==================== bcd_counter_scanner
bcd_counter_scanner, register map, names as in the netlist:
Bar = 20 um. Other sequential cells in the stronger grey, the rest of the logic in the fainter grey.
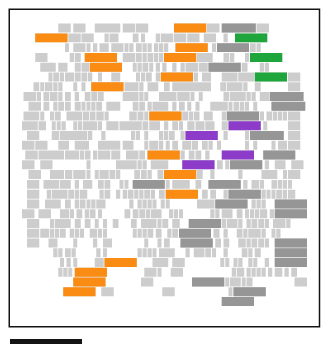

File: config.mk
export PLATFORM = sky130hd
export DESIGN_NAME = bcd_counter_scanner
export DESIGN_NICKNAME = d
export VERILOG_FILES = /design/src/rtl/bcd_counter_scanner.sv
export SDC_FILE = /design/constraint.sdc
export NUM_CORES = 1
export LEC_CHECK = 0
export ABC_AREA = 1
export CAP_MARGIN = 25
export CORE_AREA = 3 3 83 85
export CTS_CLUSTER_DIAMETER = 150
export DETAILED_ROUTE_END_ITERATION = 12
export DIE_AREA = 0 0 86 88
export PLACE_DENSITY = 0.79
export SLEW_MARGIN = 20
export SYNTH_ARGS = -nofsm -noshare
export SYNTH_HDL_FRONTEND = slang
export SYNTH_SLANG_ARGS = --single-unit
File: constraint.sdc
create_clock -name clk -period 1.9 [get_ports clk]
set_input_delay 0.285 -clock clk [delete_from_list [all_inputs] [get_ports clk]]
set_output_delay 0.285 -clock clk [all_outputs]
set_load 0.005 [all_outputs]
File: src/rtl/bcd_counter_scanner.sv
// rtl/bcd_counter_scanner.sv - multi-digit BCD up/down counter with multiplexed digit scan
//
// Purpose: counts events in BCD (clr > load > en priority) and time-multiplexes
//          the digits onto a single 4-bit digit bus with active-low digit enables.
// Ports:
//   clk       rising-edge clock
//   rst_n     asynchronous active-low reset
//   en        count enable, one count per cycle
//   up        1 = increment, 0 = decrement
//   clr       synchronous clear of the count
//   load      synchronous load of load_val (nibbles above 9 clamp to 9)
//   load_val  BCD load value, nibble i = digit i
//   bcd       registered count
//   carry     one-cycle pulse on wrap in either direction
//   A         registered digit for the seven-segment decoder
//   AN        active-low digit enables (one low bit, or all high)
//   slot      index of the digit currently displayed
// Build option: define LEADING_ZERO_BLANK_EN to blank leading-zero digits.

module bcd_counter_scanner #(
    parameter int NDIGITS  = 4,
    parameter int SCAN_DIV = 50000
) (
    input  logic                   clk,
    input  logic                   rst_n,
    input  logic                   en,
    input  logic                   up,
    input  logic                   clr,
    input  logic                   load,
    input  logic [4*NDIGITS-1:0]   load_val,
    output logic [4*NDIGITS-1:0]   bcd,
    output logic                   carry,
    output logic [3:0]             A,
    output logic [NDIGITS-1:0]     AN,
    output logic [2:0]             slot
);

    localparam int             PW        = (SCAN_DIV > 2) ? $clog2(SCAN_DIV) : 1;
    localparam logic [PW-1:0]  PRESC_MAX = PW'(SCAN_DIV - 1);
    localparam logic [2:0]     PTR_MAX   = 3'(NDIGITS - 1);

    logic [4*NDIGITS-1:0] step_val;
    logic                 step_wrap;
    logic [4*NDIGITS-1:0] clamp_val;
    logic [PW-1:0]        presc;
    logic [2:0]           ptr;
    logic                 tick;
    logic [3:0]           cur_digit;
    logic [NDIGITS-1:0]   an_next;

    // Ripple BCD increment/decrement; the carry/borrow surviving past the
    // top digit is exactly the wrap condition.
    always_comb begin
        logic       c;
        logic [3:0] d;
        step_val = bcd;
        c        = 1'b1;
        d        = 4'd0;
        for (int i = 0; i < NDIGITS; i++) begin
            d = bcd[4*i +: 4];
            if (c) begin
                if (up) begin
                    if (d == 4'd9) d = 4'd0;
                    else begin
                        d = d + 4'd1;
                        c = 1'b0;
                    end
                end else begin
                    if (d == 4'd0) d = 4'd9;
                    else begin
                        d = d - 4'd1;
                        c = 1'b0;
                    end
                end
            end
            step_val[4*i +: 4] = d;
        end
        step_wrap = c;
    end

    always_comb begin
        clamp_val = load_val;
        for (int i = 0; i < NDIGITS; i++) begin
            if (load_val[4*i +: 4] > 4'd9) clamp_val[4*i +: 4] = 4'd9;
        end
    end

    always_ff @(posedge clk or negedge rst_n) begin
        if (!rst_n) begin
            bcd   <= '0;
            carry <= 1'b0;
        end else if (clr) begin
            bcd   <= '0;
            carry <= 1'b0;
        end else if (load) begin
            bcd   <= clamp_val;
            carry <= 1'b0;
        end else if (en) begin
            bcd   <= step_val;
            carry <= step_wrap;
        end else begin
            carry <= 1'b0;
        end
    end

    assign tick = (presc == PRESC_MAX);

    // Constant-index mux keeps every select in range for any NDIGITS.
    always_comb begin
        cur_digit = 4'd0;
        for (int i = 0; i < NDIGITS; i++) begin
            if (ptr == 3'(i)) cur_digit = bcd[4*i +: 4];
        end
    end

`ifdef LEADING_ZERO_BLANK_EN
    logic hi_zero;

    // Blank when the scanned digit and every digit above it are zero;
    // digit 0 always shows so a zero count reads "0".
    always_comb begin
        hi_zero = 1'b1;
        for (int i = 0; i < NDIGITS; i++) begin
            if ((3'(i) >= ptr) && (bcd[4*i +: 4] != 4'd0)) hi_zero = 1'b0;
        end
        an_next = '1;
        if (!(hi_zero && (ptr != 3'd0))) begin
            for (int i = 0; i < NDIGITS; i++) begin
                an_next[i] = (ptr != 3'(i));
            end
        end
    end
`else
    always_comb begin
        an_next = '1;
        for (int i = 0; i < NDIGITS; i++) begin
            an_next[i] = (ptr != 3'(i));
        end
    end
`endif

    always_ff @(posedge clk or negedge rst_n) begin
        if (!rst_n) begin
            presc <= '0;
            ptr   <= 3'd0;
            A     <= 4'd0;
            AN    <= '1;
            slot  <= 3'd0;
        end else begin
            presc <= tick ? '0 : presc + 1'b1;
            if (tick) begin
                A    <= cur_digit;
                AN   <= an_next;
                slot <= ptr;
                ptr  <= (ptr == PTR_MAX) ? 3'd0 : ptr + 3'd1;
            end
        end
    end

endmodule

==================== ejtag_drseg_rd_ctl
--- src/rtl/ejtag_pkg.sv ---
// Shared definitions for the EJTAG drseg read path: FSM encoding, region codes,
// region base nibbles and select-vector bit positions.
package ejtag_pkg;

    typedef enum logic [2:0] {
        ST_IDLE = 3'd0,
        ST_SEL  = 3'd1,
        ST_WAIT = 3'd2,
        ST_CAPT = 3'd3,
        ST_DONE = 3'd4
    } rd_state_t;

    typedef enum logic [2:0] {
        RG_DCR = 3'd0,
        RG_IB  = 3'd1,
        RG_DB  = 3'd2,
        RG_PB  = 3'd3,
        RG_SN  = 3'd4
    } region_t;

    localparam logic [3:0] BASE_DCR = 4'h0;
    localparam logic [3:0] BASE_IB  = 4'h1;
    localparam logic [3:0] BASE_DB  = 4'h2;
    localparam logic [3:0] BASE_PB  = 4'h3;

    localparam int SEL_W    = 7;
    localparam int SEL_DCR  = 0;
    localparam int SEL_IBS  = 1;
    localparam int SEL_IBRS = 2;
    localparam int SEL_DBS  = 3;
    localparam int SEL_DBRS = 4;
    localparam int SEL_PBS  = 5;
    localparam int SEL_PBRS = 6;

    function automatic region_t region_of(input logic [3:0] hi);
        case (hi)
            BASE_DCR: return RG_DCR;
            BASE_IB:  return RG_IB;
            BASE_DB:  return RG_DB;
            BASE_PB:  return RG_PB;
            default:  return RG_SN;
        endcase
    endfunction

endpackage

--- src/rtl/ejtag_drseg_dec.sv ---
// Combinational drseg offset decoder: one-hot mux select plus an illegal-address
// flag. Shared between the read and write paths.
module ejtag_drseg_dec
    import ejtag_pkg::*;
#(
    parameter int ADDR_W = 16
) (
    input  logic [ADDR_W-1:0] addr,
    output logic [SEL_W-1:0]  sel,
    output logic              err
);

    logic regbank;

    always_comb begin
        sel     = '0;
        // Nonzero ADDR[11:8] addresses the per-breakpoint register bank.
        regbank = |addr[11:8];
        case (region_of(addr[15:12]))
            RG_DCR: sel[SEL_DCR] = !regbank;
            RG_IB: begin
                sel[SEL_IBS]  = !regbank;
                sel[SEL_IBRS] = regbank;
            end
            RG_DB: begin
                sel[SEL_DBS]  = !regbank;
                sel[SEL_DBRS] = regbank;
            end
            RG_PB: begin
                sel[SEL_PBS]  = !regbank;
                sel[SEL_PBRS] = regbank;
            end
            default: sel = '0;
        endcase
    end

    // Outside 0x0000-0x3FFF, or DCR touched at anything but offset 0.
    assign err = (|addr[ADDR_W-1:14]) || ((addr[15:12] == BASE_DCR) && (|addr[11:0]));

endmodule

--- src/rtl/ejtag_drseg_rd_ctl.sv ---
// Round-robin read sequencer between probe and DMA for the drseg data-out mux.
// Optional build macro EJRC_ADDR_ERR_EN adds EJRC_RD_ERR and an error fast path.
module ejtag_drseg_rd_ctl
    import ejtag_pkg::*;
#(
    parameter int ADDR_W   = 16,
    parameter int WAIT_CYC = 0
) (
    input  logic              CORE_CLOCK,
    input  logic              RESET_D1_R_N,
    input  logic              EJRC_PRB_REQ,
    input  logic [ADDR_W-1:0] EJRC_PRB_ADDR,
    input  logic              EJRC_DMA_REQ,
    input  logic [ADDR_W-1:0] EJRC_DMA_ADDR,
    input  logic [31:0]       EJDO_DATA,
    output logic              EJRC_SELDCR,
    output logic              EJRC_SELIBS,
    output logic              EJRC_SELIBRS,
    output logic              EJRC_SELDBS,
    output logic              EJRC_SELDBRS,
    output logic              EJRC_SELPBS,
    output logic              EJRC_SELPBRS,
    output logic              EJRC_SELPROBE,
    output logic              EJRC_PRB_DONE,
    output logic              EJRC_DMA_DONE,
    output logic [31:0]       EJRC_RD_DATA,
    output logic              EJRC_BUSY
`ifdef EJRC_ADDR_ERR_EN
    ,
    output logic              EJRC_RD_ERR
`endif
);

    localparam logic [3:0] WAIT_LD = 4'(WAIT_CYC);

    rd_state_t         state_reg;
    logic              grant_prb_reg;
    logic              last_prb_reg;
    logic [3:0]        wait_cnt_reg;
    logic [SEL_W-1:0]  sel_reg;
    logic              selprobe_reg;
    logic              prb_done_reg;
    logic              dma_done_reg;
    logic [31:0]       rd_data_reg;

    logic              win_prb;
    logic [ADDR_W-1:0] win_addr;
    logic [SEL_W-1:0]  dec_sel;
    logic              dec_err;

    // Probe wins unless DMA also asks and the probe had the previous grant.
    assign win_prb  = EJRC_PRB_REQ && !(EJRC_DMA_REQ && last_prb_reg);
    assign win_addr = win_prb ? EJRC_PRB_ADDR : EJRC_DMA_ADDR;

    ejtag_drseg_dec #(.ADDR_W(ADDR_W)) u_dec (
        .addr (win_addr),
        .sel  (dec_sel),
        .err  (dec_err)
    );

`ifdef EJRC_ADDR_ERR_EN
    logic err_pend_reg;
    logic rd_err_reg;
    assign EJRC_RD_ERR = rd_err_reg;
`else
    logic unused_dec_err;
    assign unused_dec_err = dec_err;
`endif

    always_ff @(posedge CORE_CLOCK or negedge RESET_D1_R_N) begin
        if (!RESET_D1_R_N) begin
            state_reg     <= ST_IDLE;
            grant_prb_reg <= 1'b0;
            last_prb_reg  <= 1'b0;
            wait_cnt_reg  <= '0;
            sel_reg       <= '0;
            selprobe_reg  <= 1'b0;
            prb_done_reg  <= 1'b0;
            dma_done_reg  <= 1'b0;
            rd_data_reg   <= '0;
`ifdef EJRC_ADDR_ERR_EN
            err_pend_reg  <= 1'b0;
            rd_err_reg    <= 1'b0;
`endif
        end else begin
            prb_done_reg <= 1'b0;
            dma_done_reg <= 1'b0;
            case (state_reg)
                ST_IDLE: begin
                    if (EJRC_PRB_REQ || EJRC_DMA_REQ) begin
                        grant_prb_reg <= win_prb;
                        last_prb_reg  <= win_prb;
`ifdef EJRC_ADDR_ERR_EN
                        err_pend_reg  <= dec_err;
                        if (dec_err) begin
                            state_reg <= ST_CAPT;
                        end else begin
                            sel_reg      <= dec_sel;
                            selprobe_reg <= win_prb;
                            state_reg    <= ST_SEL;
                        end
`else
                        sel_reg      <= dec_sel;
                        selprobe_reg <= win_prb;
                        state_reg    <= ST_SEL;
`endif
                    end
                end
                ST_SEL: begin
                    wait_cnt_reg <= WAIT_LD;
                    if (WAIT_CYC == 0) begin
                        sel_reg      <= '0;
                        selprobe_reg <= 1'b0;
                        state_reg    <= ST_CAPT;
                    end else begin
                        state_reg <= ST_WAIT;
                    end
                end
                ST_WAIT: begin
                    wait_cnt_reg <= wait_cnt_reg - 4'd1;
                    if (wait_cnt_reg == 4'd1) begin
                        sel_reg      <= '0;
                        selprobe_reg <= 1'b0;
                        state_reg    <= ST_CAPT;
                    end
                end
                ST_CAPT: begin
                    // The mux registered our selects on the edge entering this state.
`ifdef EJRC_ADDR_ERR_EN
                    rd_data_reg <= err_pend_reg ? 32'd0 : EJDO_DATA;
                    rd_err_reg  <= err_pend_reg;
`else
                    rd_data_reg <= EJDO_DATA;
`endif
                    state_reg <= ST_DONE;
                end
                ST_DONE: begin
                    prb_done_reg <= grant_prb_reg;
                    dma_done_reg <= !grant_prb_reg;
                    state_reg    <= ST_IDLE;
                end
                default: state_reg <= ST_IDLE;
            endcase
        end
    end

    assign EJRC_SELDCR   = sel_reg[SEL_DCR];
    assign EJRC_SELIBS   = sel_reg[SEL_IBS];
    assign EJRC_SELIBRS  = sel_reg[SEL_IBRS];
    assign EJRC_SELDBS   = sel_reg[SEL_DBS];
    assign EJRC_SELDBRS  = sel_reg[SEL_DBRS];
    assign EJRC_SELPBS   = sel_reg[SEL_PBS];
    assign EJRC_SELPBRS  = sel_reg[SEL_PBRS];
    assign EJRC_SELPROBE = selprobe_reg;
    assign EJRC_PRB_DONE = prb_done_reg;
    assign EJRC_DMA_DONE = dma_done_reg;
    assign EJRC_RD_DATA  = rd_data_reg;
    assign EJRC_BUSY     = (state_reg != ST_IDLE);

endmodule

--- config.mk ---
export PLATFORM = sky130hd
export DESIGN_NAME = ejtag_drseg_rd_ctl
export DESIGN_NICKNAME = d
export VERILOG_FILES = /design/src/rtl/ejtag_pkg.sv /design/src/rtl/ejtag_drseg_dec.sv /design/src/rtl/ejtag_drseg_rd_ctl.sv
export SDC_FILE = /design/constraint.sdc
export NUM_CORES = 1
export LEC_CHECK = 0
export CORE_MARGIN = 10
export CORE_UTILIZATION = 39
export CTS_CLUSTER_SIZE = 12
export DETAILED_ROUTE_END_ITERATION = 8
export GPL_TIMING_DRIVEN = 0
export PLACE_DENSITY = 0.82
export SLEW_MARGIN = 20
export SYNTH_ARGS = -nofsm -noshare
export SYNTH_HDL_FRONTEND = slang
export SYNTH_SLANG_ARGS = --single-unit
--- constraint.sdc ---
create_clock -name CORE_CLOCK -period 1.6 [get_ports CORE_CLOCK]
set_input_delay 0.24 -clock CORE_CLOCK [delete_from_list [all_inputs] [get_ports CORE_CLOCK]]
set_output_delay 0.24 -clock CORE_CLOCK [all_outputs]
set_load 0.1 [all_outputs]
==================== cache_bus_arbiter_flat
<file path="src/rtl/cache_bus_arbiter_if.sv">
// Requester-side and downstream-side signals of the shared cache refill bus.
// The arbiter connects through the slave modport; the environment through master.
interface cache_bus_arbiter_if #(parameter int LEN_W = 8);
  logic [1:0]            m_req_valid_i;
  logic [1:0]            m_req_ready_o;
  logic [1:0][31:0]      m_req_addr_i;
  logic [1:0]            m_req_write_i;
  logic [1:0][LEN_W-1:0] m_req_len_i;
  logic [1:0][31:0]      m_wdata_i;
  logic [1:0]            m_wvalid_i;
  logic [1:0]            m_wready_o;
  logic [31:0]           m_rdata_o;
  logic [1:0]            m_rvalid_o;
  logic                  m_rlast_o;
  logic [1:0]            m_wdone_o;
  logic [1:0]            m_busy_o;
  logic                  bus_req_valid_o;
  logic                  bus_req_ready_i;
  logic [31:0]           bus_addr_o;
  logic                  bus_write_o;
  logic [LEN_W-1:0]      bus_len_o;
  logic [31:0]           bus_wdata_o;
  logic                  bus_wvalid_o;
  logic                  bus_wready_i;
  logic                  bus_wlast_o;
  logic [31:0]           bus_rdata_i;
  logic                  bus_rvalid_i;
  logic                  bus_rlast_i;
  logic                  bus_bvalid_i;

  modport slave (
    input  m_req_valid_i, m_req_addr_i, m_req_write_i, m_req_len_i,
           m_wdata_i, m_wvalid_i,
           bus_req_ready_i, bus_wready_i, bus_rdata_i, bus_rvalid_i,
           bus_rlast_i, bus_bvalid_i,
    output m_req_ready_o, m_wready_o, m_rdata_o, m_rvalid_o, m_rlast_o,
           m_wdone_o, m_busy_o,
           bus_req_valid_o, bus_addr_o, bus_write_o, bus_len_o,
           bus_wdata_o, bus_wvalid_o, bus_wlast_o
  );

  modport master (
    output m_req_valid_i, m_req_addr_i, m_req_write_i, m_req_len_i,
           m_wdata_i, m_wvalid_i,
           bus_req_ready_i, bus_wready_i, bus_rdata_i, bus_rvalid_i,
           bus_rlast_i, bus_bvalid_i,
    input  m_req_ready_o, m_wready_o, m_rdata_o, m_rvalid_o, m_rlast_o,
           m_wdone_o, m_busy_o,
           bus_req_valid_o, bus_addr_o, bus_write_o, bus_len_o,
           bus_wdata_o, bus_wvalid_o, bus_wlast_o
  );
endinterface

</file>
<file path="src/rtl/cache_bus_arbiter.sv">
// Two-port (ifetch / dcache) arbiter for the cache refill bus: grants whole
// bursts, holds the grant until the read's rlast or the write response.
module cache_bus_arbiter #(
  parameter int LEN_W      = 8,
  parameter bit FIXED_PRIO = 1'b0
) (
  input logic           clk,
  input logic           rst_n,
  cache_bus_arbiter_if.slave cbus
);
  typedef enum logic [2:0] {IDLE, ADDR, RDATA, WDATA, WRESP} state_t;

  state_t           state;
  logic             gnt;
  logic             last;
  logic             win;
  logic [LEN_W-1:0] cnt;
  logic [LEN_W-1:0] len_q;

  // On a tie, round-robin favours the port that did not win last time.
  always_comb begin
    win = 1'b0;
    case (cbus.m_req_valid_i)
      2'b10:   win = 1'b1;
      2'b11:   win = FIXED_PRIO ? 1'b1 : ~last;
      default: win = 1'b0;
    endcase
  end

  always_ff @(posedge clk) begin
    if (!rst_n) begin
      state <= IDLE;
      gnt   <= 1'b0;
      last  <= 1'b1;
      cnt   <= '0;
      len_q <= '0;
    end else begin
      case (state)
        IDLE: if (|cbus.m_req_valid_i) begin
          gnt   <= win;
          last  <= win;
          state <= ADDR;
        end
        ADDR: if (cbus.bus_req_ready_i) begin
          cnt   <= '0;
          len_q <= cbus.m_req_len_i[gnt];
          state <= cbus.m_req_write_i[gnt] ? WDATA : RDATA;
        end
        RDATA: if (cbus.bus_rvalid_i && cbus.bus_rlast_i) state <= IDLE;
        // Counter stops at the last beat so a maximal burst never wraps.
        WDATA: if (cbus.m_wvalid_i[gnt] && cbus.bus_wready_i) begin
          if (cnt == len_q) state <= WRESP;
          else              cnt   <= cnt + 1'b1;
        end
        WRESP: if (cbus.bus_bvalid_i) state <= IDLE;
        default: state <= IDLE;
      endcase
    end
  end

  assign cbus.bus_req_valid_o = (state == ADDR);
  assign cbus.bus_addr_o      = cbus.m_req_addr_i[gnt];
  assign cbus.bus_write_o     = cbus.m_req_write_i[gnt];
  assign cbus.bus_len_o       = cbus.m_req_len_i[gnt];
  assign cbus.bus_wdata_o     = cbus.m_wdata_i[gnt];
  assign cbus.bus_wvalid_o    = (state == WDATA) && cbus.m_wvalid_i[gnt];
  assign cbus.bus_wlast_o     = (state == WDATA) && (cnt == len_q);
  assign cbus.m_rdata_o       = cbus.bus_rdata_i;
  assign cbus.m_rlast_o       = (state == RDATA) && cbus.bus_rvalid_i && cbus.bus_rlast_i;

  // Handshake returns are steered to the granted port only.
  always_comb begin
    cbus.m_req_ready_o = '0;
    cbus.m_rvalid_o    = '0;
    cbus.m_wready_o    = '0;
    cbus.m_wdone_o     = '0;
    case (state)
      ADDR:    cbus.m_req_ready_o[gnt] = cbus.bus_req_ready_i;
      RDATA:   cbus.m_rvalid_o[gnt]    = cbus.bus_rvalid_i;
      WDATA:   cbus.m_wready_o[gnt]    = cbus.bus_wready_i;
      WRESP:   cbus.m_wdone_o[gnt]     = cbus.bus_bvalid_i;
      default: ;
    endcase
  end

  always_comb begin
    cbus.m_busy_o = '0;
    if (state != IDLE) cbus.m_busy_o[~gnt] = 1'b1;
  end
endmodule

</file>
<file path="src/flat_wrapper.sv">
// flat-port wrapper written by rule: the top's interface ports become plain ports
module cache_bus_arbiter_flat 
#(
  parameter int LEN_W      = 8,
  parameter bit FIXED_PRIO = 1'b0
)
  (clk, rst_n, cbus_m_req_valid_i, cbus_m_req_addr_i, cbus_m_req_write_i, cbus_m_req_len_i, cbus_m_wdata_i, cbus_m_wvalid_i, cbus_bus_req_ready_i, cbus_bus_wready_i, cbus_bus_rdata_i, cbus_bus_rvalid_i, cbus_bus_rlast_i, cbus_bus_bvalid_i, cbus_m_req_ready_o, cbus_m_wready_o, cbus_m_rdata_o, cbus_m_rvalid_o, cbus_m_rlast_o, cbus_m_wdone_o, cbus_m_busy_o, cbus_bus_req_valid_o, cbus_bus_addr_o, cbus_bus_write_o, cbus_bus_len_o, cbus_bus_wdata_o, cbus_bus_wvalid_o, cbus_bus_wlast_o);
  cache_bus_arbiter_if #(.LEN_W(LEN_W)) cbus_i ();
  input logic clk;
  input logic rst_n;
  input wire logic [$bits(cbus_i.m_req_valid_i)-1:0] cbus_m_req_valid_i;
  input wire logic [$bits(cbus_i.m_req_addr_i)-1:0] cbus_m_req_addr_i;
  input wire logic [$bits(cbus_i.m_req_write_i)-1:0] cbus_m_req_write_i;
  input wire logic [$bits(cbus_i.m_req_len_i)-1:0] cbus_m_req_len_i;
  input wire logic [$bits(cbus_i.m_wdata_i)-1:0] cbus_m_wdata_i;
  input wire logic [$bits(cbus_i.m_wvalid_i)-1:0] cbus_m_wvalid_i;
  input wire logic [$bits(cbus_i.bus_req_ready_i)-1:0] cbus_bus_req_ready_i;
  input wire logic [$bits(cbus_i.bus_wready_i)-1:0] cbus_bus_wready_i;
  input wire logic [$bits(cbus_i.bus_rdata_i)-1:0] cbus_bus_rdata_i;
  input wire logic [$bits(cbus_i.bus_rvalid_i)-1:0] cbus_bus_rvalid_i;
  input wire logic [$bits(cbus_i.bus_rlast_i)-1:0] cbus_bus_rlast_i;
  input wire logic [$bits(cbus_i.bus_bvalid_i)-1:0] cbus_bus_bvalid_i;
  output wire logic [$bits(cbus_i.m_req_ready_o)-1:0] cbus_m_req_ready_o;
  output wire logic [$bits(cbus_i.m_wready_o)-1:0] cbus_m_wready_o;
  output wire logic [$bits(cbus_i.m_rdata_o)-1:0] cbus_m_rdata_o;
  output wire logic [$bits(cbus_i.m_rvalid_o)-1:0] cbus_m_rvalid_o;
  output wire logic [$bits(cbus_i.m_rlast_o)-1:0] cbus_m_rlast_o;
  output wire logic [$bits(cbus_i.m_wdone_o)-1:0] cbus_m_wdone_o;
  output wire logic [$bits(cbus_i.m_busy_o)-1:0] cbus_m_busy_o;
  output wire logic [$bits(cbus_i.bus_req_valid_o)-1:0] cbus_bus_req_valid_o;
  output wire logic [$bits(cbus_i.bus_addr_o)-1:0] cbus_bus_addr_o;
  output wire logic [$bits(cbus_i.bus_write_o)-1:0] cbus_bus_write_o;
  output wire logic [$bits(cbus_i.bus_len_o)-1:0] cbus_bus_len_o;
  output wire logic [$bits(cbus_i.bus_wdata_o)-1:0] cbus_bus_wdata_o;
  output wire logic [$bits(cbus_i.bus_wvalid_o)-1:0] cbus_bus_wvalid_o;
  output wire logic [$bits(cbus_i.bus_wlast_o)-1:0] cbus_bus_wlast_o;
  assign cbus_i.m_req_valid_i = cbus_m_req_valid_i;
  assign cbus_i.m_req_addr_i = cbus_m_req_addr_i;
  assign cbus_i.m_req_write_i = cbus_m_req_write_i;
  assign cbus_i.m_req_len_i = cbus_m_req_len_i;
  assign cbus_i.m_wdata_i = cbus_m_wdata_i;
  assign cbus_i.m_wvalid_i = cbus_m_wvalid_i;
  assign cbus_i.bus_req_ready_i = cbus_bus_req_ready_i;
  assign cbus_i.bus_wready_i = cbus_bus_wready_i;
  assign cbus_i.bus_rdata_i = cbus_bus_rdata_i;
  assign cbus_i.bus_rvalid_i = cbus_bus_rvalid_i;
  assign cbus_i.bus_rlast_i = cbus_bus_rlast_i;
  assign cbus_i.bus_bvalid_i = cbus_bus_bvalid_i;
  assign cbus_m_req_ready_o = cbus_i.m_req_ready_o;
  assign cbus_m_wready_o = cbus_i.m_wready_o;
  assign cbus_m_rdata_o = cbus_i.m_rdata_o;
  assign cbus_m_rvalid_o = cbus_i.m_rvalid_o;
  assign cbus_m_rlast_o = cbus_i.m_rlast_o;
  assign cbus_m_wdone_o = cbus_i.m_wdone_o;
  assign cbus_m_busy_o = cbus_i.m_busy_o;
  assign cbus_bus_req_valid_o = cbus_i.bus_req_valid_o;
  assign cbus_bus_addr_o = cbus_i.bus_addr_o;
  assign cbus_bus_write_o = cbus_i.bus_write_o;
  assign cbus_bus_len_o = cbus_i.bus_len_o;
  assign cbus_bus_wdata_o = cbus_i.bus_wdata_o;
  assign cbus_bus_wvalid_o = cbus_i.bus_wvalid_o;
  assign cbus_bus_wlast_o = cbus_i.bus_wlast_o;
  cache_bus_arbiter #(.LEN_W(LEN_W), .FIXED_PRIO(FIXED_PRIO)) u_core (.clk(clk), .rst_n(rst_n), .cbus(cbus_i));
endmodule
</file>
<file path="config.mk">
export PLATFORM = sky130hd
export DESIGN_NAME = cache_bus_arbiter_flat
export DESIGN_NICKNAME = d
export VERILOG_FILES = /design/src/rtl/cache_bus_arbiter_if.sv /design/src/rtl/cache_bus_arbiter.sv /design/src/flat_wrapper.sv
export SDC_FILE = /design/constraint.sdc
export NUM_CORES = 1
export LEC_CHECK = 0
export ABC_CLOCK_PERIOD_IN_PS = 3500
export CELL_PAD_IN_SITES_DETAIL_PLACEMENT = 1
export CELL_PAD_IN_SITES_GLOBAL_PLACEMENT = 1
export CORE_MARGIN = 2
export CORE_UTILIZATION = 18
export CTS_BUF_LIST = sky130_fd_sc_hd__clkbuf_8
export CTS_CLUSTER_SIZE = 20
export DETAILED_ROUTE_END_ITERATION = 8
export PLACE_DENSITY = 0.95
export SYNTH_ARGS = -nofsm -noshare
export SYNTH_HDL_FRONTEND = slang
export SYNTH_SLANG_ARGS = --single-unit
</file>
<file path="constraint.sdc">
create_clock -name clk -period 3.5 [get_ports clk]
set_clock_uncertainty 0.05 [all_clocks]
set_input_delay 0.35 -clock clk [delete_from_list [all_inputs] [get_ports clk]]
set_output_delay 0.35 -clock clk [all_outputs]
set_load 0.01 [all_outputs]
</file>
ejtag_drseg_rd_ctl, cell classes on the final placement:
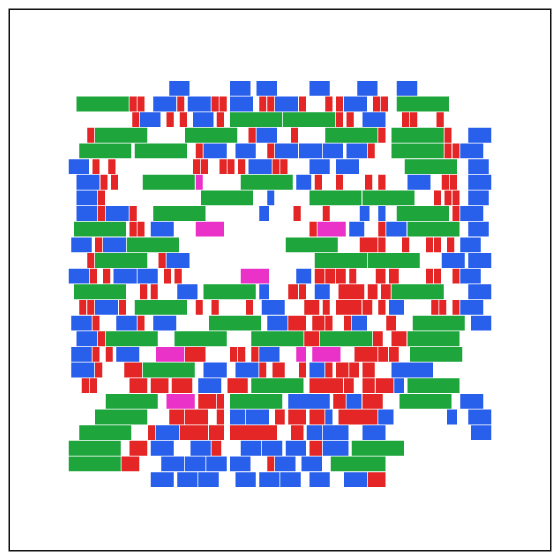
class	colour	cells
combinational and other logic	red	165
flops	green	50
other buffers and delay cells	blue	115
clock drivers and dummy loads	magenta	8
Util after Layout: 0.661
core area: 5200 um^2

==> results_dict.tcl, ejtag_drseg_rd_ctl <==
# metrics dict for downstream scripts
set metrics [dict create \
    fp_util 0.409 \
    path_cells "buf_6 -> nor3_4 -> inv_2 -> buf_12" \
    ant_nets 0 \
    rows 26 \
    grt_max_degree 27 \
    status "finished clean" \
    ys_async_sr_fraction 1.00 \
    netlist_area_um2 2130 \
    crit_slowest_cell "dfrtp_1" \
    grt_pass1_vias 1968 \
    holdWs_ns 0.317 \
    gr-usage-met2 0.225 \
    wl_met2_um 3030 \
    r2r_setup_slack_ns 0.08 \
    min_period_over_period 0.987 \
    dpl_cell_area_um2 3170 \
    top_cells_by_count "100 x nand2_1, 50 x dfrtp_1, 7 x a21oi_1" \
    start_kind "register" \
    synth_cell_type_count 32 \
    timing.rr.start "wait_cnt_reg[1]" \
    setup_viol 0 \
    syn_inst 226 \
    slew_headroom 0.620 \
    worst_slack_ns 0.0213 \
    drive_gt1_frac 0.234 \
    final_cells 408 \
    syn_avg_cell_area_um2 9.41 \
    wirelength_um 6010 \
    wl_per_cell_um 14.7 \
    antenna_cells 0 \
    min_to "last_prb_reg" \
]
-- ejtag_drseg_rd_ctl: repair_timing --
item,in CTS,in global routing
endpoints found under the setup margin,78,39
gates cloned,0,0
gates resized,133,16
endpoints found under the hold margin,24,0
hold buffers,1,0
setup buffers,3,7
pin swaps,1,2
-- ejtag_drseg_rd_ctl: cell families after synthesis --
family | Yosys count | synth area share
DFF | 50 | 0.588
and+or+nand+nor | 126 | 0.258
xor gates and xnor gates | 1 | 0.00412
buffers and inverters | 17 | 0.0335
muxes | 2 | 0.00941
adders and majority gates | 2 | 0.0118
AOI/OAI and AO/OA | 28 | 0.0953
-- ejtag_drseg_rd_ctl: layout make-up --
| cell class | instances | area share |
|---|---|---|
| Inverter | 6 | 0.00654 |
| Timing Repair Buffer | 106 | 0.322 |
| Tap cell | 70 | 0.0254 |
| Buffer | 9 | 0.0145 |
| Clock buffer | 7 | 0.0251 |
| Multi-Input combinational cell | 159 | 0.241 |
| Clock inverter | 1 | 0.00145 |
| Sequential cell | 50 | 0.364 |
-- ejtag_drseg_rd_ctl: worst max-delay path, delay by kind of cell, from the launching register on --
family                 cells  cell delay, ns
and+or+nand+nor            1            0.20
buffers and inverters      3            0.42
DFF                        1            0.42
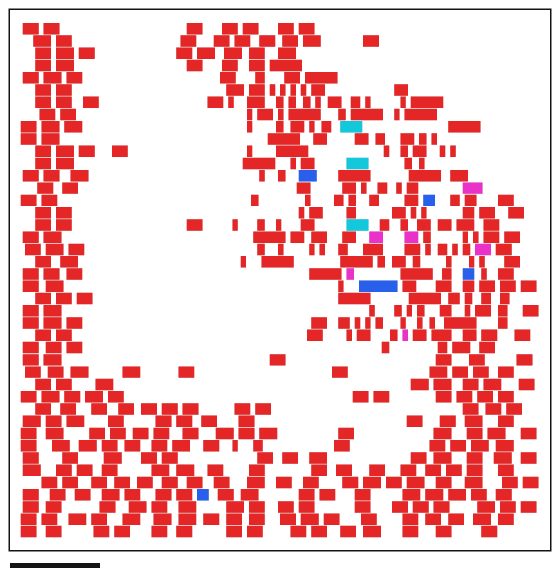
cache_bus_arbiter_flat: drive-strength map
Bar = 20 um.
size	colour	cells
_3 and _4 cells	blue	5
_0 and _1 cells	red	470
_6 and larger	cyan	3
_2 cells	magenta	6
number of non-clock buffers in the layout: 246
final worst slack: 0.624 ns
Area Overhead vs Synth: 99.4%

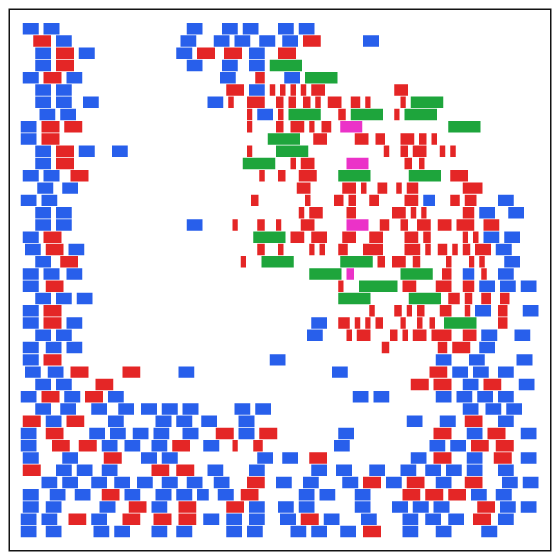
cache_bus_arbiter_flat: cell classes on the final placement
class	colour	cells
clock drivers and dummy loads	magenta	4
combinational and other logic	red	213
flops	green	21
other buffers and delay cells	blue	246
Core Rows: 42
design area: 4810 um^2
core area: 13100 um^2
fraction of area in registers: 0.0882
Util after Layout: 0.366

==> results_dict.tcl, cache_bus_arbiter_flat <==
# metrics dict for downstream scripts
set metrics [dict create \
    max_freq_mhz 348 \
    layout.nets 675 \
    chip_area_um2 14300 \
    grt_pass1_vias 3242 \
    ant_nets 0 \
    status "finished clean" \
    post-route-drc-count 0 \
    rsz0062_at_grt "false" \
    fillers 1550 \
    grt_overflow 0 \
    bufAreaShareNonClock 0.511 \
    synth_adder_area_share 0.00519 \
    ys_ff 21 \
    synth_top_area_share 0.346 \
    regArea_um2 424 \
    yosys_area_um2 2410 \
    wl_met2_um 5760 \
    ys_sh_simple 0.168 \
    synth_cell_type_count 50 \
    grt.total_usage 0.160 \
    top_cells_by_count "74 x mux2_1, 32 x buf_4, 30 x nand2_1" \
    highest_layer "met5" \
    drive_gt1_frac 0.0289 \
]
[cache_bus_arbiter_flat: final timing paths]
| kind | from | end | slack, ns | depth (start not counted) |
|---|---|---|---|---|
| setup / recovery | u_core.gnt | cbus_bus_addr_o[14] | 0.62 | 3 |
| setup reg to reg | u_core.gnt | u_core.cnt[3] | 1.08 | 4 |
| hold reg to reg | u_core.len_q[0] | u_core.len_q[0] | 0.42 | 2 |
| hold / removal | u_core.len_q[0] | u_core.len_q[0] | 0.42 | 2 |
[cache_bus_arbiter_flat: worst reg2reg max path, cell delays in order, from the launching register on]
cell and delay [ns]:
dfxtp_4 0.92, mux2_1 0.41, a311oi_1 0.67, o21ai_0 0.21, o221ai_1 0.10
[cache_bus_arbiter_flat: routing by layer]
layer,up-vias,global-route usage
met5,-,0
met4,8,0.0265
met3,24,0.0599
met2,165,0.276
met1,1350,0.192
li1,1390,-
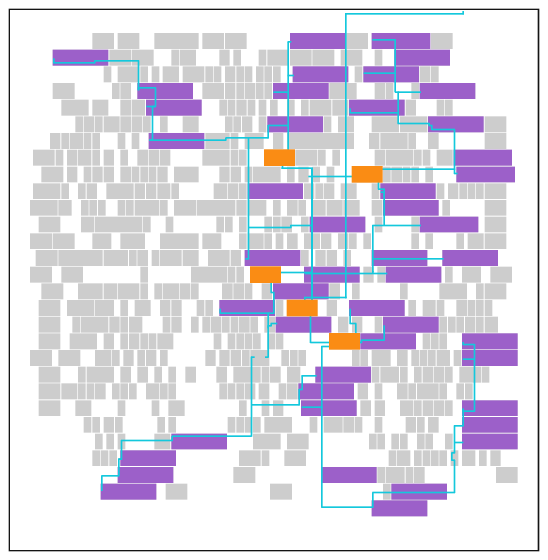
bcd_counter_scanner: clock distribution
[clock drivers] orange | count: 5
[flip-flops] purple | count: 47
[clock wires] cyan | length: 558 um
routed clock nets	6
flops lie	widely spread
clk latency late pin: 0.29 ns

Notes on 'register map, names as in the netlist' of bcd_counter_scanner above:
name in the netlist	colour	flops
`A`	purple	4
`bcd`	orange	16
`slot`	green	3
not coloured	24
Util after Layout: 0.658
fraction of area in registers: 0.286

==> results_dict.tcl, bcd_counter_scanner <==
# metrics dict for downstream scripts
set metrics [dict create \
    cts_tree "yes" \
    grt.total_usage 0.217 \
    synth_adder_area_share 0.0705 \
    via_per_inst 5.31 \
    nClkBuffers 5 \
    crit_slowest_cell "dfrtp_1" \
    min_period_over_period 0.966 \
    cts_buffers 5 \
    status "finished clean" \
    wl_met1_um 3510 \
    synth_warnings 0 \
    highest_layer "met4" \
    ys_seq_frac 0.350 \
    ys_ff 47 \
    bufAreaShareNonClock 0.153 \
    grt_max_degree 24 \
]
-- bcd_counter_scanner: placed cells by master (no fill, tap or decap), types with 4 or more instances in the layout --
master / count
ha_1: 19
inv_2: 6
nor3_1: 4
clkdlybuf4s50_1: 48
nand3_1: 52
o21ai_0: 19
o211ai_1: 6
o21ai_1: 4
xor2_1: 6
inv_1: 48
nor2_4: 4
nand4_1: 8
clkbuf_8: 5
a21oi_1: 20
nor2_1: 44
buf_4: 13
nand3_2: 4
dfrtp_1: 43
dfstp_2: 4
nand2_1: 137
-- bcd_counter_scanner: Yosys cell counts (all sizes together) (4+ instances only) --
master  instances
nand2         142
nand3          58
inv            56
nor2           50
dfrtp          43
o21ai          24
a21oi          20
ha             19
buf            11
nand4           9
nor3            7
o211ai          6
xor2            6
dfstp           4
-- bcd_counter_scanner: path summary, 6_finish.rpt --
check,end,cells past startpoint,startpoint
max,bcd[7],1,bcd[7]
min,presc[0],1,presc[0]
max reg2reg,bcd[14],10,bcd[0]
min reg2reg,presc[0],1,presc[0]
max in group asynchronous,AN[3],3,rst_n
min in group asynchronous,presc[3],2,rst_n

==> gallery <==
Clock nets.
panel A
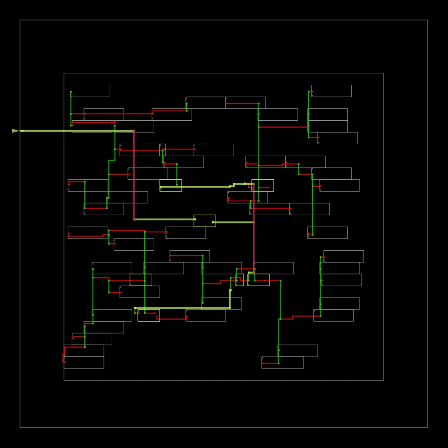
panel B
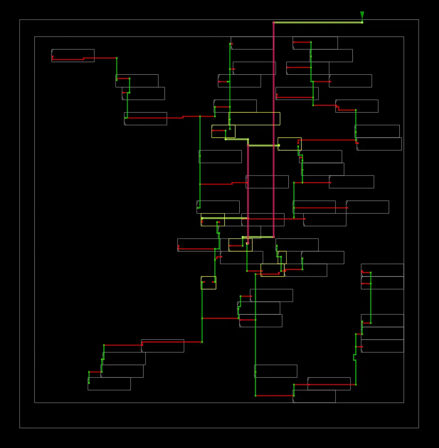
panel C
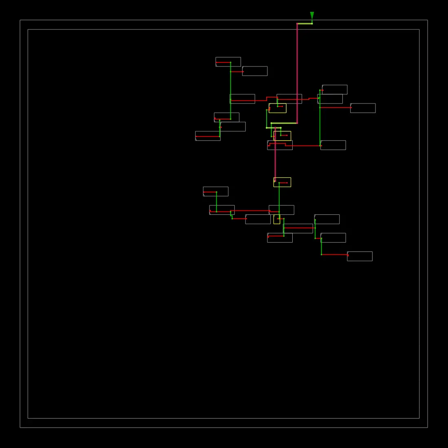
Of these, fewest sequential cells: panel C
panel C: cache_bus_arbiter_flat
panel B: bcd_counter_scanner
panel A: ejtag_drseg_rd_ctl


==================== dual_issue_scheduler
dual_issue_scheduler, drive-strength map:
Bar = 50 um.
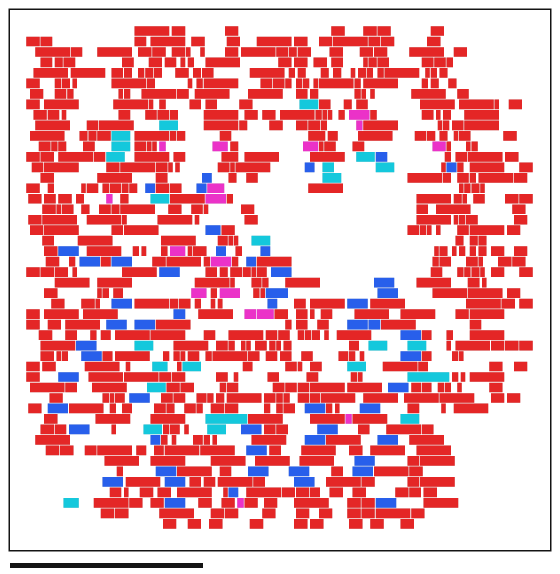

`src/rtl/dual_issue_pkg.sv`:
```
// Shared types and helpers for the dual-issue scheduler slice.
package dual_issue_pkg;

    typedef enum logic [1:0] {
        IDLE   = 2'd0,
        PAIR   = 2'd1,
        SECOND = 2'd2
    } state_t;

    typedef struct packed {
        logic       v;
        logic [4:0] rs1;
        logic [4:0] rs2;
        logic [4:0] rd;
        logic       regwr;
        logic       memrd;
        logic       memwr;
    } slot_t;

    localparam logic [4:0] REG_ZERO = 5'd0;

    // True when either source names rd and rd is a real (nonzero) register.
    function automatic logic reads_reg(input logic [4:0] rs1,
                                       input logic [4:0] rs2,
                                       input logic [4:0] rd);
        return (rd != REG_ZERO) && ((rs1 == rd) || (rs2 == rd));
    endfunction

endpackage

```
`src/rtl/dual_issue_scheduler_scoreboard.sv`:
```
// Load scoreboard: a LOAD_LAT-deep shift register of recently decided
// loads, queried by two instructions for load-use hazards.
module load_scoreboard
    import dual_issue_pkg::*;
#(
    parameter int LOAD_LAT = 1
) (
    input  logic       clk,
    input  logic       rst_n,
    input  logic       shift_en,
    input  logic       load_v,
    input  logic [4:0] load_rd,
    input  logic [4:0] qa_rs1,
    input  logic [4:0] qa_rs2,
    output logic       qa_haz,
    input  logic [4:0] qb_rs1,
    input  logic [4:0] qb_rs2,
    output logic       qb_haz
);

    logic [LOAD_LAT-1:0]      ent_v;
    logic [LOAD_LAT-1:0][4:0] ent_rd;

    // Shift in the load decided this cycle; the oldest entry falls off.
    always_ff @(posedge clk or negedge rst_n) begin
        if (!rst_n) begin
            ent_v  <= '0;
            ent_rd <= '0;
        end else if (shift_en) begin
            ent_v[0]  <= load_v;
            ent_rd[0] <= load_rd;
            for (int i = 1; i < LOAD_LAT; i++) begin
                ent_v[i]  <= ent_v[i-1];
                ent_rd[i] <= ent_rd[i-1];
            end
        end
    end

    // Both sources are always compared, even if the instruction ignores one.
    always_comb begin
        qa_haz = 1'b0;
        qb_haz = 1'b0;
        for (int i = 0; i < LOAD_LAT; i++) begin
            if (ent_v[i] && reads_reg(qa_rs1, qa_rs2, ent_rd[i])) qa_haz = 1'b1;
            if (ent_v[i] && reads_reg(qb_rs1, qb_rs2, ent_rd[i])) qb_haz = 1'b1;
        end
    end

endmodule

```
`src/rtl/dual_issue_scheduler.sv`:
```
// Dual-issue scheduler: buffers a decoded pair and issues it on lane 0
// (ALU + memory) and lane 1 (ALU only), splitting the pair on hazards.
// Handshake: a pair transfers on a rising edge where in_valid && in_ready;
// in_ready never depends on in_valid and the decoder must hold the pair
// until it transfers.
module dual_issue_scheduler
    import dual_issue_pkg::*;
#(
    parameter int LOAD_LAT = 1,
    parameter int CNT_W    = 32
) (
    input  logic             clk,
    input  logic             rst_n,
    input  logic             in_valid,
    output logic             in_ready,
    input  logic             s0_v,
    input  logic [4:0]       s0_rs1,
    input  logic [4:0]       s0_rs2,
    input  logic [4:0]       s0_rd,
    input  logic             s0_regwr,
    input  logic             s0_memrd,
    input  logic             s0_memwr,
    input  logic             s1_v,
    input  logic [4:0]       s1_rs1,
    input  logic [4:0]       s1_rs2,
    input  logic [4:0]       s1_rd,
    input  logic             s1_regwr,
    input  logic             s1_memrd,
    input  logic             s1_memwr,
    input  logic             stall,
    output logic             l0_v,
    output logic [4:0]       l0_rs1,
    output logic [4:0]       l0_rs2,
    output logic [4:0]       l0_rd,
    output logic             l0_regwr,
    output logic             l0_memrd,
    output logic             l0_memwr,
    output logic             l0_slot,
    output logic             l1_v,
    output logic [4:0]       l1_rs1,
    output logic [4:0]       l1_rs2,
    output logic [4:0]       l1_rd,
    output logic             l1_regwr,
    output logic [CNT_W-1:0] split_cnt,
    output logic [CNT_W-1:0] stall_cnt
);

    state_t state, state_n;
    slot_t  b0, b1;
    slot_t  in_s0, in_s1;
    slot_t  l0_src;

    logic haz0, haz1, raw, waw;
    logic issue0, co_issue, issue_second, drain, l0_go;
    logic accept, split_ev, stall_ev, load_v;

    assign in_s0 = {s0_v, s0_rs1, s0_rs2, s0_rd, s0_regwr, s0_memrd, s0_memwr};
    assign in_s1 = {s1_v, s1_rs1, s1_rs2, s1_rd, s1_regwr, s1_memrd, s1_memwr};

    load_scoreboard #(.LOAD_LAT(LOAD_LAT)) u_sb (
        .clk      (clk),
        .rst_n    (rst_n),
        .shift_en (!stall),
        .load_v   (load_v),
        .load_rd  (l0_src.rd),
        .qa_rs1   (b0.rs1),
        .qa_rs2   (b0.rs2),
        .qa_haz   (haz0),
        .qb_rs1   (b1.rs1),
        .qb_rs2   (b1.rs2),
        .qb_haz   (haz1)
    );

    // Issue decision for the buffered instructions, plus the accept rule.
    always_comb begin
        raw          = b0.regwr && reads_reg(b1.rs1, b1.rs2, b0.rd);
        waw          = b0.regwr && b1.regwr && (b0.rd != REG_ZERO) && (b0.rd == b1.rd);
        issue0       = (state == PAIR) && b0.v && !haz0;
        co_issue     = issue0 && b1.v && !b1.memrd && !b1.memwr && !raw && !waw && !haz1;
        issue_second = (state == SECOND) && !haz1;
        drain        = (issue0 && (!b1.v || co_issue)) || issue_second;
        l0_go        = issue0 || issue_second;
        l0_src       = issue0 ? b0 : b1;
        load_v       = l0_go && l0_src.memrd && l0_src.regwr;
        in_ready     = rst_n && !stall && ((state == IDLE) || drain);
        accept       = in_valid && in_ready;
        split_ev     = issue0 && b1.v && !co_issue;
        stall_ev     = (state != IDLE) && !l0_go;
    end

    // Next state: a drained buffer refills from the handshake on the same edge.
    always_comb begin
        state_n = state;
        if ((state == IDLE) || drain) begin
            if (accept) state_n = s0_v ? PAIR : (s1_v ? SECOND : IDLE);
            else        state_n = IDLE;
        end else if (issue0) begin
            state_n = SECOND;
        end
    end

    // State and pair buffer; everything freezes while stalled.
    always_ff @(posedge clk or negedge rst_n) begin
        if (!rst_n) begin
            state <= IDLE;
            b0    <= '0;
            b1    <= '0;
        end else if (!stall) begin
            state <= state_n;
            if (accept) begin
                b0 <= in_s0;
                b1 <= in_s1;
            end
        end
    end

    // Registered lane outputs; a lane that issues nothing shows all zeros.
    always_ff @(posedge clk or negedge rst_n) begin
        if (!rst_n) begin
            l0_v     <= 1'b0;
            l0_rs1   <= REG_ZERO;
            l0_rs2   <= REG_ZERO;
            l0_rd    <= REG_ZERO;
            l0_regwr <= 1'b0;
            l0_memrd <= 1'b0;
            l0_memwr <= 1'b0;
            l0_slot  <= 1'b0;
            l1_v     <= 1'b0;
            l1_rs1   <= REG_ZERO;
            l1_rs2   <= REG_ZERO;
            l1_rd    <= REG_ZERO;
            l1_regwr <= 1'b0;
        end else if (!stall) begin
            l0_v     <= l0_go && l0_src.v;
            l0_rs1   <= l0_go ? l0_src.rs1 : REG_ZERO;
            l0_rs2   <= l0_go ? l0_src.rs2 : REG_ZERO;
            l0_rd    <= l0_go ? l0_src.rd : REG_ZERO;
            l0_regwr <= l0_go && l0_src.regwr;
            l0_memrd <= l0_go && l0_src.memrd;
            l0_memwr <= l0_go && l0_src.memwr;
            l0_slot  <= issue_second;
            l1_v     <= co_issue;
            l1_rs1   <= co_issue ? b1.rs1 : REG_ZERO;
            l1_rs2   <= co_issue ? b1.rs2 : REG_ZERO;
            l1_rd    <= co_issue ? b1.rd : REG_ZERO;
            l1_regwr <= co_issue && b1.regwr;
        end
    end

    // Saturating performance counters.
    always_ff @(posedge clk or negedge rst_n) begin
        if (!rst_n) begin
            split_cnt <= '0;
            stall_cnt <= '0;
        end else if (!stall) begin
            if (split_ev && (split_cnt != '1)) split_cnt <= split_cnt + CNT_W'(1);
            if (stall_ev && (stall_cnt != '1)) stall_cnt <= stall_cnt + CNT_W'(1);
        end
    end

endmodule

```
`config.mk`:
```
export PLATFORM = sky130hd
export DESIGN_NAME = dual_issue_scheduler
export DESIGN_NICKNAME = d
export VERILOG_FILES = /design/src/rtl/dual_issue_pkg.sv /design/src/rtl/dual_issue_scheduler_scoreboard.sv /design/src/rtl/dual_issue_scheduler.sv
export SDC_FILE = /design/constraint.sdc
export NUM_CORES = 1
export LEC_CHECK = 0
export ABC_CLOCK_PERIOD_IN_PS = 5050
export CAP_MARGIN = 20
export CORE_MARGIN = 4
export CORE_UTILIZATION = 40
export CTS_BUF_LIST = sky130_fd_sc_hd__clkbuf_8
export DETAILED_ROUTE_END_ITERATION = 12
export PLACE_DENSITY = 0.62
export SLEW_MARGIN = 20
export SYNTH_ARGS = -nofsm -noshare
export SYNTH_HDL_FRONTEND = slang
export SYNTH_SLANG_ARGS = --single-unit
```
`constraint.sdc`:
```
create_clock -name clk -period 5.05 [get_ports clk]
set_input_delay 1.515 -clock clk [delete_from_list [all_inputs] [get_ports clk]]
set_output_delay 1.515 -clock clk [all_outputs]
set_load 0.01 [all_outputs]
```
==================== linear_reorder_fifo
File: src/rtl/linear_reorder_fifo.sv
// rtl/linear_reorder_fifo.sv - reorder buffer that drains linear base addresses in reservation order
// Optional block-done flush is compiled in with `define LINEAR_ROB_FLUSH_EN.
module linear_reorder_fifo #(
  parameter  int LBW   = 10,
  parameter  int DEPTH = 4,
  localparam int TBW   = $clog2(DEPTH),
  localparam int CBW   = $clog2(DEPTH + 1)
) (
  input  logic           i_clk,
  input  logic           i_rst,
  input  logic           alloc_rdy,
  output logic           alloc_ack,
  output logic [TBW-1:0] o_alloc_tag,
  input  logic           fill_dval,
  input  logic [TBW-1:0] i_fill_tag,
  input  logic [LBW-1:0] i_fill_linear,
  output logic           dst_rdy,
  input  logic           dst_ack,
  output logic [LBW-1:0] o_linear,
  output logic [CBW-1:0] o_count,
  output logic           o_full,
  output logic           o_empty,
  output logic           o_err
`ifdef LINEAR_ROB_FLUSH_EN
  ,
  input  logic           blkdone_dval
`endif
);

  // Storage is sized to the full tag space so any tag value indexes safely;
  // slots at or above DEPTH are never reserved and therefore never written.
  localparam int NS = 1 << TBW;
  localparam int PW = CBW + 1;
  localparam logic [TBW-1:0] LAST_TAG = TBW'(DEPTH - 1);
  localparam logic [CBW-1:0] DEPTH_C  = CBW'(DEPTH);

  logic [TBW-1:0] wptr_q, wptr_d;
  logic [TBW-1:0] rptr_q, rptr_d;
  logic [CBW-1:0] count_q, count_d;
  logic           err_q, err_d;
  logic [NS-1:0]  filled_q, filled_d;
  logic [LBW-1:0] linear_q [NS];

  logic           full, empty, flush, drain, head_filled;
  logic           tag_reserved, fill_ok, fill_err;
  logic [PW-1:0]  tag_off;

`ifdef LINEAR_ROB_FLUSH_EN
  assign flush = blkdone_dval;
`else
  assign flush = 1'b0;
`endif

  function automatic logic [TBW-1:0] next_tag(input logic [TBW-1:0] t);
    return (t == LAST_TAG) ? '0 : t + TBW'(1);
  endfunction

  assign full        = (count_q == DEPTH_C);
  assign empty       = (count_q == '0);
  assign head_filled = filled_q[rptr_q];

  assign alloc_ack   = alloc_rdy && !full && !flush;
  assign dst_rdy     = head_filled && !empty && !flush;
  assign drain       = dst_ack && dst_rdy;

  assign o_alloc_tag = wptr_q;
  assign o_linear    = linear_q[rptr_q];
  assign o_count     = count_q;
  assign o_full      = full;
  assign o_empty     = empty;
  assign o_err       = err_q;

  // A tag is reserved when its circular distance from rptr is below the count.
  always_comb begin
    tag_off = '0;
    if (i_fill_tag >= rptr_q) begin
      tag_off = PW'(i_fill_tag) - PW'(rptr_q);
    end else begin
      tag_off = PW'(i_fill_tag) + PW'(DEPTH) - PW'(rptr_q);
    end
  end

  assign tag_reserved = (PW'(i_fill_tag) < PW'(DEPTH)) && (tag_off < PW'(count_q));
  assign fill_ok      = fill_dval && tag_reserved;
  assign fill_err     = fill_dval && (!tag_reserved || filled_q[i_fill_tag]);

  always_comb begin
    wptr_d   = wptr_q;
    rptr_d   = rptr_q;
    count_d  = count_q;
    filled_d = filled_q;
    err_d    = err_q | fill_err | (dst_ack && !dst_rdy);

    if (alloc_ack) begin
      wptr_d = next_tag(wptr_q);
    end
    if (fill_ok) begin
      filled_d[i_fill_tag] = 1'b1;
    end
    // Clearing after the set makes a same-cycle fill to the draining head end cleared.
    if (drain) begin
      filled_d[rptr_q] = 1'b0;
      rptr_d           = next_tag(rptr_q);
    end

    case ({alloc_ack, drain})
      2'b10:   count_d = count_q + CBW'(1);
      2'b01:   count_d = count_q - CBW'(1);
      default: count_d = count_q;
    endcase

    if (flush) begin
      wptr_d   = '0;
      rptr_d   = '0;
      count_d  = '0;
      filled_d = '0;
      err_d    = err_q;
    end
  end

  always_ff @(posedge i_clk or posedge i_rst) begin
    if (i_rst) begin
      wptr_q   <= '0;
      rptr_q   <= '0;
      count_q  <= '0;
      err_q    <= 1'b0;
      filled_q <= '0;
    end else begin
      wptr_q   <= wptr_d;
      rptr_q   <= rptr_d;
      count_q  <= count_d;
      err_q    <= err_d;
      filled_q <= filled_d;
    end
  end

  always_ff @(posedge i_clk or posedge i_rst) begin
    if (i_rst) begin
      for (int i = 0; i < NS; i++) linear_q[i] <= '0;
    end else if (flush) begin
      for (int i = 0; i < NS; i++) linear_q[i] <= '0;
    end else if (fill_ok) begin
      linear_q[i_fill_tag] <= i_fill_linear;
    end
  end

endmodule

File: config.mk
export PLATFORM = sky130hd
export DESIGN_NAME = linear_reorder_fifo
export DESIGN_NICKNAME = d
export VERILOG_FILES = /design/src/rtl/linear_reorder_fifo.sv
export SDC_FILE = /design/constraint.sdc
export NUM_CORES = 1
export LEC_CHECK = 0
export CORE_ASPECT_RATIO = 0.75
export CORE_MARGIN = 3
export CORE_UTILIZATION = 40
export DETAILED_ROUTE_END_ITERATION = 7
export PLACE_DENSITY_LB_ADDON = 0.2
export SYNTH_ARGS = -nofsm -noshare
export SYNTH_HDL_FRONTEND = slang
export SYNTH_SLANG_ARGS = --single-unit
File: constraint.sdc
create_clock -name i_clk -period 3 [get_ports i_clk]
set_clock_uncertainty 0.05 [all_clocks]
set_input_delay 0.75 -clock i_clk [delete_from_list [all_inputs] [get_ports i_clk]]
set_output_delay 0.75 -clock i_clk [all_outputs]
set_load 0.02 [all_outputs]
==================== multiplexor_nin_reg
--- src/rtl/multiplexor_nin_reg_pkg.sv ---
`default_nettype none
// ============================================================================
//  Module   : multiplexor_nin_reg_pkg
//  Purpose  : Shared constants for the N-input registered multiplexer.
//             MODE_SEL selects the explicit-select decode, MODE_RR selects
//             round-robin arbitration among valid inputs.
//  Revision : 1.0  initial release
// ============================================================================
package multiplexor_nin_reg_pkg;

    localparam int MODE_SEL = 0;
    localparam int MODE_RR  = 1;

endpackage
`default_nettype wire

--- src/rtl/multiplexor_nin_reg_rr_arbiter_n.sv ---
`default_nettype none
// ============================================================================
//  Module   : rr_arbiter_n
//  Purpose  : Combinational round-robin arbiter. Scans ptr_i, ptr_i+1, ...
//             wrapping at N_IN, and picks the first channel whose valid bit
//             is set.
//  Ports    : valido_i  [N_IN]   per-channel request
//             ptr_i     [SEL_W]  channel with highest priority this cycle
//             enable_i           allows the one-hot grant to be asserted
//             grant_o   [N_IN]   one-hot grant (zero when disabled/no hit)
//             index_o   [SEL_W]  index of the winning channel
//             hit_o              some channel requested
//  Revision : 1.0  initial release
// ============================================================================
module rr_arbiter_n #(
    parameter int N_IN  = 4,
    parameter int SEL_W = 2
) (
    input  logic [N_IN-1:0]  valido_i,
    input  logic [SEL_W-1:0] ptr_i,
    input  logic             enable_i,
    output logic [N_IN-1:0]  grant_o,
    output logic [SEL_W-1:0] index_o,
    output logic             hit_o
);

    // One extra bit so ptr + offset cannot overflow before the wrap.
    logic [SEL_W:0] w_idx;

    always_comb begin
        grant_o = '0;
        index_o = '0;
        hit_o   = 1'b0;
        w_idx   = '0;
        // Scan from the farthest offset down so the nearest valid channel
        // (smallest offset from ptr) is the last one written and wins.
        for (int j = N_IN - 1; j >= 0; j--) begin
            w_idx = {1'b0, ptr_i} + (SEL_W+1)'(j);
            if (w_idx >= (SEL_W+1)'(N_IN)) begin
                w_idx = w_idx - (SEL_W+1)'(N_IN);
            end
            if (valido_i[w_idx[SEL_W-1:0]]) begin
                index_o = w_idx[SEL_W-1:0];
                hit_o   = 1'b1;
            end
        end
        if (enable_i && hit_o) begin
            grant_o[index_o] = 1'b1;
        end
    end

endmodule
`default_nettype wire

--- src/rtl/multiplexor_nin_reg.sv ---
`default_nettype none
// ============================================================================
//  Module   : multiplexor_nin_reg
//  Purpose  : N-input, WIDTH-bit registered multiplexer with per-input
//             valid/ready handshake and a one-entry output register
//             (latency 1). MODE_SEL uses Sel, MODE_RR arbitrates round-robin.
//  Ports    : clk, reset (sync, active-high)
//             DatoIn   [N_IN*WIDTH] flattened channel data
//             ValidoIn [N_IN]       channel holds a word
//             ListoIn  [N_IN]       channel word consumed this cycle
//             Sel      [SEL_W]      channel select (MODE_SEL only)
//             Salida   [WIDTH]      registered output word
//             SalidaValida          Salida holds an unconsumed word
//             SalidaListo           downstream accepts Salida
//             Indice   [SEL_W]      channel that produced Salida
//  Revision : 1.0  initial release
// ============================================================================
module multiplexor_nin_reg
    import multiplexor_nin_reg_pkg::*;
#(
    parameter int WIDTH = 16,
    parameter int N_IN  = 4,
    parameter int SEL_W = 2,
    parameter int MODE  = MODE_SEL
) (
    input  logic                    clk,
    input  logic                    reset,
    input  logic [N_IN*WIDTH-1:0]   DatoIn,
    input  logic [N_IN-1:0]         ValidoIn,
    output logic [N_IN-1:0]         ListoIn,
    input  logic [SEL_W-1:0]        Sel,
    output logic [WIDTH-1:0]        Salida,
    output logic                    SalidaValida,
    input  logic                    SalidaListo,
    output logic [SEL_W-1:0]        Indice
);

    logic [WIDTH-1:0] salida_q, salida_d;
    logic             valida_q, valida_d;
    logic [SEL_W-1:0] indice_q, indice_d;

    logic             w_load;
    logic             w_hit;
    logic             w_xfer;
    logic [SEL_W-1:0] w_idx_g;
    logic [WIDTH-1:0] w_dato;

    // The output register can take a new word when it is empty or being
    // drained this same cycle; this is what gives bubble-free throughput.
    assign w_load = ~valida_q | SalidaListo;
    assign w_xfer = w_load & w_hit & ~reset;

    generate
        if (MODE == MODE_RR) begin : g_rr
            logic [SEL_W-1:0] ptr_q, ptr_d;
            logic             w_unused_sel;

            assign w_unused_sel = ^Sel;

            rr_arbiter_n #(
                .N_IN  (N_IN),
                .SEL_W (SEL_W)
            ) u_arb (
                .valido_i (ValidoIn),
                .ptr_i    (ptr_q),
                .enable_i (w_load & ~reset),
                .grant_o  (ListoIn),
                .index_o  (w_idx_g),
                .hit_o    (w_hit)
            );

            // Pointer advances past the winner only on an actual transfer.
            always_comb begin
                ptr_d = ptr_q;
                if (w_xfer) begin
                    ptr_d = (w_idx_g == SEL_W'(N_IN - 1)) ? '0 : w_idx_g + 1'b1;
                end
            end

            always_ff @(posedge clk) begin
                if (reset) begin
                    ptr_q <= '0;
                end else begin
                    ptr_q <= ptr_d;
                end
            end
        end else begin : g_sel
            // Zero-padding to the full Sel range makes Sel >= N_IN read as
            // "not valid" without an out-of-range index.
            logic [(2**SEL_W)-1:0] w_vpad;

            assign w_vpad  = (2**SEL_W)'(ValidoIn);
            assign w_hit   = w_vpad[Sel];
            assign w_idx_g = Sel;

            always_comb begin
                ListoIn = '0;
                for (int i = 0; i < N_IN; i++) begin
                    ListoIn[i] = w_xfer && (Sel == SEL_W'(i));
                end
            end
        end
    endgenerate

    always_comb begin
        w_dato = '0;
        for (int i = 0; i < N_IN; i++) begin
            if (w_idx_g == SEL_W'(i)) begin
                w_dato = DatoIn[i*WIDTH +: WIDTH];
            end
        end
    end

    always_comb begin
        salida_d = salida_q;
        valida_d = valida_q;
        indice_d = indice_q;
        if (w_load) begin
            if (w_hit) begin
                salida_d = w_dato;
                indice_d = w_idx_g;
                valida_d = 1'b1;
            end else begin
                valida_d = 1'b0;
            end
        end
    end

    always_ff @(posedge clk) begin
        if (reset) begin
            salida_q <= '0;
            valida_q <= 1'b0;
            indice_q <= '0;
        end else begin
            salida_q <= salida_d;
            valida_q <= valida_d;
            indice_q <= indice_d;
        end
    end

    assign Salida       = salida_q;
    assign SalidaValida = valida_q;
    assign Indice       = indice_q;

endmodule
`default_nettype wire

--- config.mk ---
export PLATFORM = sky130hd
export DESIGN_NAME = multiplexor_nin_reg
export DESIGN_NICKNAME = d
export VERILOG_FILES = /design/src/rtl/multiplexor_nin_reg_pkg.sv /design/src/rtl/multiplexor_nin_reg_rr_arbiter_n.sv /design/src/rtl/multiplexor_nin_reg.sv
export SDC_FILE = /design/constraint.sdc
export NUM_CORES = 1
export LEC_CHECK = 0
export CAP_MARGIN = 20
export CORE_UTILIZATION = 34
export CTS_BUF_LIST = sky130_fd_sc_hd__clkbuf_8
export DETAILED_ROUTE_END_ITERATION = 12
export GPL_TIMING_DRIVEN = 0
export PLACE_DENSITY_LB_ADDON = 0.25
export SLEW_MARGIN = 20
export SYNTH_ARGS = -nofsm -noshare
export SYNTH_HDL_FRONTEND = slang
export SYNTH_SLANG_ARGS = --single-unit
--- constraint.sdc ---
create_clock -name clk -period 2.3 [get_ports clk]
set_input_delay 0.575 -clock clk [delete_from_list [all_inputs] [get_ports clk]]
set_output_delay 0.575 -clock clk [all_outputs]
set_load 0.01 [all_outputs]
==================== usb_rx_packet_controller
### src/rtl/usb_rx_packet_controller.sv
// USB receive packet controller.
// Consumes the decoded byte stream from the serial front end. It checks the PID,
// checks the token CRC5 and address, and writes accepted DATA0/DATA1 payloads
// into the shared packet buffer. The buffer is then held for the CPU until
// software releases it with packet_ack.
`timescale 1ns/1ps
module usb_rx_packet_controller #(
    parameter int BUFFER_BYTES = 1024,
    parameter int ADDR_W       = $clog2(BUFFER_BYTES)
) (
    input  logic              clock48,
    input  logic              reset_n,
    input  logic [7:0]        rx_byte,
    input  logic              rx_byte_valid,
    input  logic              rx_eop,
    input  logic              rx_error,
    input  logic [6:0]        device_address,
    output logic              buf_we,
    output logic [ADDR_W-1:0] buf_addr,
    output logic [7:0]        buf_wdata,
    output logic              packet_ready,
    output logic [3:0]        packet_pid,
    output logic [3:0]        packet_endpoint,
    output logic              packet_setup,
    output logic [ADDR_W:0]   packet_length,
    input  logic              packet_ack,
    output logic [7:0]        overflow_count
);

    localparam logic [3:0]      PID_OUT        = 4'b0001;
    localparam logic [3:0]      PID_SETUP      = 4'b1101;
    localparam logic [3:0]      PID_DATA0      = 4'b0011;
    localparam logic [3:0]      PID_DATA1      = 4'b1011;
    localparam logic [4:0]      CRC5_RESIDUAL  = 5'b01100;
    localparam logic [15:0]     CRC16_RESIDUAL = 16'h800D;
    localparam logic [ADDR_W:0] IDX_LIMIT      = (ADDR_W+1)'(BUFFER_BYTES);
    localparam logic [ADDR_W:0] IDX_TWO        = (ADDR_W+1)'(2);

    // The PID check happens in the same cycle the PID byte is taken in IDLE,
    // so it needs no state of its own.
    typedef enum logic [1:0] {
        ST_IDLE    = 2'd0,
        ST_TOKEN   = 2'd1,
        ST_DATA    = 2'd2,
        ST_DISCARD = 2'd3
    } state_t;

    state_t            state_r, state_s;
    logic              token_match_r, token_match_s;
    logic [1:0]        tok_cnt_r, tok_cnt_s;
    logic [7:0]        tok_byte0_r, tok_byte0_s;
    logic [2:0]        tok_endp_hi_r, tok_endp_hi_s;
    logic [3:0]        tok_endp_r, tok_endp_s;
    logic              tok_setup_r, tok_setup_s;
    logic [3:0]        pid_r, pid_s;
    logic [4:0]        crc5_r, crc5_s;
    logic [15:0]       crc16_r, crc16_s;
    logic [ADDR_W:0]   byte_index_r, byte_index_s;
    logic              buf_we_r, buf_we_s;
    logic [ADDR_W-1:0] buf_addr_r, buf_addr_s;
    logic [7:0]        buf_wdata_r, buf_wdata_s;
    logic              packet_ready_r, packet_ready_s;
    logic [3:0]        packet_pid_r, packet_pid_s;
    logic [3:0]        packet_endpoint_r, packet_endpoint_s;
    logic              packet_setup_r, packet_setup_s;
    logic [ADDR_W:0]   packet_length_r, packet_length_s;
    logic [7:0]        overflow_r, overflow_s;

    // CRC5 (x^5+x^2+1) advanced by one byte, LSB first on the wire.
    function automatic logic [4:0] crc5_byte(input logic [4:0] crc_in, input logic [7:0] data);
        logic [4:0] c;
        logic       fb;
        c = crc_in;
        for (int i = 0; i < 8; i++) begin
            fb = c[4] ^ data[i];
            c  = {c[3:0], 1'b0};
            if (fb) c = c ^ 5'b00101;
            else    c = c;
        end
        return c;
    endfunction

    // CRC16 (x^16+x^15+x^2+1) advanced by one byte, LSB first on the wire.
    function automatic logic [15:0] crc16_byte(input logic [15:0] crc_in, input logic [7:0] data);
        logic [15:0] c;
        logic        fb;
        c = crc_in;
        for (int i = 0; i < 8; i++) begin
            fb = c[15] ^ data[i];
            c  = {c[14:0], 1'b0};
            if (fb) c = c ^ 16'h8005;
            else    c = c;
        end
        return c;
    endfunction

    // The PID check field is the ones-complement of the PID.
    function automatic logic pid_ok(input logic [7:0] b);
        return (b[7:4] == ~b[3:0]);
    endfunction

    // Increment that sticks at 255.
    function automatic logic [7:0] sat_inc8(input logic [7:0] v);
        if (v == 8'hFF) return v;
        else            return v + 8'h01;
    endfunction

    // Next-state and next-output logic for the receive sequencer.
    always_comb begin
        state_s           = state_r;
        token_match_s     = token_match_r;
        tok_cnt_s         = tok_cnt_r;
        tok_byte0_s       = tok_byte0_r;
        tok_endp_hi_s     = tok_endp_hi_r;
        tok_endp_s        = tok_endp_r;
        tok_setup_s       = tok_setup_r;
        pid_s             = pid_r;
        crc5_s            = crc5_r;
        crc16_s           = crc16_r;
        byte_index_s      = byte_index_r;
        buf_we_s          = 1'b0;
        buf_addr_s        = buf_addr_r;
        buf_wdata_s       = buf_wdata_r;
        packet_pid_s      = packet_pid_r;
        packet_endpoint_s = packet_endpoint_r;
        packet_setup_s    = packet_setup_r;
        packet_length_s   = packet_length_r;
        overflow_s        = overflow_r;

        // An acknowledge releases a held buffer. An acknowledge with no held
        // packet is ignored.
        if (packet_ack && packet_ready_r) packet_ready_s = 1'b0;
        else                              packet_ready_s = packet_ready_r;

        case (state_r)
            ST_IDLE: begin
                if (rx_byte_valid) begin
                    pid_s        = rx_byte[3:0];
                    crc5_s       = 5'h1F;
                    crc16_s      = 16'hFFFF;
                    tok_cnt_s    = 2'd0;
                    byte_index_s = '0;
                    if (!pid_ok(rx_byte)) begin
                        state_s = ST_DISCARD;
                    end else begin
                        case (rx_byte[3:0])
                            PID_OUT, PID_SETUP: begin
                                state_s = ST_TOKEN;
                            end
                            PID_DATA0, PID_DATA1: begin
                                // The held check uses the registered ready, so an
                                // ack in this same cycle does not admit the packet.
                                if (token_match_r && !packet_ready_r) begin
                                    state_s = ST_DATA;
                                end else begin
                                    state_s = ST_DISCARD;
                                    if (token_match_r) overflow_s = sat_inc8(overflow_r);
                                    else               overflow_s = overflow_r;
                                end
                            end
                            default: begin
                                token_match_s = 1'b0;
                                state_s       = ST_DISCARD;
                            end
                        endcase
                    end
                end else begin
                    state_s = ST_IDLE;
                end
            end

            ST_TOKEN: begin
                if (rx_error) begin
                    token_match_s = 1'b0;
                    state_s       = ST_DISCARD;
                end else if (rx_byte_valid) begin
                    if (tok_cnt_r == 2'd2) begin
                        token_match_s = 1'b0;
                        state_s       = ST_DISCARD;
                    end else begin
                        crc5_s    = crc5_byte(crc5_r, rx_byte);
                        tok_cnt_s = tok_cnt_r + 2'd1;
                        if (tok_cnt_r == 2'd0) tok_byte0_s   = rx_byte;
                        else                   tok_endp_hi_s = rx_byte[2:0];
                    end
                end else if (rx_eop) begin
                    state_s = ST_IDLE;
                    if ((tok_cnt_r == 2'd2) && (crc5_r == CRC5_RESIDUAL) &&
                        (tok_byte0_r[6:0] == device_address)) begin
                        token_match_s = 1'b1;
                        tok_endp_s    = {tok_endp_hi_r, tok_byte0_r[7]};
                        tok_setup_s   = (pid_r == PID_SETUP);
                    end else begin
                        token_match_s = 1'b0;
                    end
                end else begin
                    state_s = ST_TOKEN;
                end
            end

            ST_DATA: begin
                if (rx_error) begin
                    token_match_s = 1'b0;
                    state_s       = ST_DISCARD;
                end else if (rx_byte_valid) begin
                    if (byte_index_r == IDX_LIMIT) begin
                        // Payload longer than the buffer.
                        token_match_s = 1'b0;
                        overflow_s    = sat_inc8(overflow_r);
                        state_s       = ST_DISCARD;
                    end else begin
                        buf_we_s     = 1'b1;
                        buf_addr_s   = byte_index_r[ADDR_W-1:0];
                        buf_wdata_s  = rx_byte;
                        crc16_s      = crc16_byte(crc16_r, rx_byte);
                        byte_index_s = byte_index_r + (ADDR_W+1)'(1);
                    end
                end else if (rx_eop) begin
                    token_match_s = 1'b0;
                    state_s       = ST_IDLE;
                    if ((byte_index_r >= IDX_TWO) && (crc16_r == CRC16_RESIDUAL)) begin
                        packet_ready_s    = 1'b1;
                        packet_length_s   = byte_index_r - IDX_TWO;
                        packet_pid_s      = pid_r;
                        packet_endpoint_s = tok_endp_r;
                        packet_setup_s    = tok_setup_r;
                    end else begin
                        packet_ready_s = packet_ready_r;
                    end
                end else begin
                    state_s = ST_DATA;
                end
            end

            ST_DISCARD: begin
                if (rx_error) token_match_s = 1'b0;
                else          token_match_s = token_match_r;
                if (rx_eop) state_s = ST_IDLE;
                else        state_s = ST_DISCARD;
            end

            default: begin
                state_s = ST_IDLE;
            end
        endcase
    end

    // State and output registers. A reset in the middle of a packet drops the packet.
    always_ff @(posedge clock48 or negedge reset_n) begin
        if (!reset_n) begin
            state_r           <= ST_IDLE;
            token_match_r     <= 1'b0;
            tok_cnt_r         <= 2'd0;
            tok_byte0_r       <= 8'h00;
            tok_endp_hi_r     <= 3'd0;
            tok_endp_r        <= 4'd0;
            tok_setup_r       <= 1'b0;
            pid_r             <= 4'd0;
            crc5_r            <= 5'd0;
            crc16_r           <= 16'h0000;
            byte_index_r      <= '0;
            buf_we_r          <= 1'b0;
            buf_addr_r        <= '0;
            buf_wdata_r       <= 8'h00;
            packet_ready_r    <= 1'b0;
            packet_pid_r      <= 4'd0;
            packet_endpoint_r <= 4'd0;
            packet_setup_r    <= 1'b0;
            packet_length_r   <= '0;
            overflow_r        <= 8'h00;
        end else begin
            state_r           <= state_s;
            token_match_r     <= token_match_s;
            tok_cnt_r         <= tok_cnt_s;
            tok_byte0_r       <= tok_byte0_s;
            tok_endp_hi_r     <= tok_endp_hi_s;
            tok_endp_r        <= tok_endp_s;
            tok_setup_r       <= tok_setup_s;
            pid_r             <= pid_s;
            crc5_r            <= crc5_s;
            crc16_r           <= crc16_s;
            byte_index_r      <= byte_index_s;
            buf_we_r          <= buf_we_s;
            buf_addr_r        <= buf_addr_s;
            buf_wdata_r       <= buf_wdata_s;
            packet_ready_r    <= packet_ready_s;
            packet_pid_r      <= packet_pid_s;
            packet_endpoint_r <= packet_endpoint_s;
            packet_setup_r    <= packet_setup_s;
            packet_length_r   <= packet_length_s;
            overflow_r        <= overflow_s;
        end
    end

    assign buf_we          = buf_we_r;
    assign buf_addr        = buf_addr_r;
    assign buf_wdata       = buf_wdata_r;
    assign packet_ready    = packet_ready_r;
    assign packet_pid      = packet_pid_r;
    assign packet_endpoint = packet_endpoint_r;
    assign packet_setup    = packet_setup_r;
    assign packet_length   = packet_length_r;
    assign overflow_count  = overflow_r;

endmodule

### config.mk
export PLATFORM = sky130hd
export DESIGN_NAME = usb_rx_packet_controller
export DESIGN_NICKNAME = d
export VERILOG_FILES = /design/src/rtl/usb_rx_packet_controller.sv
export SDC_FILE = /design/constraint.sdc
export NUM_CORES = 1
export LEC_CHECK = 0
export ABC_CLOCK_PERIOD_IN_PS = 3100
export CAP_MARGIN = 20
export CORE_ASPECT_RATIO = 1.2
export CORE_UTILIZATION = 57
export CTS_BUF_LIST = sky130_fd_sc_hd__clkbuf_8
export CTS_CLUSTER_DIAMETER = 150
export DETAILED_ROUTE_END_ITERATION = 8
export HOLD_SLACK_MARGIN = 0.08
export PLACE_DENSITY_LB_ADDON = 0.2
export REMOVE_ABC_BUFFERS = 1
export SLEW_MARGIN = 25
export SYNTH_ARGS = -nofsm -noshare
export SYNTH_HDL_FRONTEND = slang
export SYNTH_SLANG_ARGS = --single-unit
### constraint.sdc
create_clock -name clock48 -period 3.1 [get_ports clock48]
set_input_delay 0.31 -clock clock48 [delete_from_list [all_inputs] [get_ports clock48]]
set_output_delay 0.31 -clock clock48 [all_outputs]
set_load 0.02 [all_outputs]

==> notes/layouts.md <==
Pictures saved along the way, in no particular order.

Drive-strength map.
Bar = 20 um.
image #1
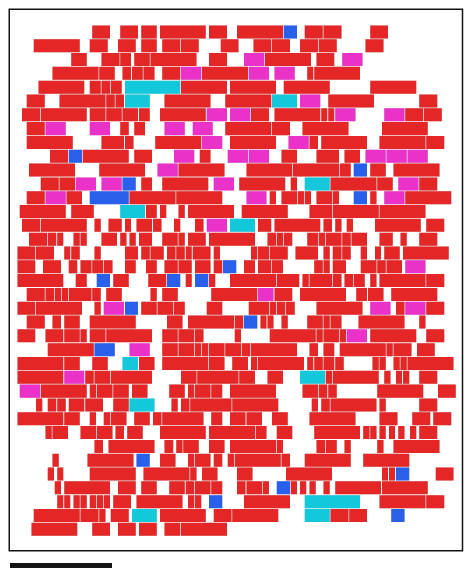
image #2
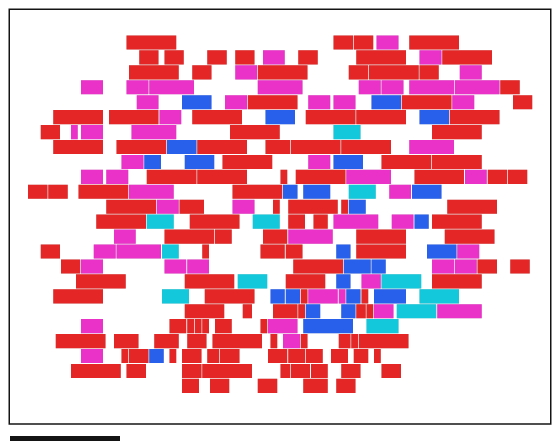
image #3
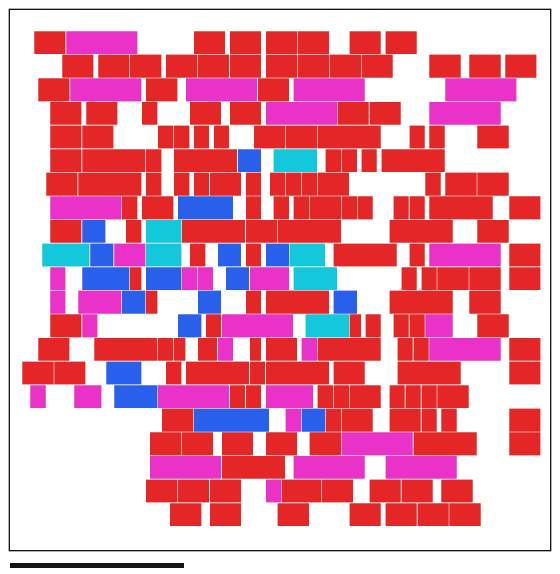
linear_reorder_fifo is image #2.
usb_rx_packet_controller is image #1.
multiplexor_nin_reg is image #3.
Of these, largest die: image #1
Of these, smallest die: image #3

linear_reorder_fifo, clock nets:
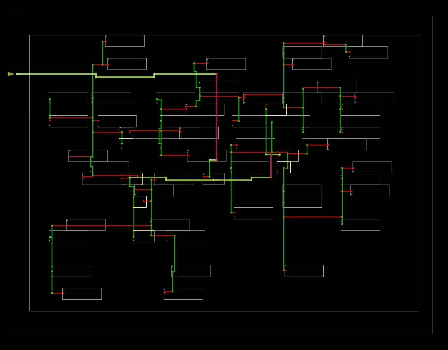
clk_buf instances: 5
clk latency late pin: 0.30 ns
total CTS buffers: 5

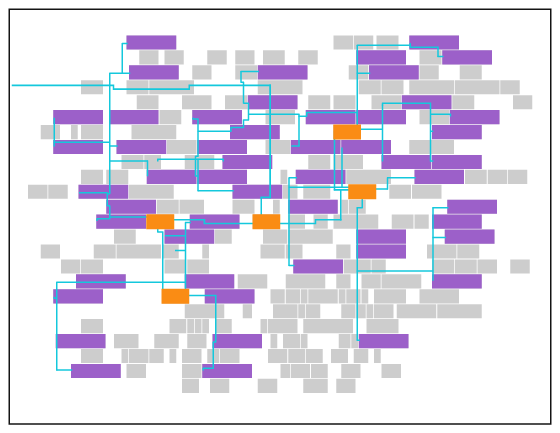
linear_reorder_fifo: clock distribution
[clock wires] cyan | length: 592 um
[clock drivers] orange | count: 5
[flip-flops] purple | count: 52
routed clock nets	6
Clk pwr share: 0.108
clock-net power: 413 uW

==> results_dict.tcl, linear_reorder_fifo <==
# metrics dict for downstream scripts
set metrics [dict create \
    status "finished clean" \
    post-route-drc-count 0 \
    path_class "in -> reg" \
    worst_slack_ns 0.0681 \
    warning_count 31 \
    htree_levels 2 \
    top_power_group "combinational logic" \
    comb-power_mw 2.14 \
    io-pin-count 37 \
    p_seq_mw 1.27 \
    wl_met3_um 157 \
    pwr-share-comb 0.560 \
    synth_top_area_share 0.508 \
    globalplace.congestion 0.819 \
    netlist_area_um2 2560 \
    ctsLongestPathBuffers 2 \
    stdcell_area_um2 3280 \
    ys_seq_frac 0.508 \
    grt.total_usage 0.152 \
    synthesis.nets 200 \
    clkTransAtPathRegs_ns 0.10 \
    whs_path_depth 2 \
    topCellsByArea "dfrtp_1 51%, mux2_2 15%, mux4_2 11%" \
]
-- linear_reorder_fifo: Yosys cell counts (2+ instances only) --
cell type   n
nor2_1      4
buf_2       5
mux2_4      9
a2bb2oi_1   3
fa_1        2
nor3_1      5
inv_1      14
o21ai_0     2
buf_1       2
dfrtp_1    52
nand2_1     3
mux4_2     12
mux2_2     35
ha_1       10
xnor2_1     2
-- linear_reorder_fifo: layer usage --
metal,vias up,track usage
met2,25,0.248
met5,-,0
li1,710,-
met4,0,0.0470
met1,813,0.208
met3,8,0.0324
-- linear_reorder_fifo: cell type report --
type | instances | area share
multi-input cells | 98 | 0.371
repair buffers | 50 | 0.154
flip-flops and latches | 52 | 0.397
well taps | 78 | 0.0297
clock buffers | 5 | 0.0210
clock inverters | 3 | 0.00801
inverters | 14 | 0.0198
-- linear_reorder_fifo: sequential cells by signal (all words and copies together), names as in the netlist --
signal / flops
filled_q: 4
linear_q: 40
rptr_q: 2
o_err: 1
o_count: 3
o_alloc_tag: 2
-- linear_reorder_fifo: tightest hold or removal path, delay by kind of cell, from the launching register on --
kind	cells	cell delay (ns)
flops	1	0.36
compound gates	1	0.06
buf+inv	1	0.04
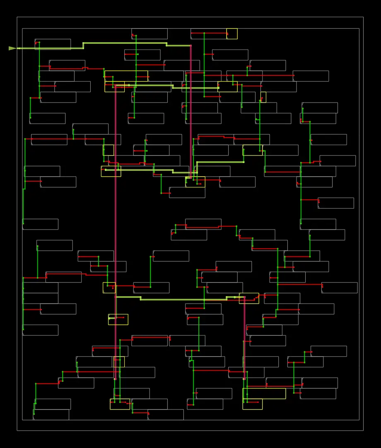
usb_rx_packet_controller: clock nets
clock-net power: 923 uW
total CTS buffers: 9
CTS Sinks: 105

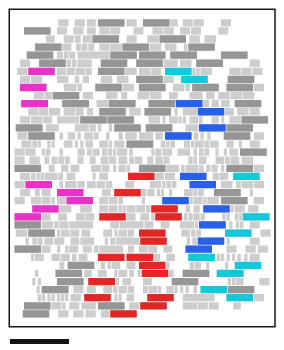
usb_rx_packet_controller: register map, names as in the netlist
Bar = 20 um. Other sequential cells in the stronger grey, the rest of the logic in the fainter grey.
name in the netlist	colour	flops
`buf_addr`	cyan	10
`crc16_r`	red	16
`byte_index_r`	blue	11
`tok_byte0_r`	magenta	8
not coloured	60
Util after Layout: 0.714
P_seq: 2.02 mW
fraction of area in registers: 0.423
sequential cell area: 2630 um^2

==> results_dict.tcl, usb_rx_packet_controller <==
# metrics dict for downstream scripts
set metrics [dict create \
    status "finished clean" \
    final.min_clock_period_ns 2.56 \
    ctsLongestPathBuffers 2 \
    comb_area_um2 2400 \
    die_h_um 106 \
    top_cells_by_count "105 x dfrtp_1, 65 x nand2_1, 39 x mux2_2" \
    ir_drop_uv 608 \
    slew_violations 0 \
    die_x_um 88.9 \
    yosys_most_used_dff "dfrtp_1" \
    p_seq_frac 0.415 \
    power_mw 4.88 \
    rows 37 \
    fillers 700 \
    layout.nets 576 \
    io-pin-count 69 \
    setup_tns_ns 0 \
    topCellsByArea "dfrtp_1 51%, mux2_2 8.5%, xnor2_1 6.4%" \
    wl_met1_um 4680 \
    rsz0062_at_grt "false" \
    setup_viol 0 \
    drt_iter0_drc 246 \
    worst_slack_ns 0.542 \
    synth_top_area_share 0.508 \
    final_cells 669 \
    r2r_end "state_r[0]" \
    netlist_area_um2 5170 \
    grt.total_usage 0.262 \
    highest_layer "met4" \
    port_buffers 68 \
    bufAreaShareNonClock 0.125 \
    synth_warnings 0 \
    stdcell_area_um2 6220 \
    dp_hpwl_um 8290 \
    hold_viol 0 \
    fin_skew_ns 0.0182 \
    clkCellAreaFrac 0.0352 \
    nClkBuffers 9 \
    grt_overflow 0 \
    cts-root-buf "clkbuf_8" \
    start_kind "register" \
    max_freq_mhz 391 \
    post-route-drc-count 0 \
]
[usb_rx_packet_controller: state kept, by name, summed over array words and instances, names as in the netlist]
name,cells
tok_setup_r,1
pid_r,4
overflow_count,8
buf_we,1
tok_cnt_r,2
tok_endp_r,4
crc16_r,16
crc5_r,5
packet_length,11
packet_pid,4
buf_addr,10
byte_index_r,11
state_r,2
packet_ready,1
packet_endpoint,4
buf_wdata,8
tok_byte0_r,8
tok_endp_hi_r,3
token_match_r,1
packet_setup,1
[usb_rx_packet_controller: power groups by stage]
stage	combinational (mW)	clock, mW	sequential (mW)
after floorplan	1.31	0	2.07
after CTS	1.95	0.946	2.02
after global placement	1.88	0	2.03
final	1.93	0.923	2.02
after global routing	2.11	0.996	2.08
after detailed placement	1.93	0	2.05
[usb_rx_packet_controller: logic make-up after synthesis]
group	count (synthesis)	synth area share
simple gates	158	0.151
flops	105	0.508
buf+inv	37	0.0274
compound gates	57	0.0695
xor+xnor	74	0.136
mux	40	0.0869
fa+ha+maj	9	0.0213
[usb_rx_packet_controller: metal layers]
metal | GRT usage | up-vias
met2 | 0.446 | 124
met1 | 0.331 | 1914
met4 | 0.0986 | 0
li1 | - | 1780
met3 | 0.0474 | 22
met5 | 0 | -
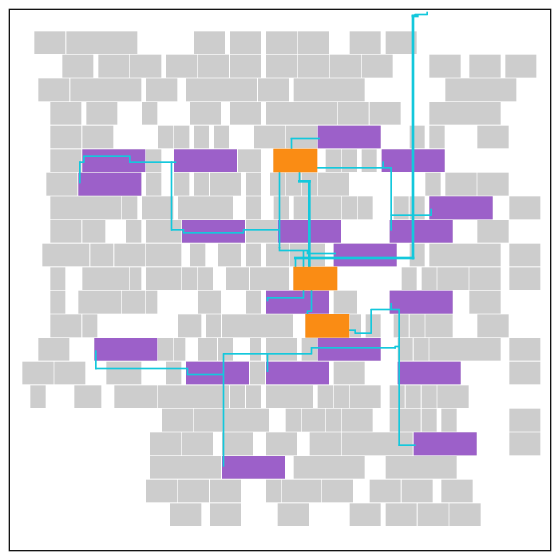
multiplexor_nin_reg: clock distribution
[clock drivers] orange | count: 3
[flip-flops] purple | count: 19
[clock wires] cyan | length: 248 um
routed clock nets	4
clock-net power: 236 uW
final setup skew: 0.00209 ns
Clk pwr share: 0.236

==> results_dict.tcl, multiplexor_nin_reg <==
# metrics dict for downstream scripts
set metrics [dict create \
    final_common_cell "clkdlybuf4s50_1" \
    chip_area_um2 3870 \
    top_cells_by_count "19 x a21oi_1, 19 x dfxtp_1, 17 x nand3_1" \
    holdWs_ns 0.467 \
    worst_slack_ns 0.0105 \
    wl_met2_um 2460 \
    syn_inst 117 \
    status "finished clean" \
    rsz0062_at_grt "true" \
    p_seq_frac 0.374 \
    r2r_cells 5 \
    drive_gt1_frac 0.253 \
    area_delta_synth_final_pct 90.2 \
    clkTransAtPathRegs_ns 0.07 \
    ys_async_sr_fraction 0 \
    synth_top_area_share 0.308 \
    ff_count 19 \
    htree_levels 1 \
    comb_area_um2 801 \
    die_x_um 62.2 \
    via_per_inst 5.26 \
    coreArea_um2 3420 \
    globalplace.congestion 0.751 \
    cap_violations 0 \
    cts_hold_buf 0 \
    cts-root-buf "clkbuf_8" \
    final.min_clock_period_ns 2.29 \
    edf_count 0 \
    grt_pass1_vias 1427 \
    cellLeakagePower_nw 0.861 \
    power_uw 998 \
]
==> multiplexor_nin_reg: cells by family (layout without fill, tap and decap cells) <==
| family | Yosys count | count (layout) | synth area share |
|---|---|---|---|
| compound gates | 37 | 37 | 0.153 |
| simple gates | 29 | 29 | 0.150 |
| flops | 19 | 19 | 0.308 |
| mux | 18 | 18 | 0.312 |
| buf+inv | 14 | 118 | 0.0761 |
==> multiplexor_nin_reg: critical path, stage by stage <==
cell and delay, ns:
clkdlybuf4s50_1 0.46, mux2_4 0.18, nand3_4 0.10, nor4b_4 0.22
buf_2 0.18
==> multiplexor_nin_reg: what timing repair did <==
item / 4_1_cts / 5_1_grt
gates resized: 42 / 3
setup buffers: 8 / 0
pin swaps: 3 / 1
setup endpoints to repair: 4 / 3
==> multiplexor_nin_reg: final timing paths <==
path | endpoint | startpoint | slack [ns]
setup / recovery | ListoIn[3] | ValidoIn[1] | 0.01
hold / removal | Salida[8] | Salida[8] | 0.47
setup reg to reg | Salida[7] | SalidaValida | 0.73
hold reg to reg | Salida[8] | Salida[8] | 0.47
==> multiplexor_nin_reg: sequential cells by signal, summed over array words and instances (netlist names) <==
register / count
Salida: 16
Indice: 2
SalidaValida: 1
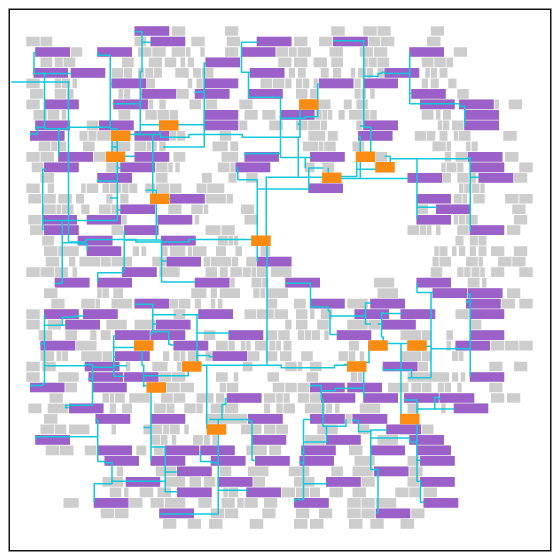
dual_issue_scheduler: clock distribution
[flip-flops] purple | count: 147
[clock drivers] orange | count: 17
[clock wires] cyan | length: 1770 um
flops lie	widely spread
final setup skew: 0.0119 ns
clk latency late pin: 0.43 ns
clock-net power: 904 uW
Clk pwr share: 0.221

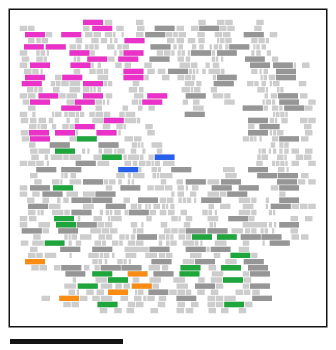
dual_issue_scheduler: register map, names as in the netlist
Bar = 50 um. Other sequential cells in the stronger grey, the rest of the logic in the fainter grey.
name in the netlist	colour	flops
`l1_rd`	orange	5
`b1`	green	19
`state`	blue	2
`stall_cnt`	magenta	32
Util after Layout: 0.524
fraction of area in registers: 0.409
P_seq: 1.88 mW

## Picture notes: 'drive-strength map' of dual_issue_scheduler
size	colour	cells
_2 cells	magenta	17
_3 and _4 cells	blue	54
_0 and _1 cells	red	661
_6 and larger	cyan	24
number of non-clock buffers in the layout: 153
design area: 9000 um^2
Area Overhead vs Synth: 29.0%

==> results_dict.tcl, dual_issue_scheduler <==
# metrics dict for downstream scripts
set metrics [dict create \
    path_max_fanout 6 \
    edf_count 0 \
    synth_top_area_share 0.527 \
    power_mw 4.08 \
    vias 5055 \
    cellLeakagePower_nw 3.93 \
    syn_avg_cell_area_um2 11.5 \
    topCellsByArea "dfrtp_1 53%, mux2_4 8.2%, xnor2_1 7.2%" \
    timing.rr.start "u_sb.ent_rd[0]" \
    clock-sinks 147 \
    worst_slack_ns 0.498 \
    port_buffers 143 \
    ir_drop_uv 228 \
    cts_setup_buffers 0 \
    cts_resized 0 \
    worst_pin_slew_ns 0.877 \
    globalplace.congestion 0.828 \
    ys_seq_frac 0.527 \
    cts_tree "yes" \
    yosysTopAreaCell "dfrtp_1" \
    via_per_inst 5.15 \
    setup_tns_ns 0 \
    path_cells "or4_1 -> o21a_2 -> a211o_1 -> o21ai_0 -> a21oi_1 -> nor2_1 -> clkdlybuf4s50_1" \
    status "finished clean" \
    r2r_setup_slack_ns 1.86 \
    coreArea_um2 17200 \
    top_cells_by_count "147 x dfrtp_1, 57 x xnor2_1, 55 x nand2_1" \
    final_common_cell "dfrtp_1" \
    synthesis.nets 651 \
    dp_hpwl_um 11800 \
]
==> dual_issue_scheduler: where the power goes <==
part / switching, mW / internal [mW]
Sequential: 0.420 / 1.46
Clock: 0.440 / 0.464
Combinational: 0.527 / 0.770
Total: 1.39 / 2.70
==> dual_issue_scheduler: layer usage <==
layer | part of all wire | GRT usage | routed length [um] | up-vias
met5 | 0 | 0 | 0 | -
met4 | 0.0054 | 0.0367 | 93 | 0
met3 | 0.047 | 0.0516 | 803 | 8
met2 | 0.47 | 0.279 | 8080 | 101
met1 | 0.47 | 0.246 | 8090 | 2528
li1 | - | - | - | 2418
==> dual_issue_scheduler: logic make-up after synthesis <==
family	after synthesis	share of synthesized area
simple gates	183	0.137
fa+ha+maj	2	0.00358
compound gates	80	0.0807
flops	147	0.527
buf+inv	51	0.0344
xor+xnor	97	0.122
mux	47	0.0954
==> dual_issue_scheduler: layout make-up <==
| cell class | instances | area [um^2] |
|---|---|---|
| clock buffers | 19 | 262 |
| flip-flops and latches | 147 | 3680 |
| repair buffers | 153 | 1510 |
| fillers | 1530 | 8170 |
| well taps | 225 | 282 |
| inverters | 15 | 56.3 |
| clock inverters | 13 | 134 |
| multi-input cells | 409 | 3090 |


==> layout pictures side by side <==
Register map, names as in the netlist.
Bar = 20 um. Other sequential cells in the stronger grey, the rest of the logic in the fainter grey.
shot_01.png
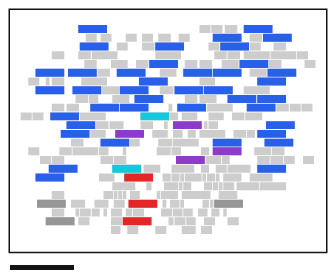
shot_02.png
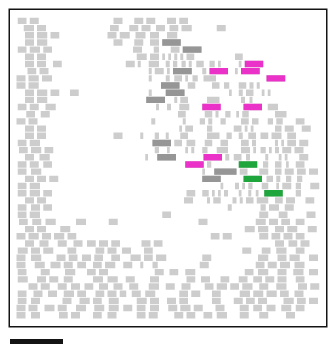
shot_03.png
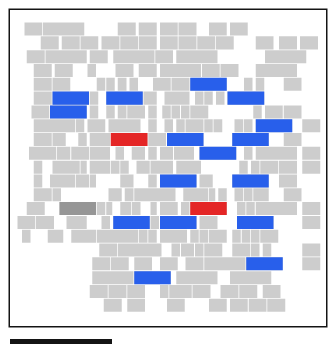
shot_04.png
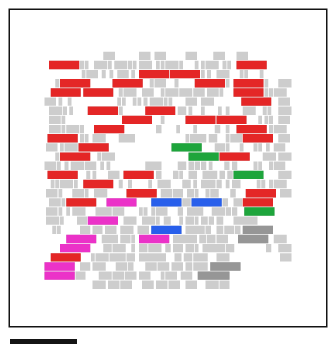
linear_reorder_fifo -> shot_01.png
ejtag_drseg_rd_ctl -> shot_04.png
cache_bus_arbiter_flat -> shot_02.png
multiplexor_nin_reg -> shot_03.png


==> layout pictures side by side <==
Clock distribution.
(a)
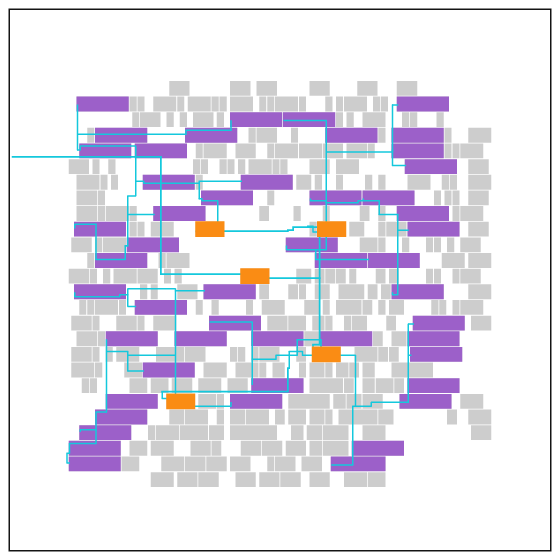
(b)
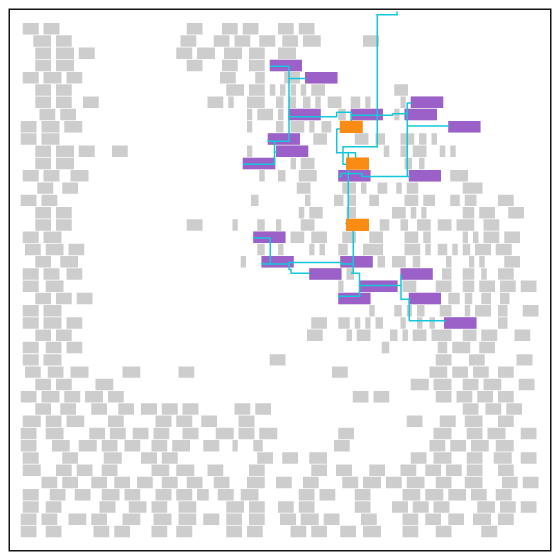
(c)
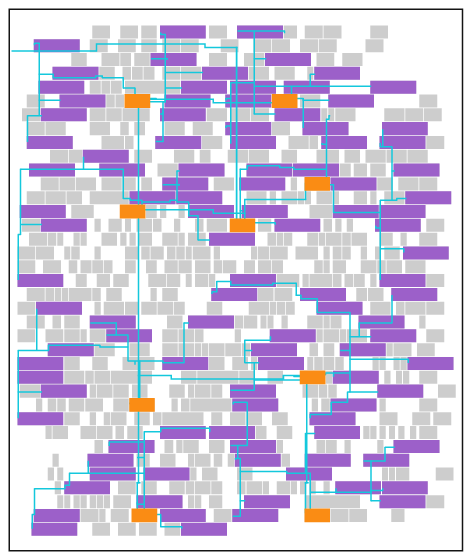
(c) comes from usb_rx_packet_controller.
(a) comes from ejtag_drseg_rd_ctl.
(b) comes from cache_bus_arbiter_flat.

Key to (c):
[flip-flops] purple | count: 105
[clock wires] cyan | length: 1140 um
[clock drivers] orange | count: 9
routed clock nets	10
flops lie	widely spread

No activity file was given, so power comes from the tool's default toggle rates.
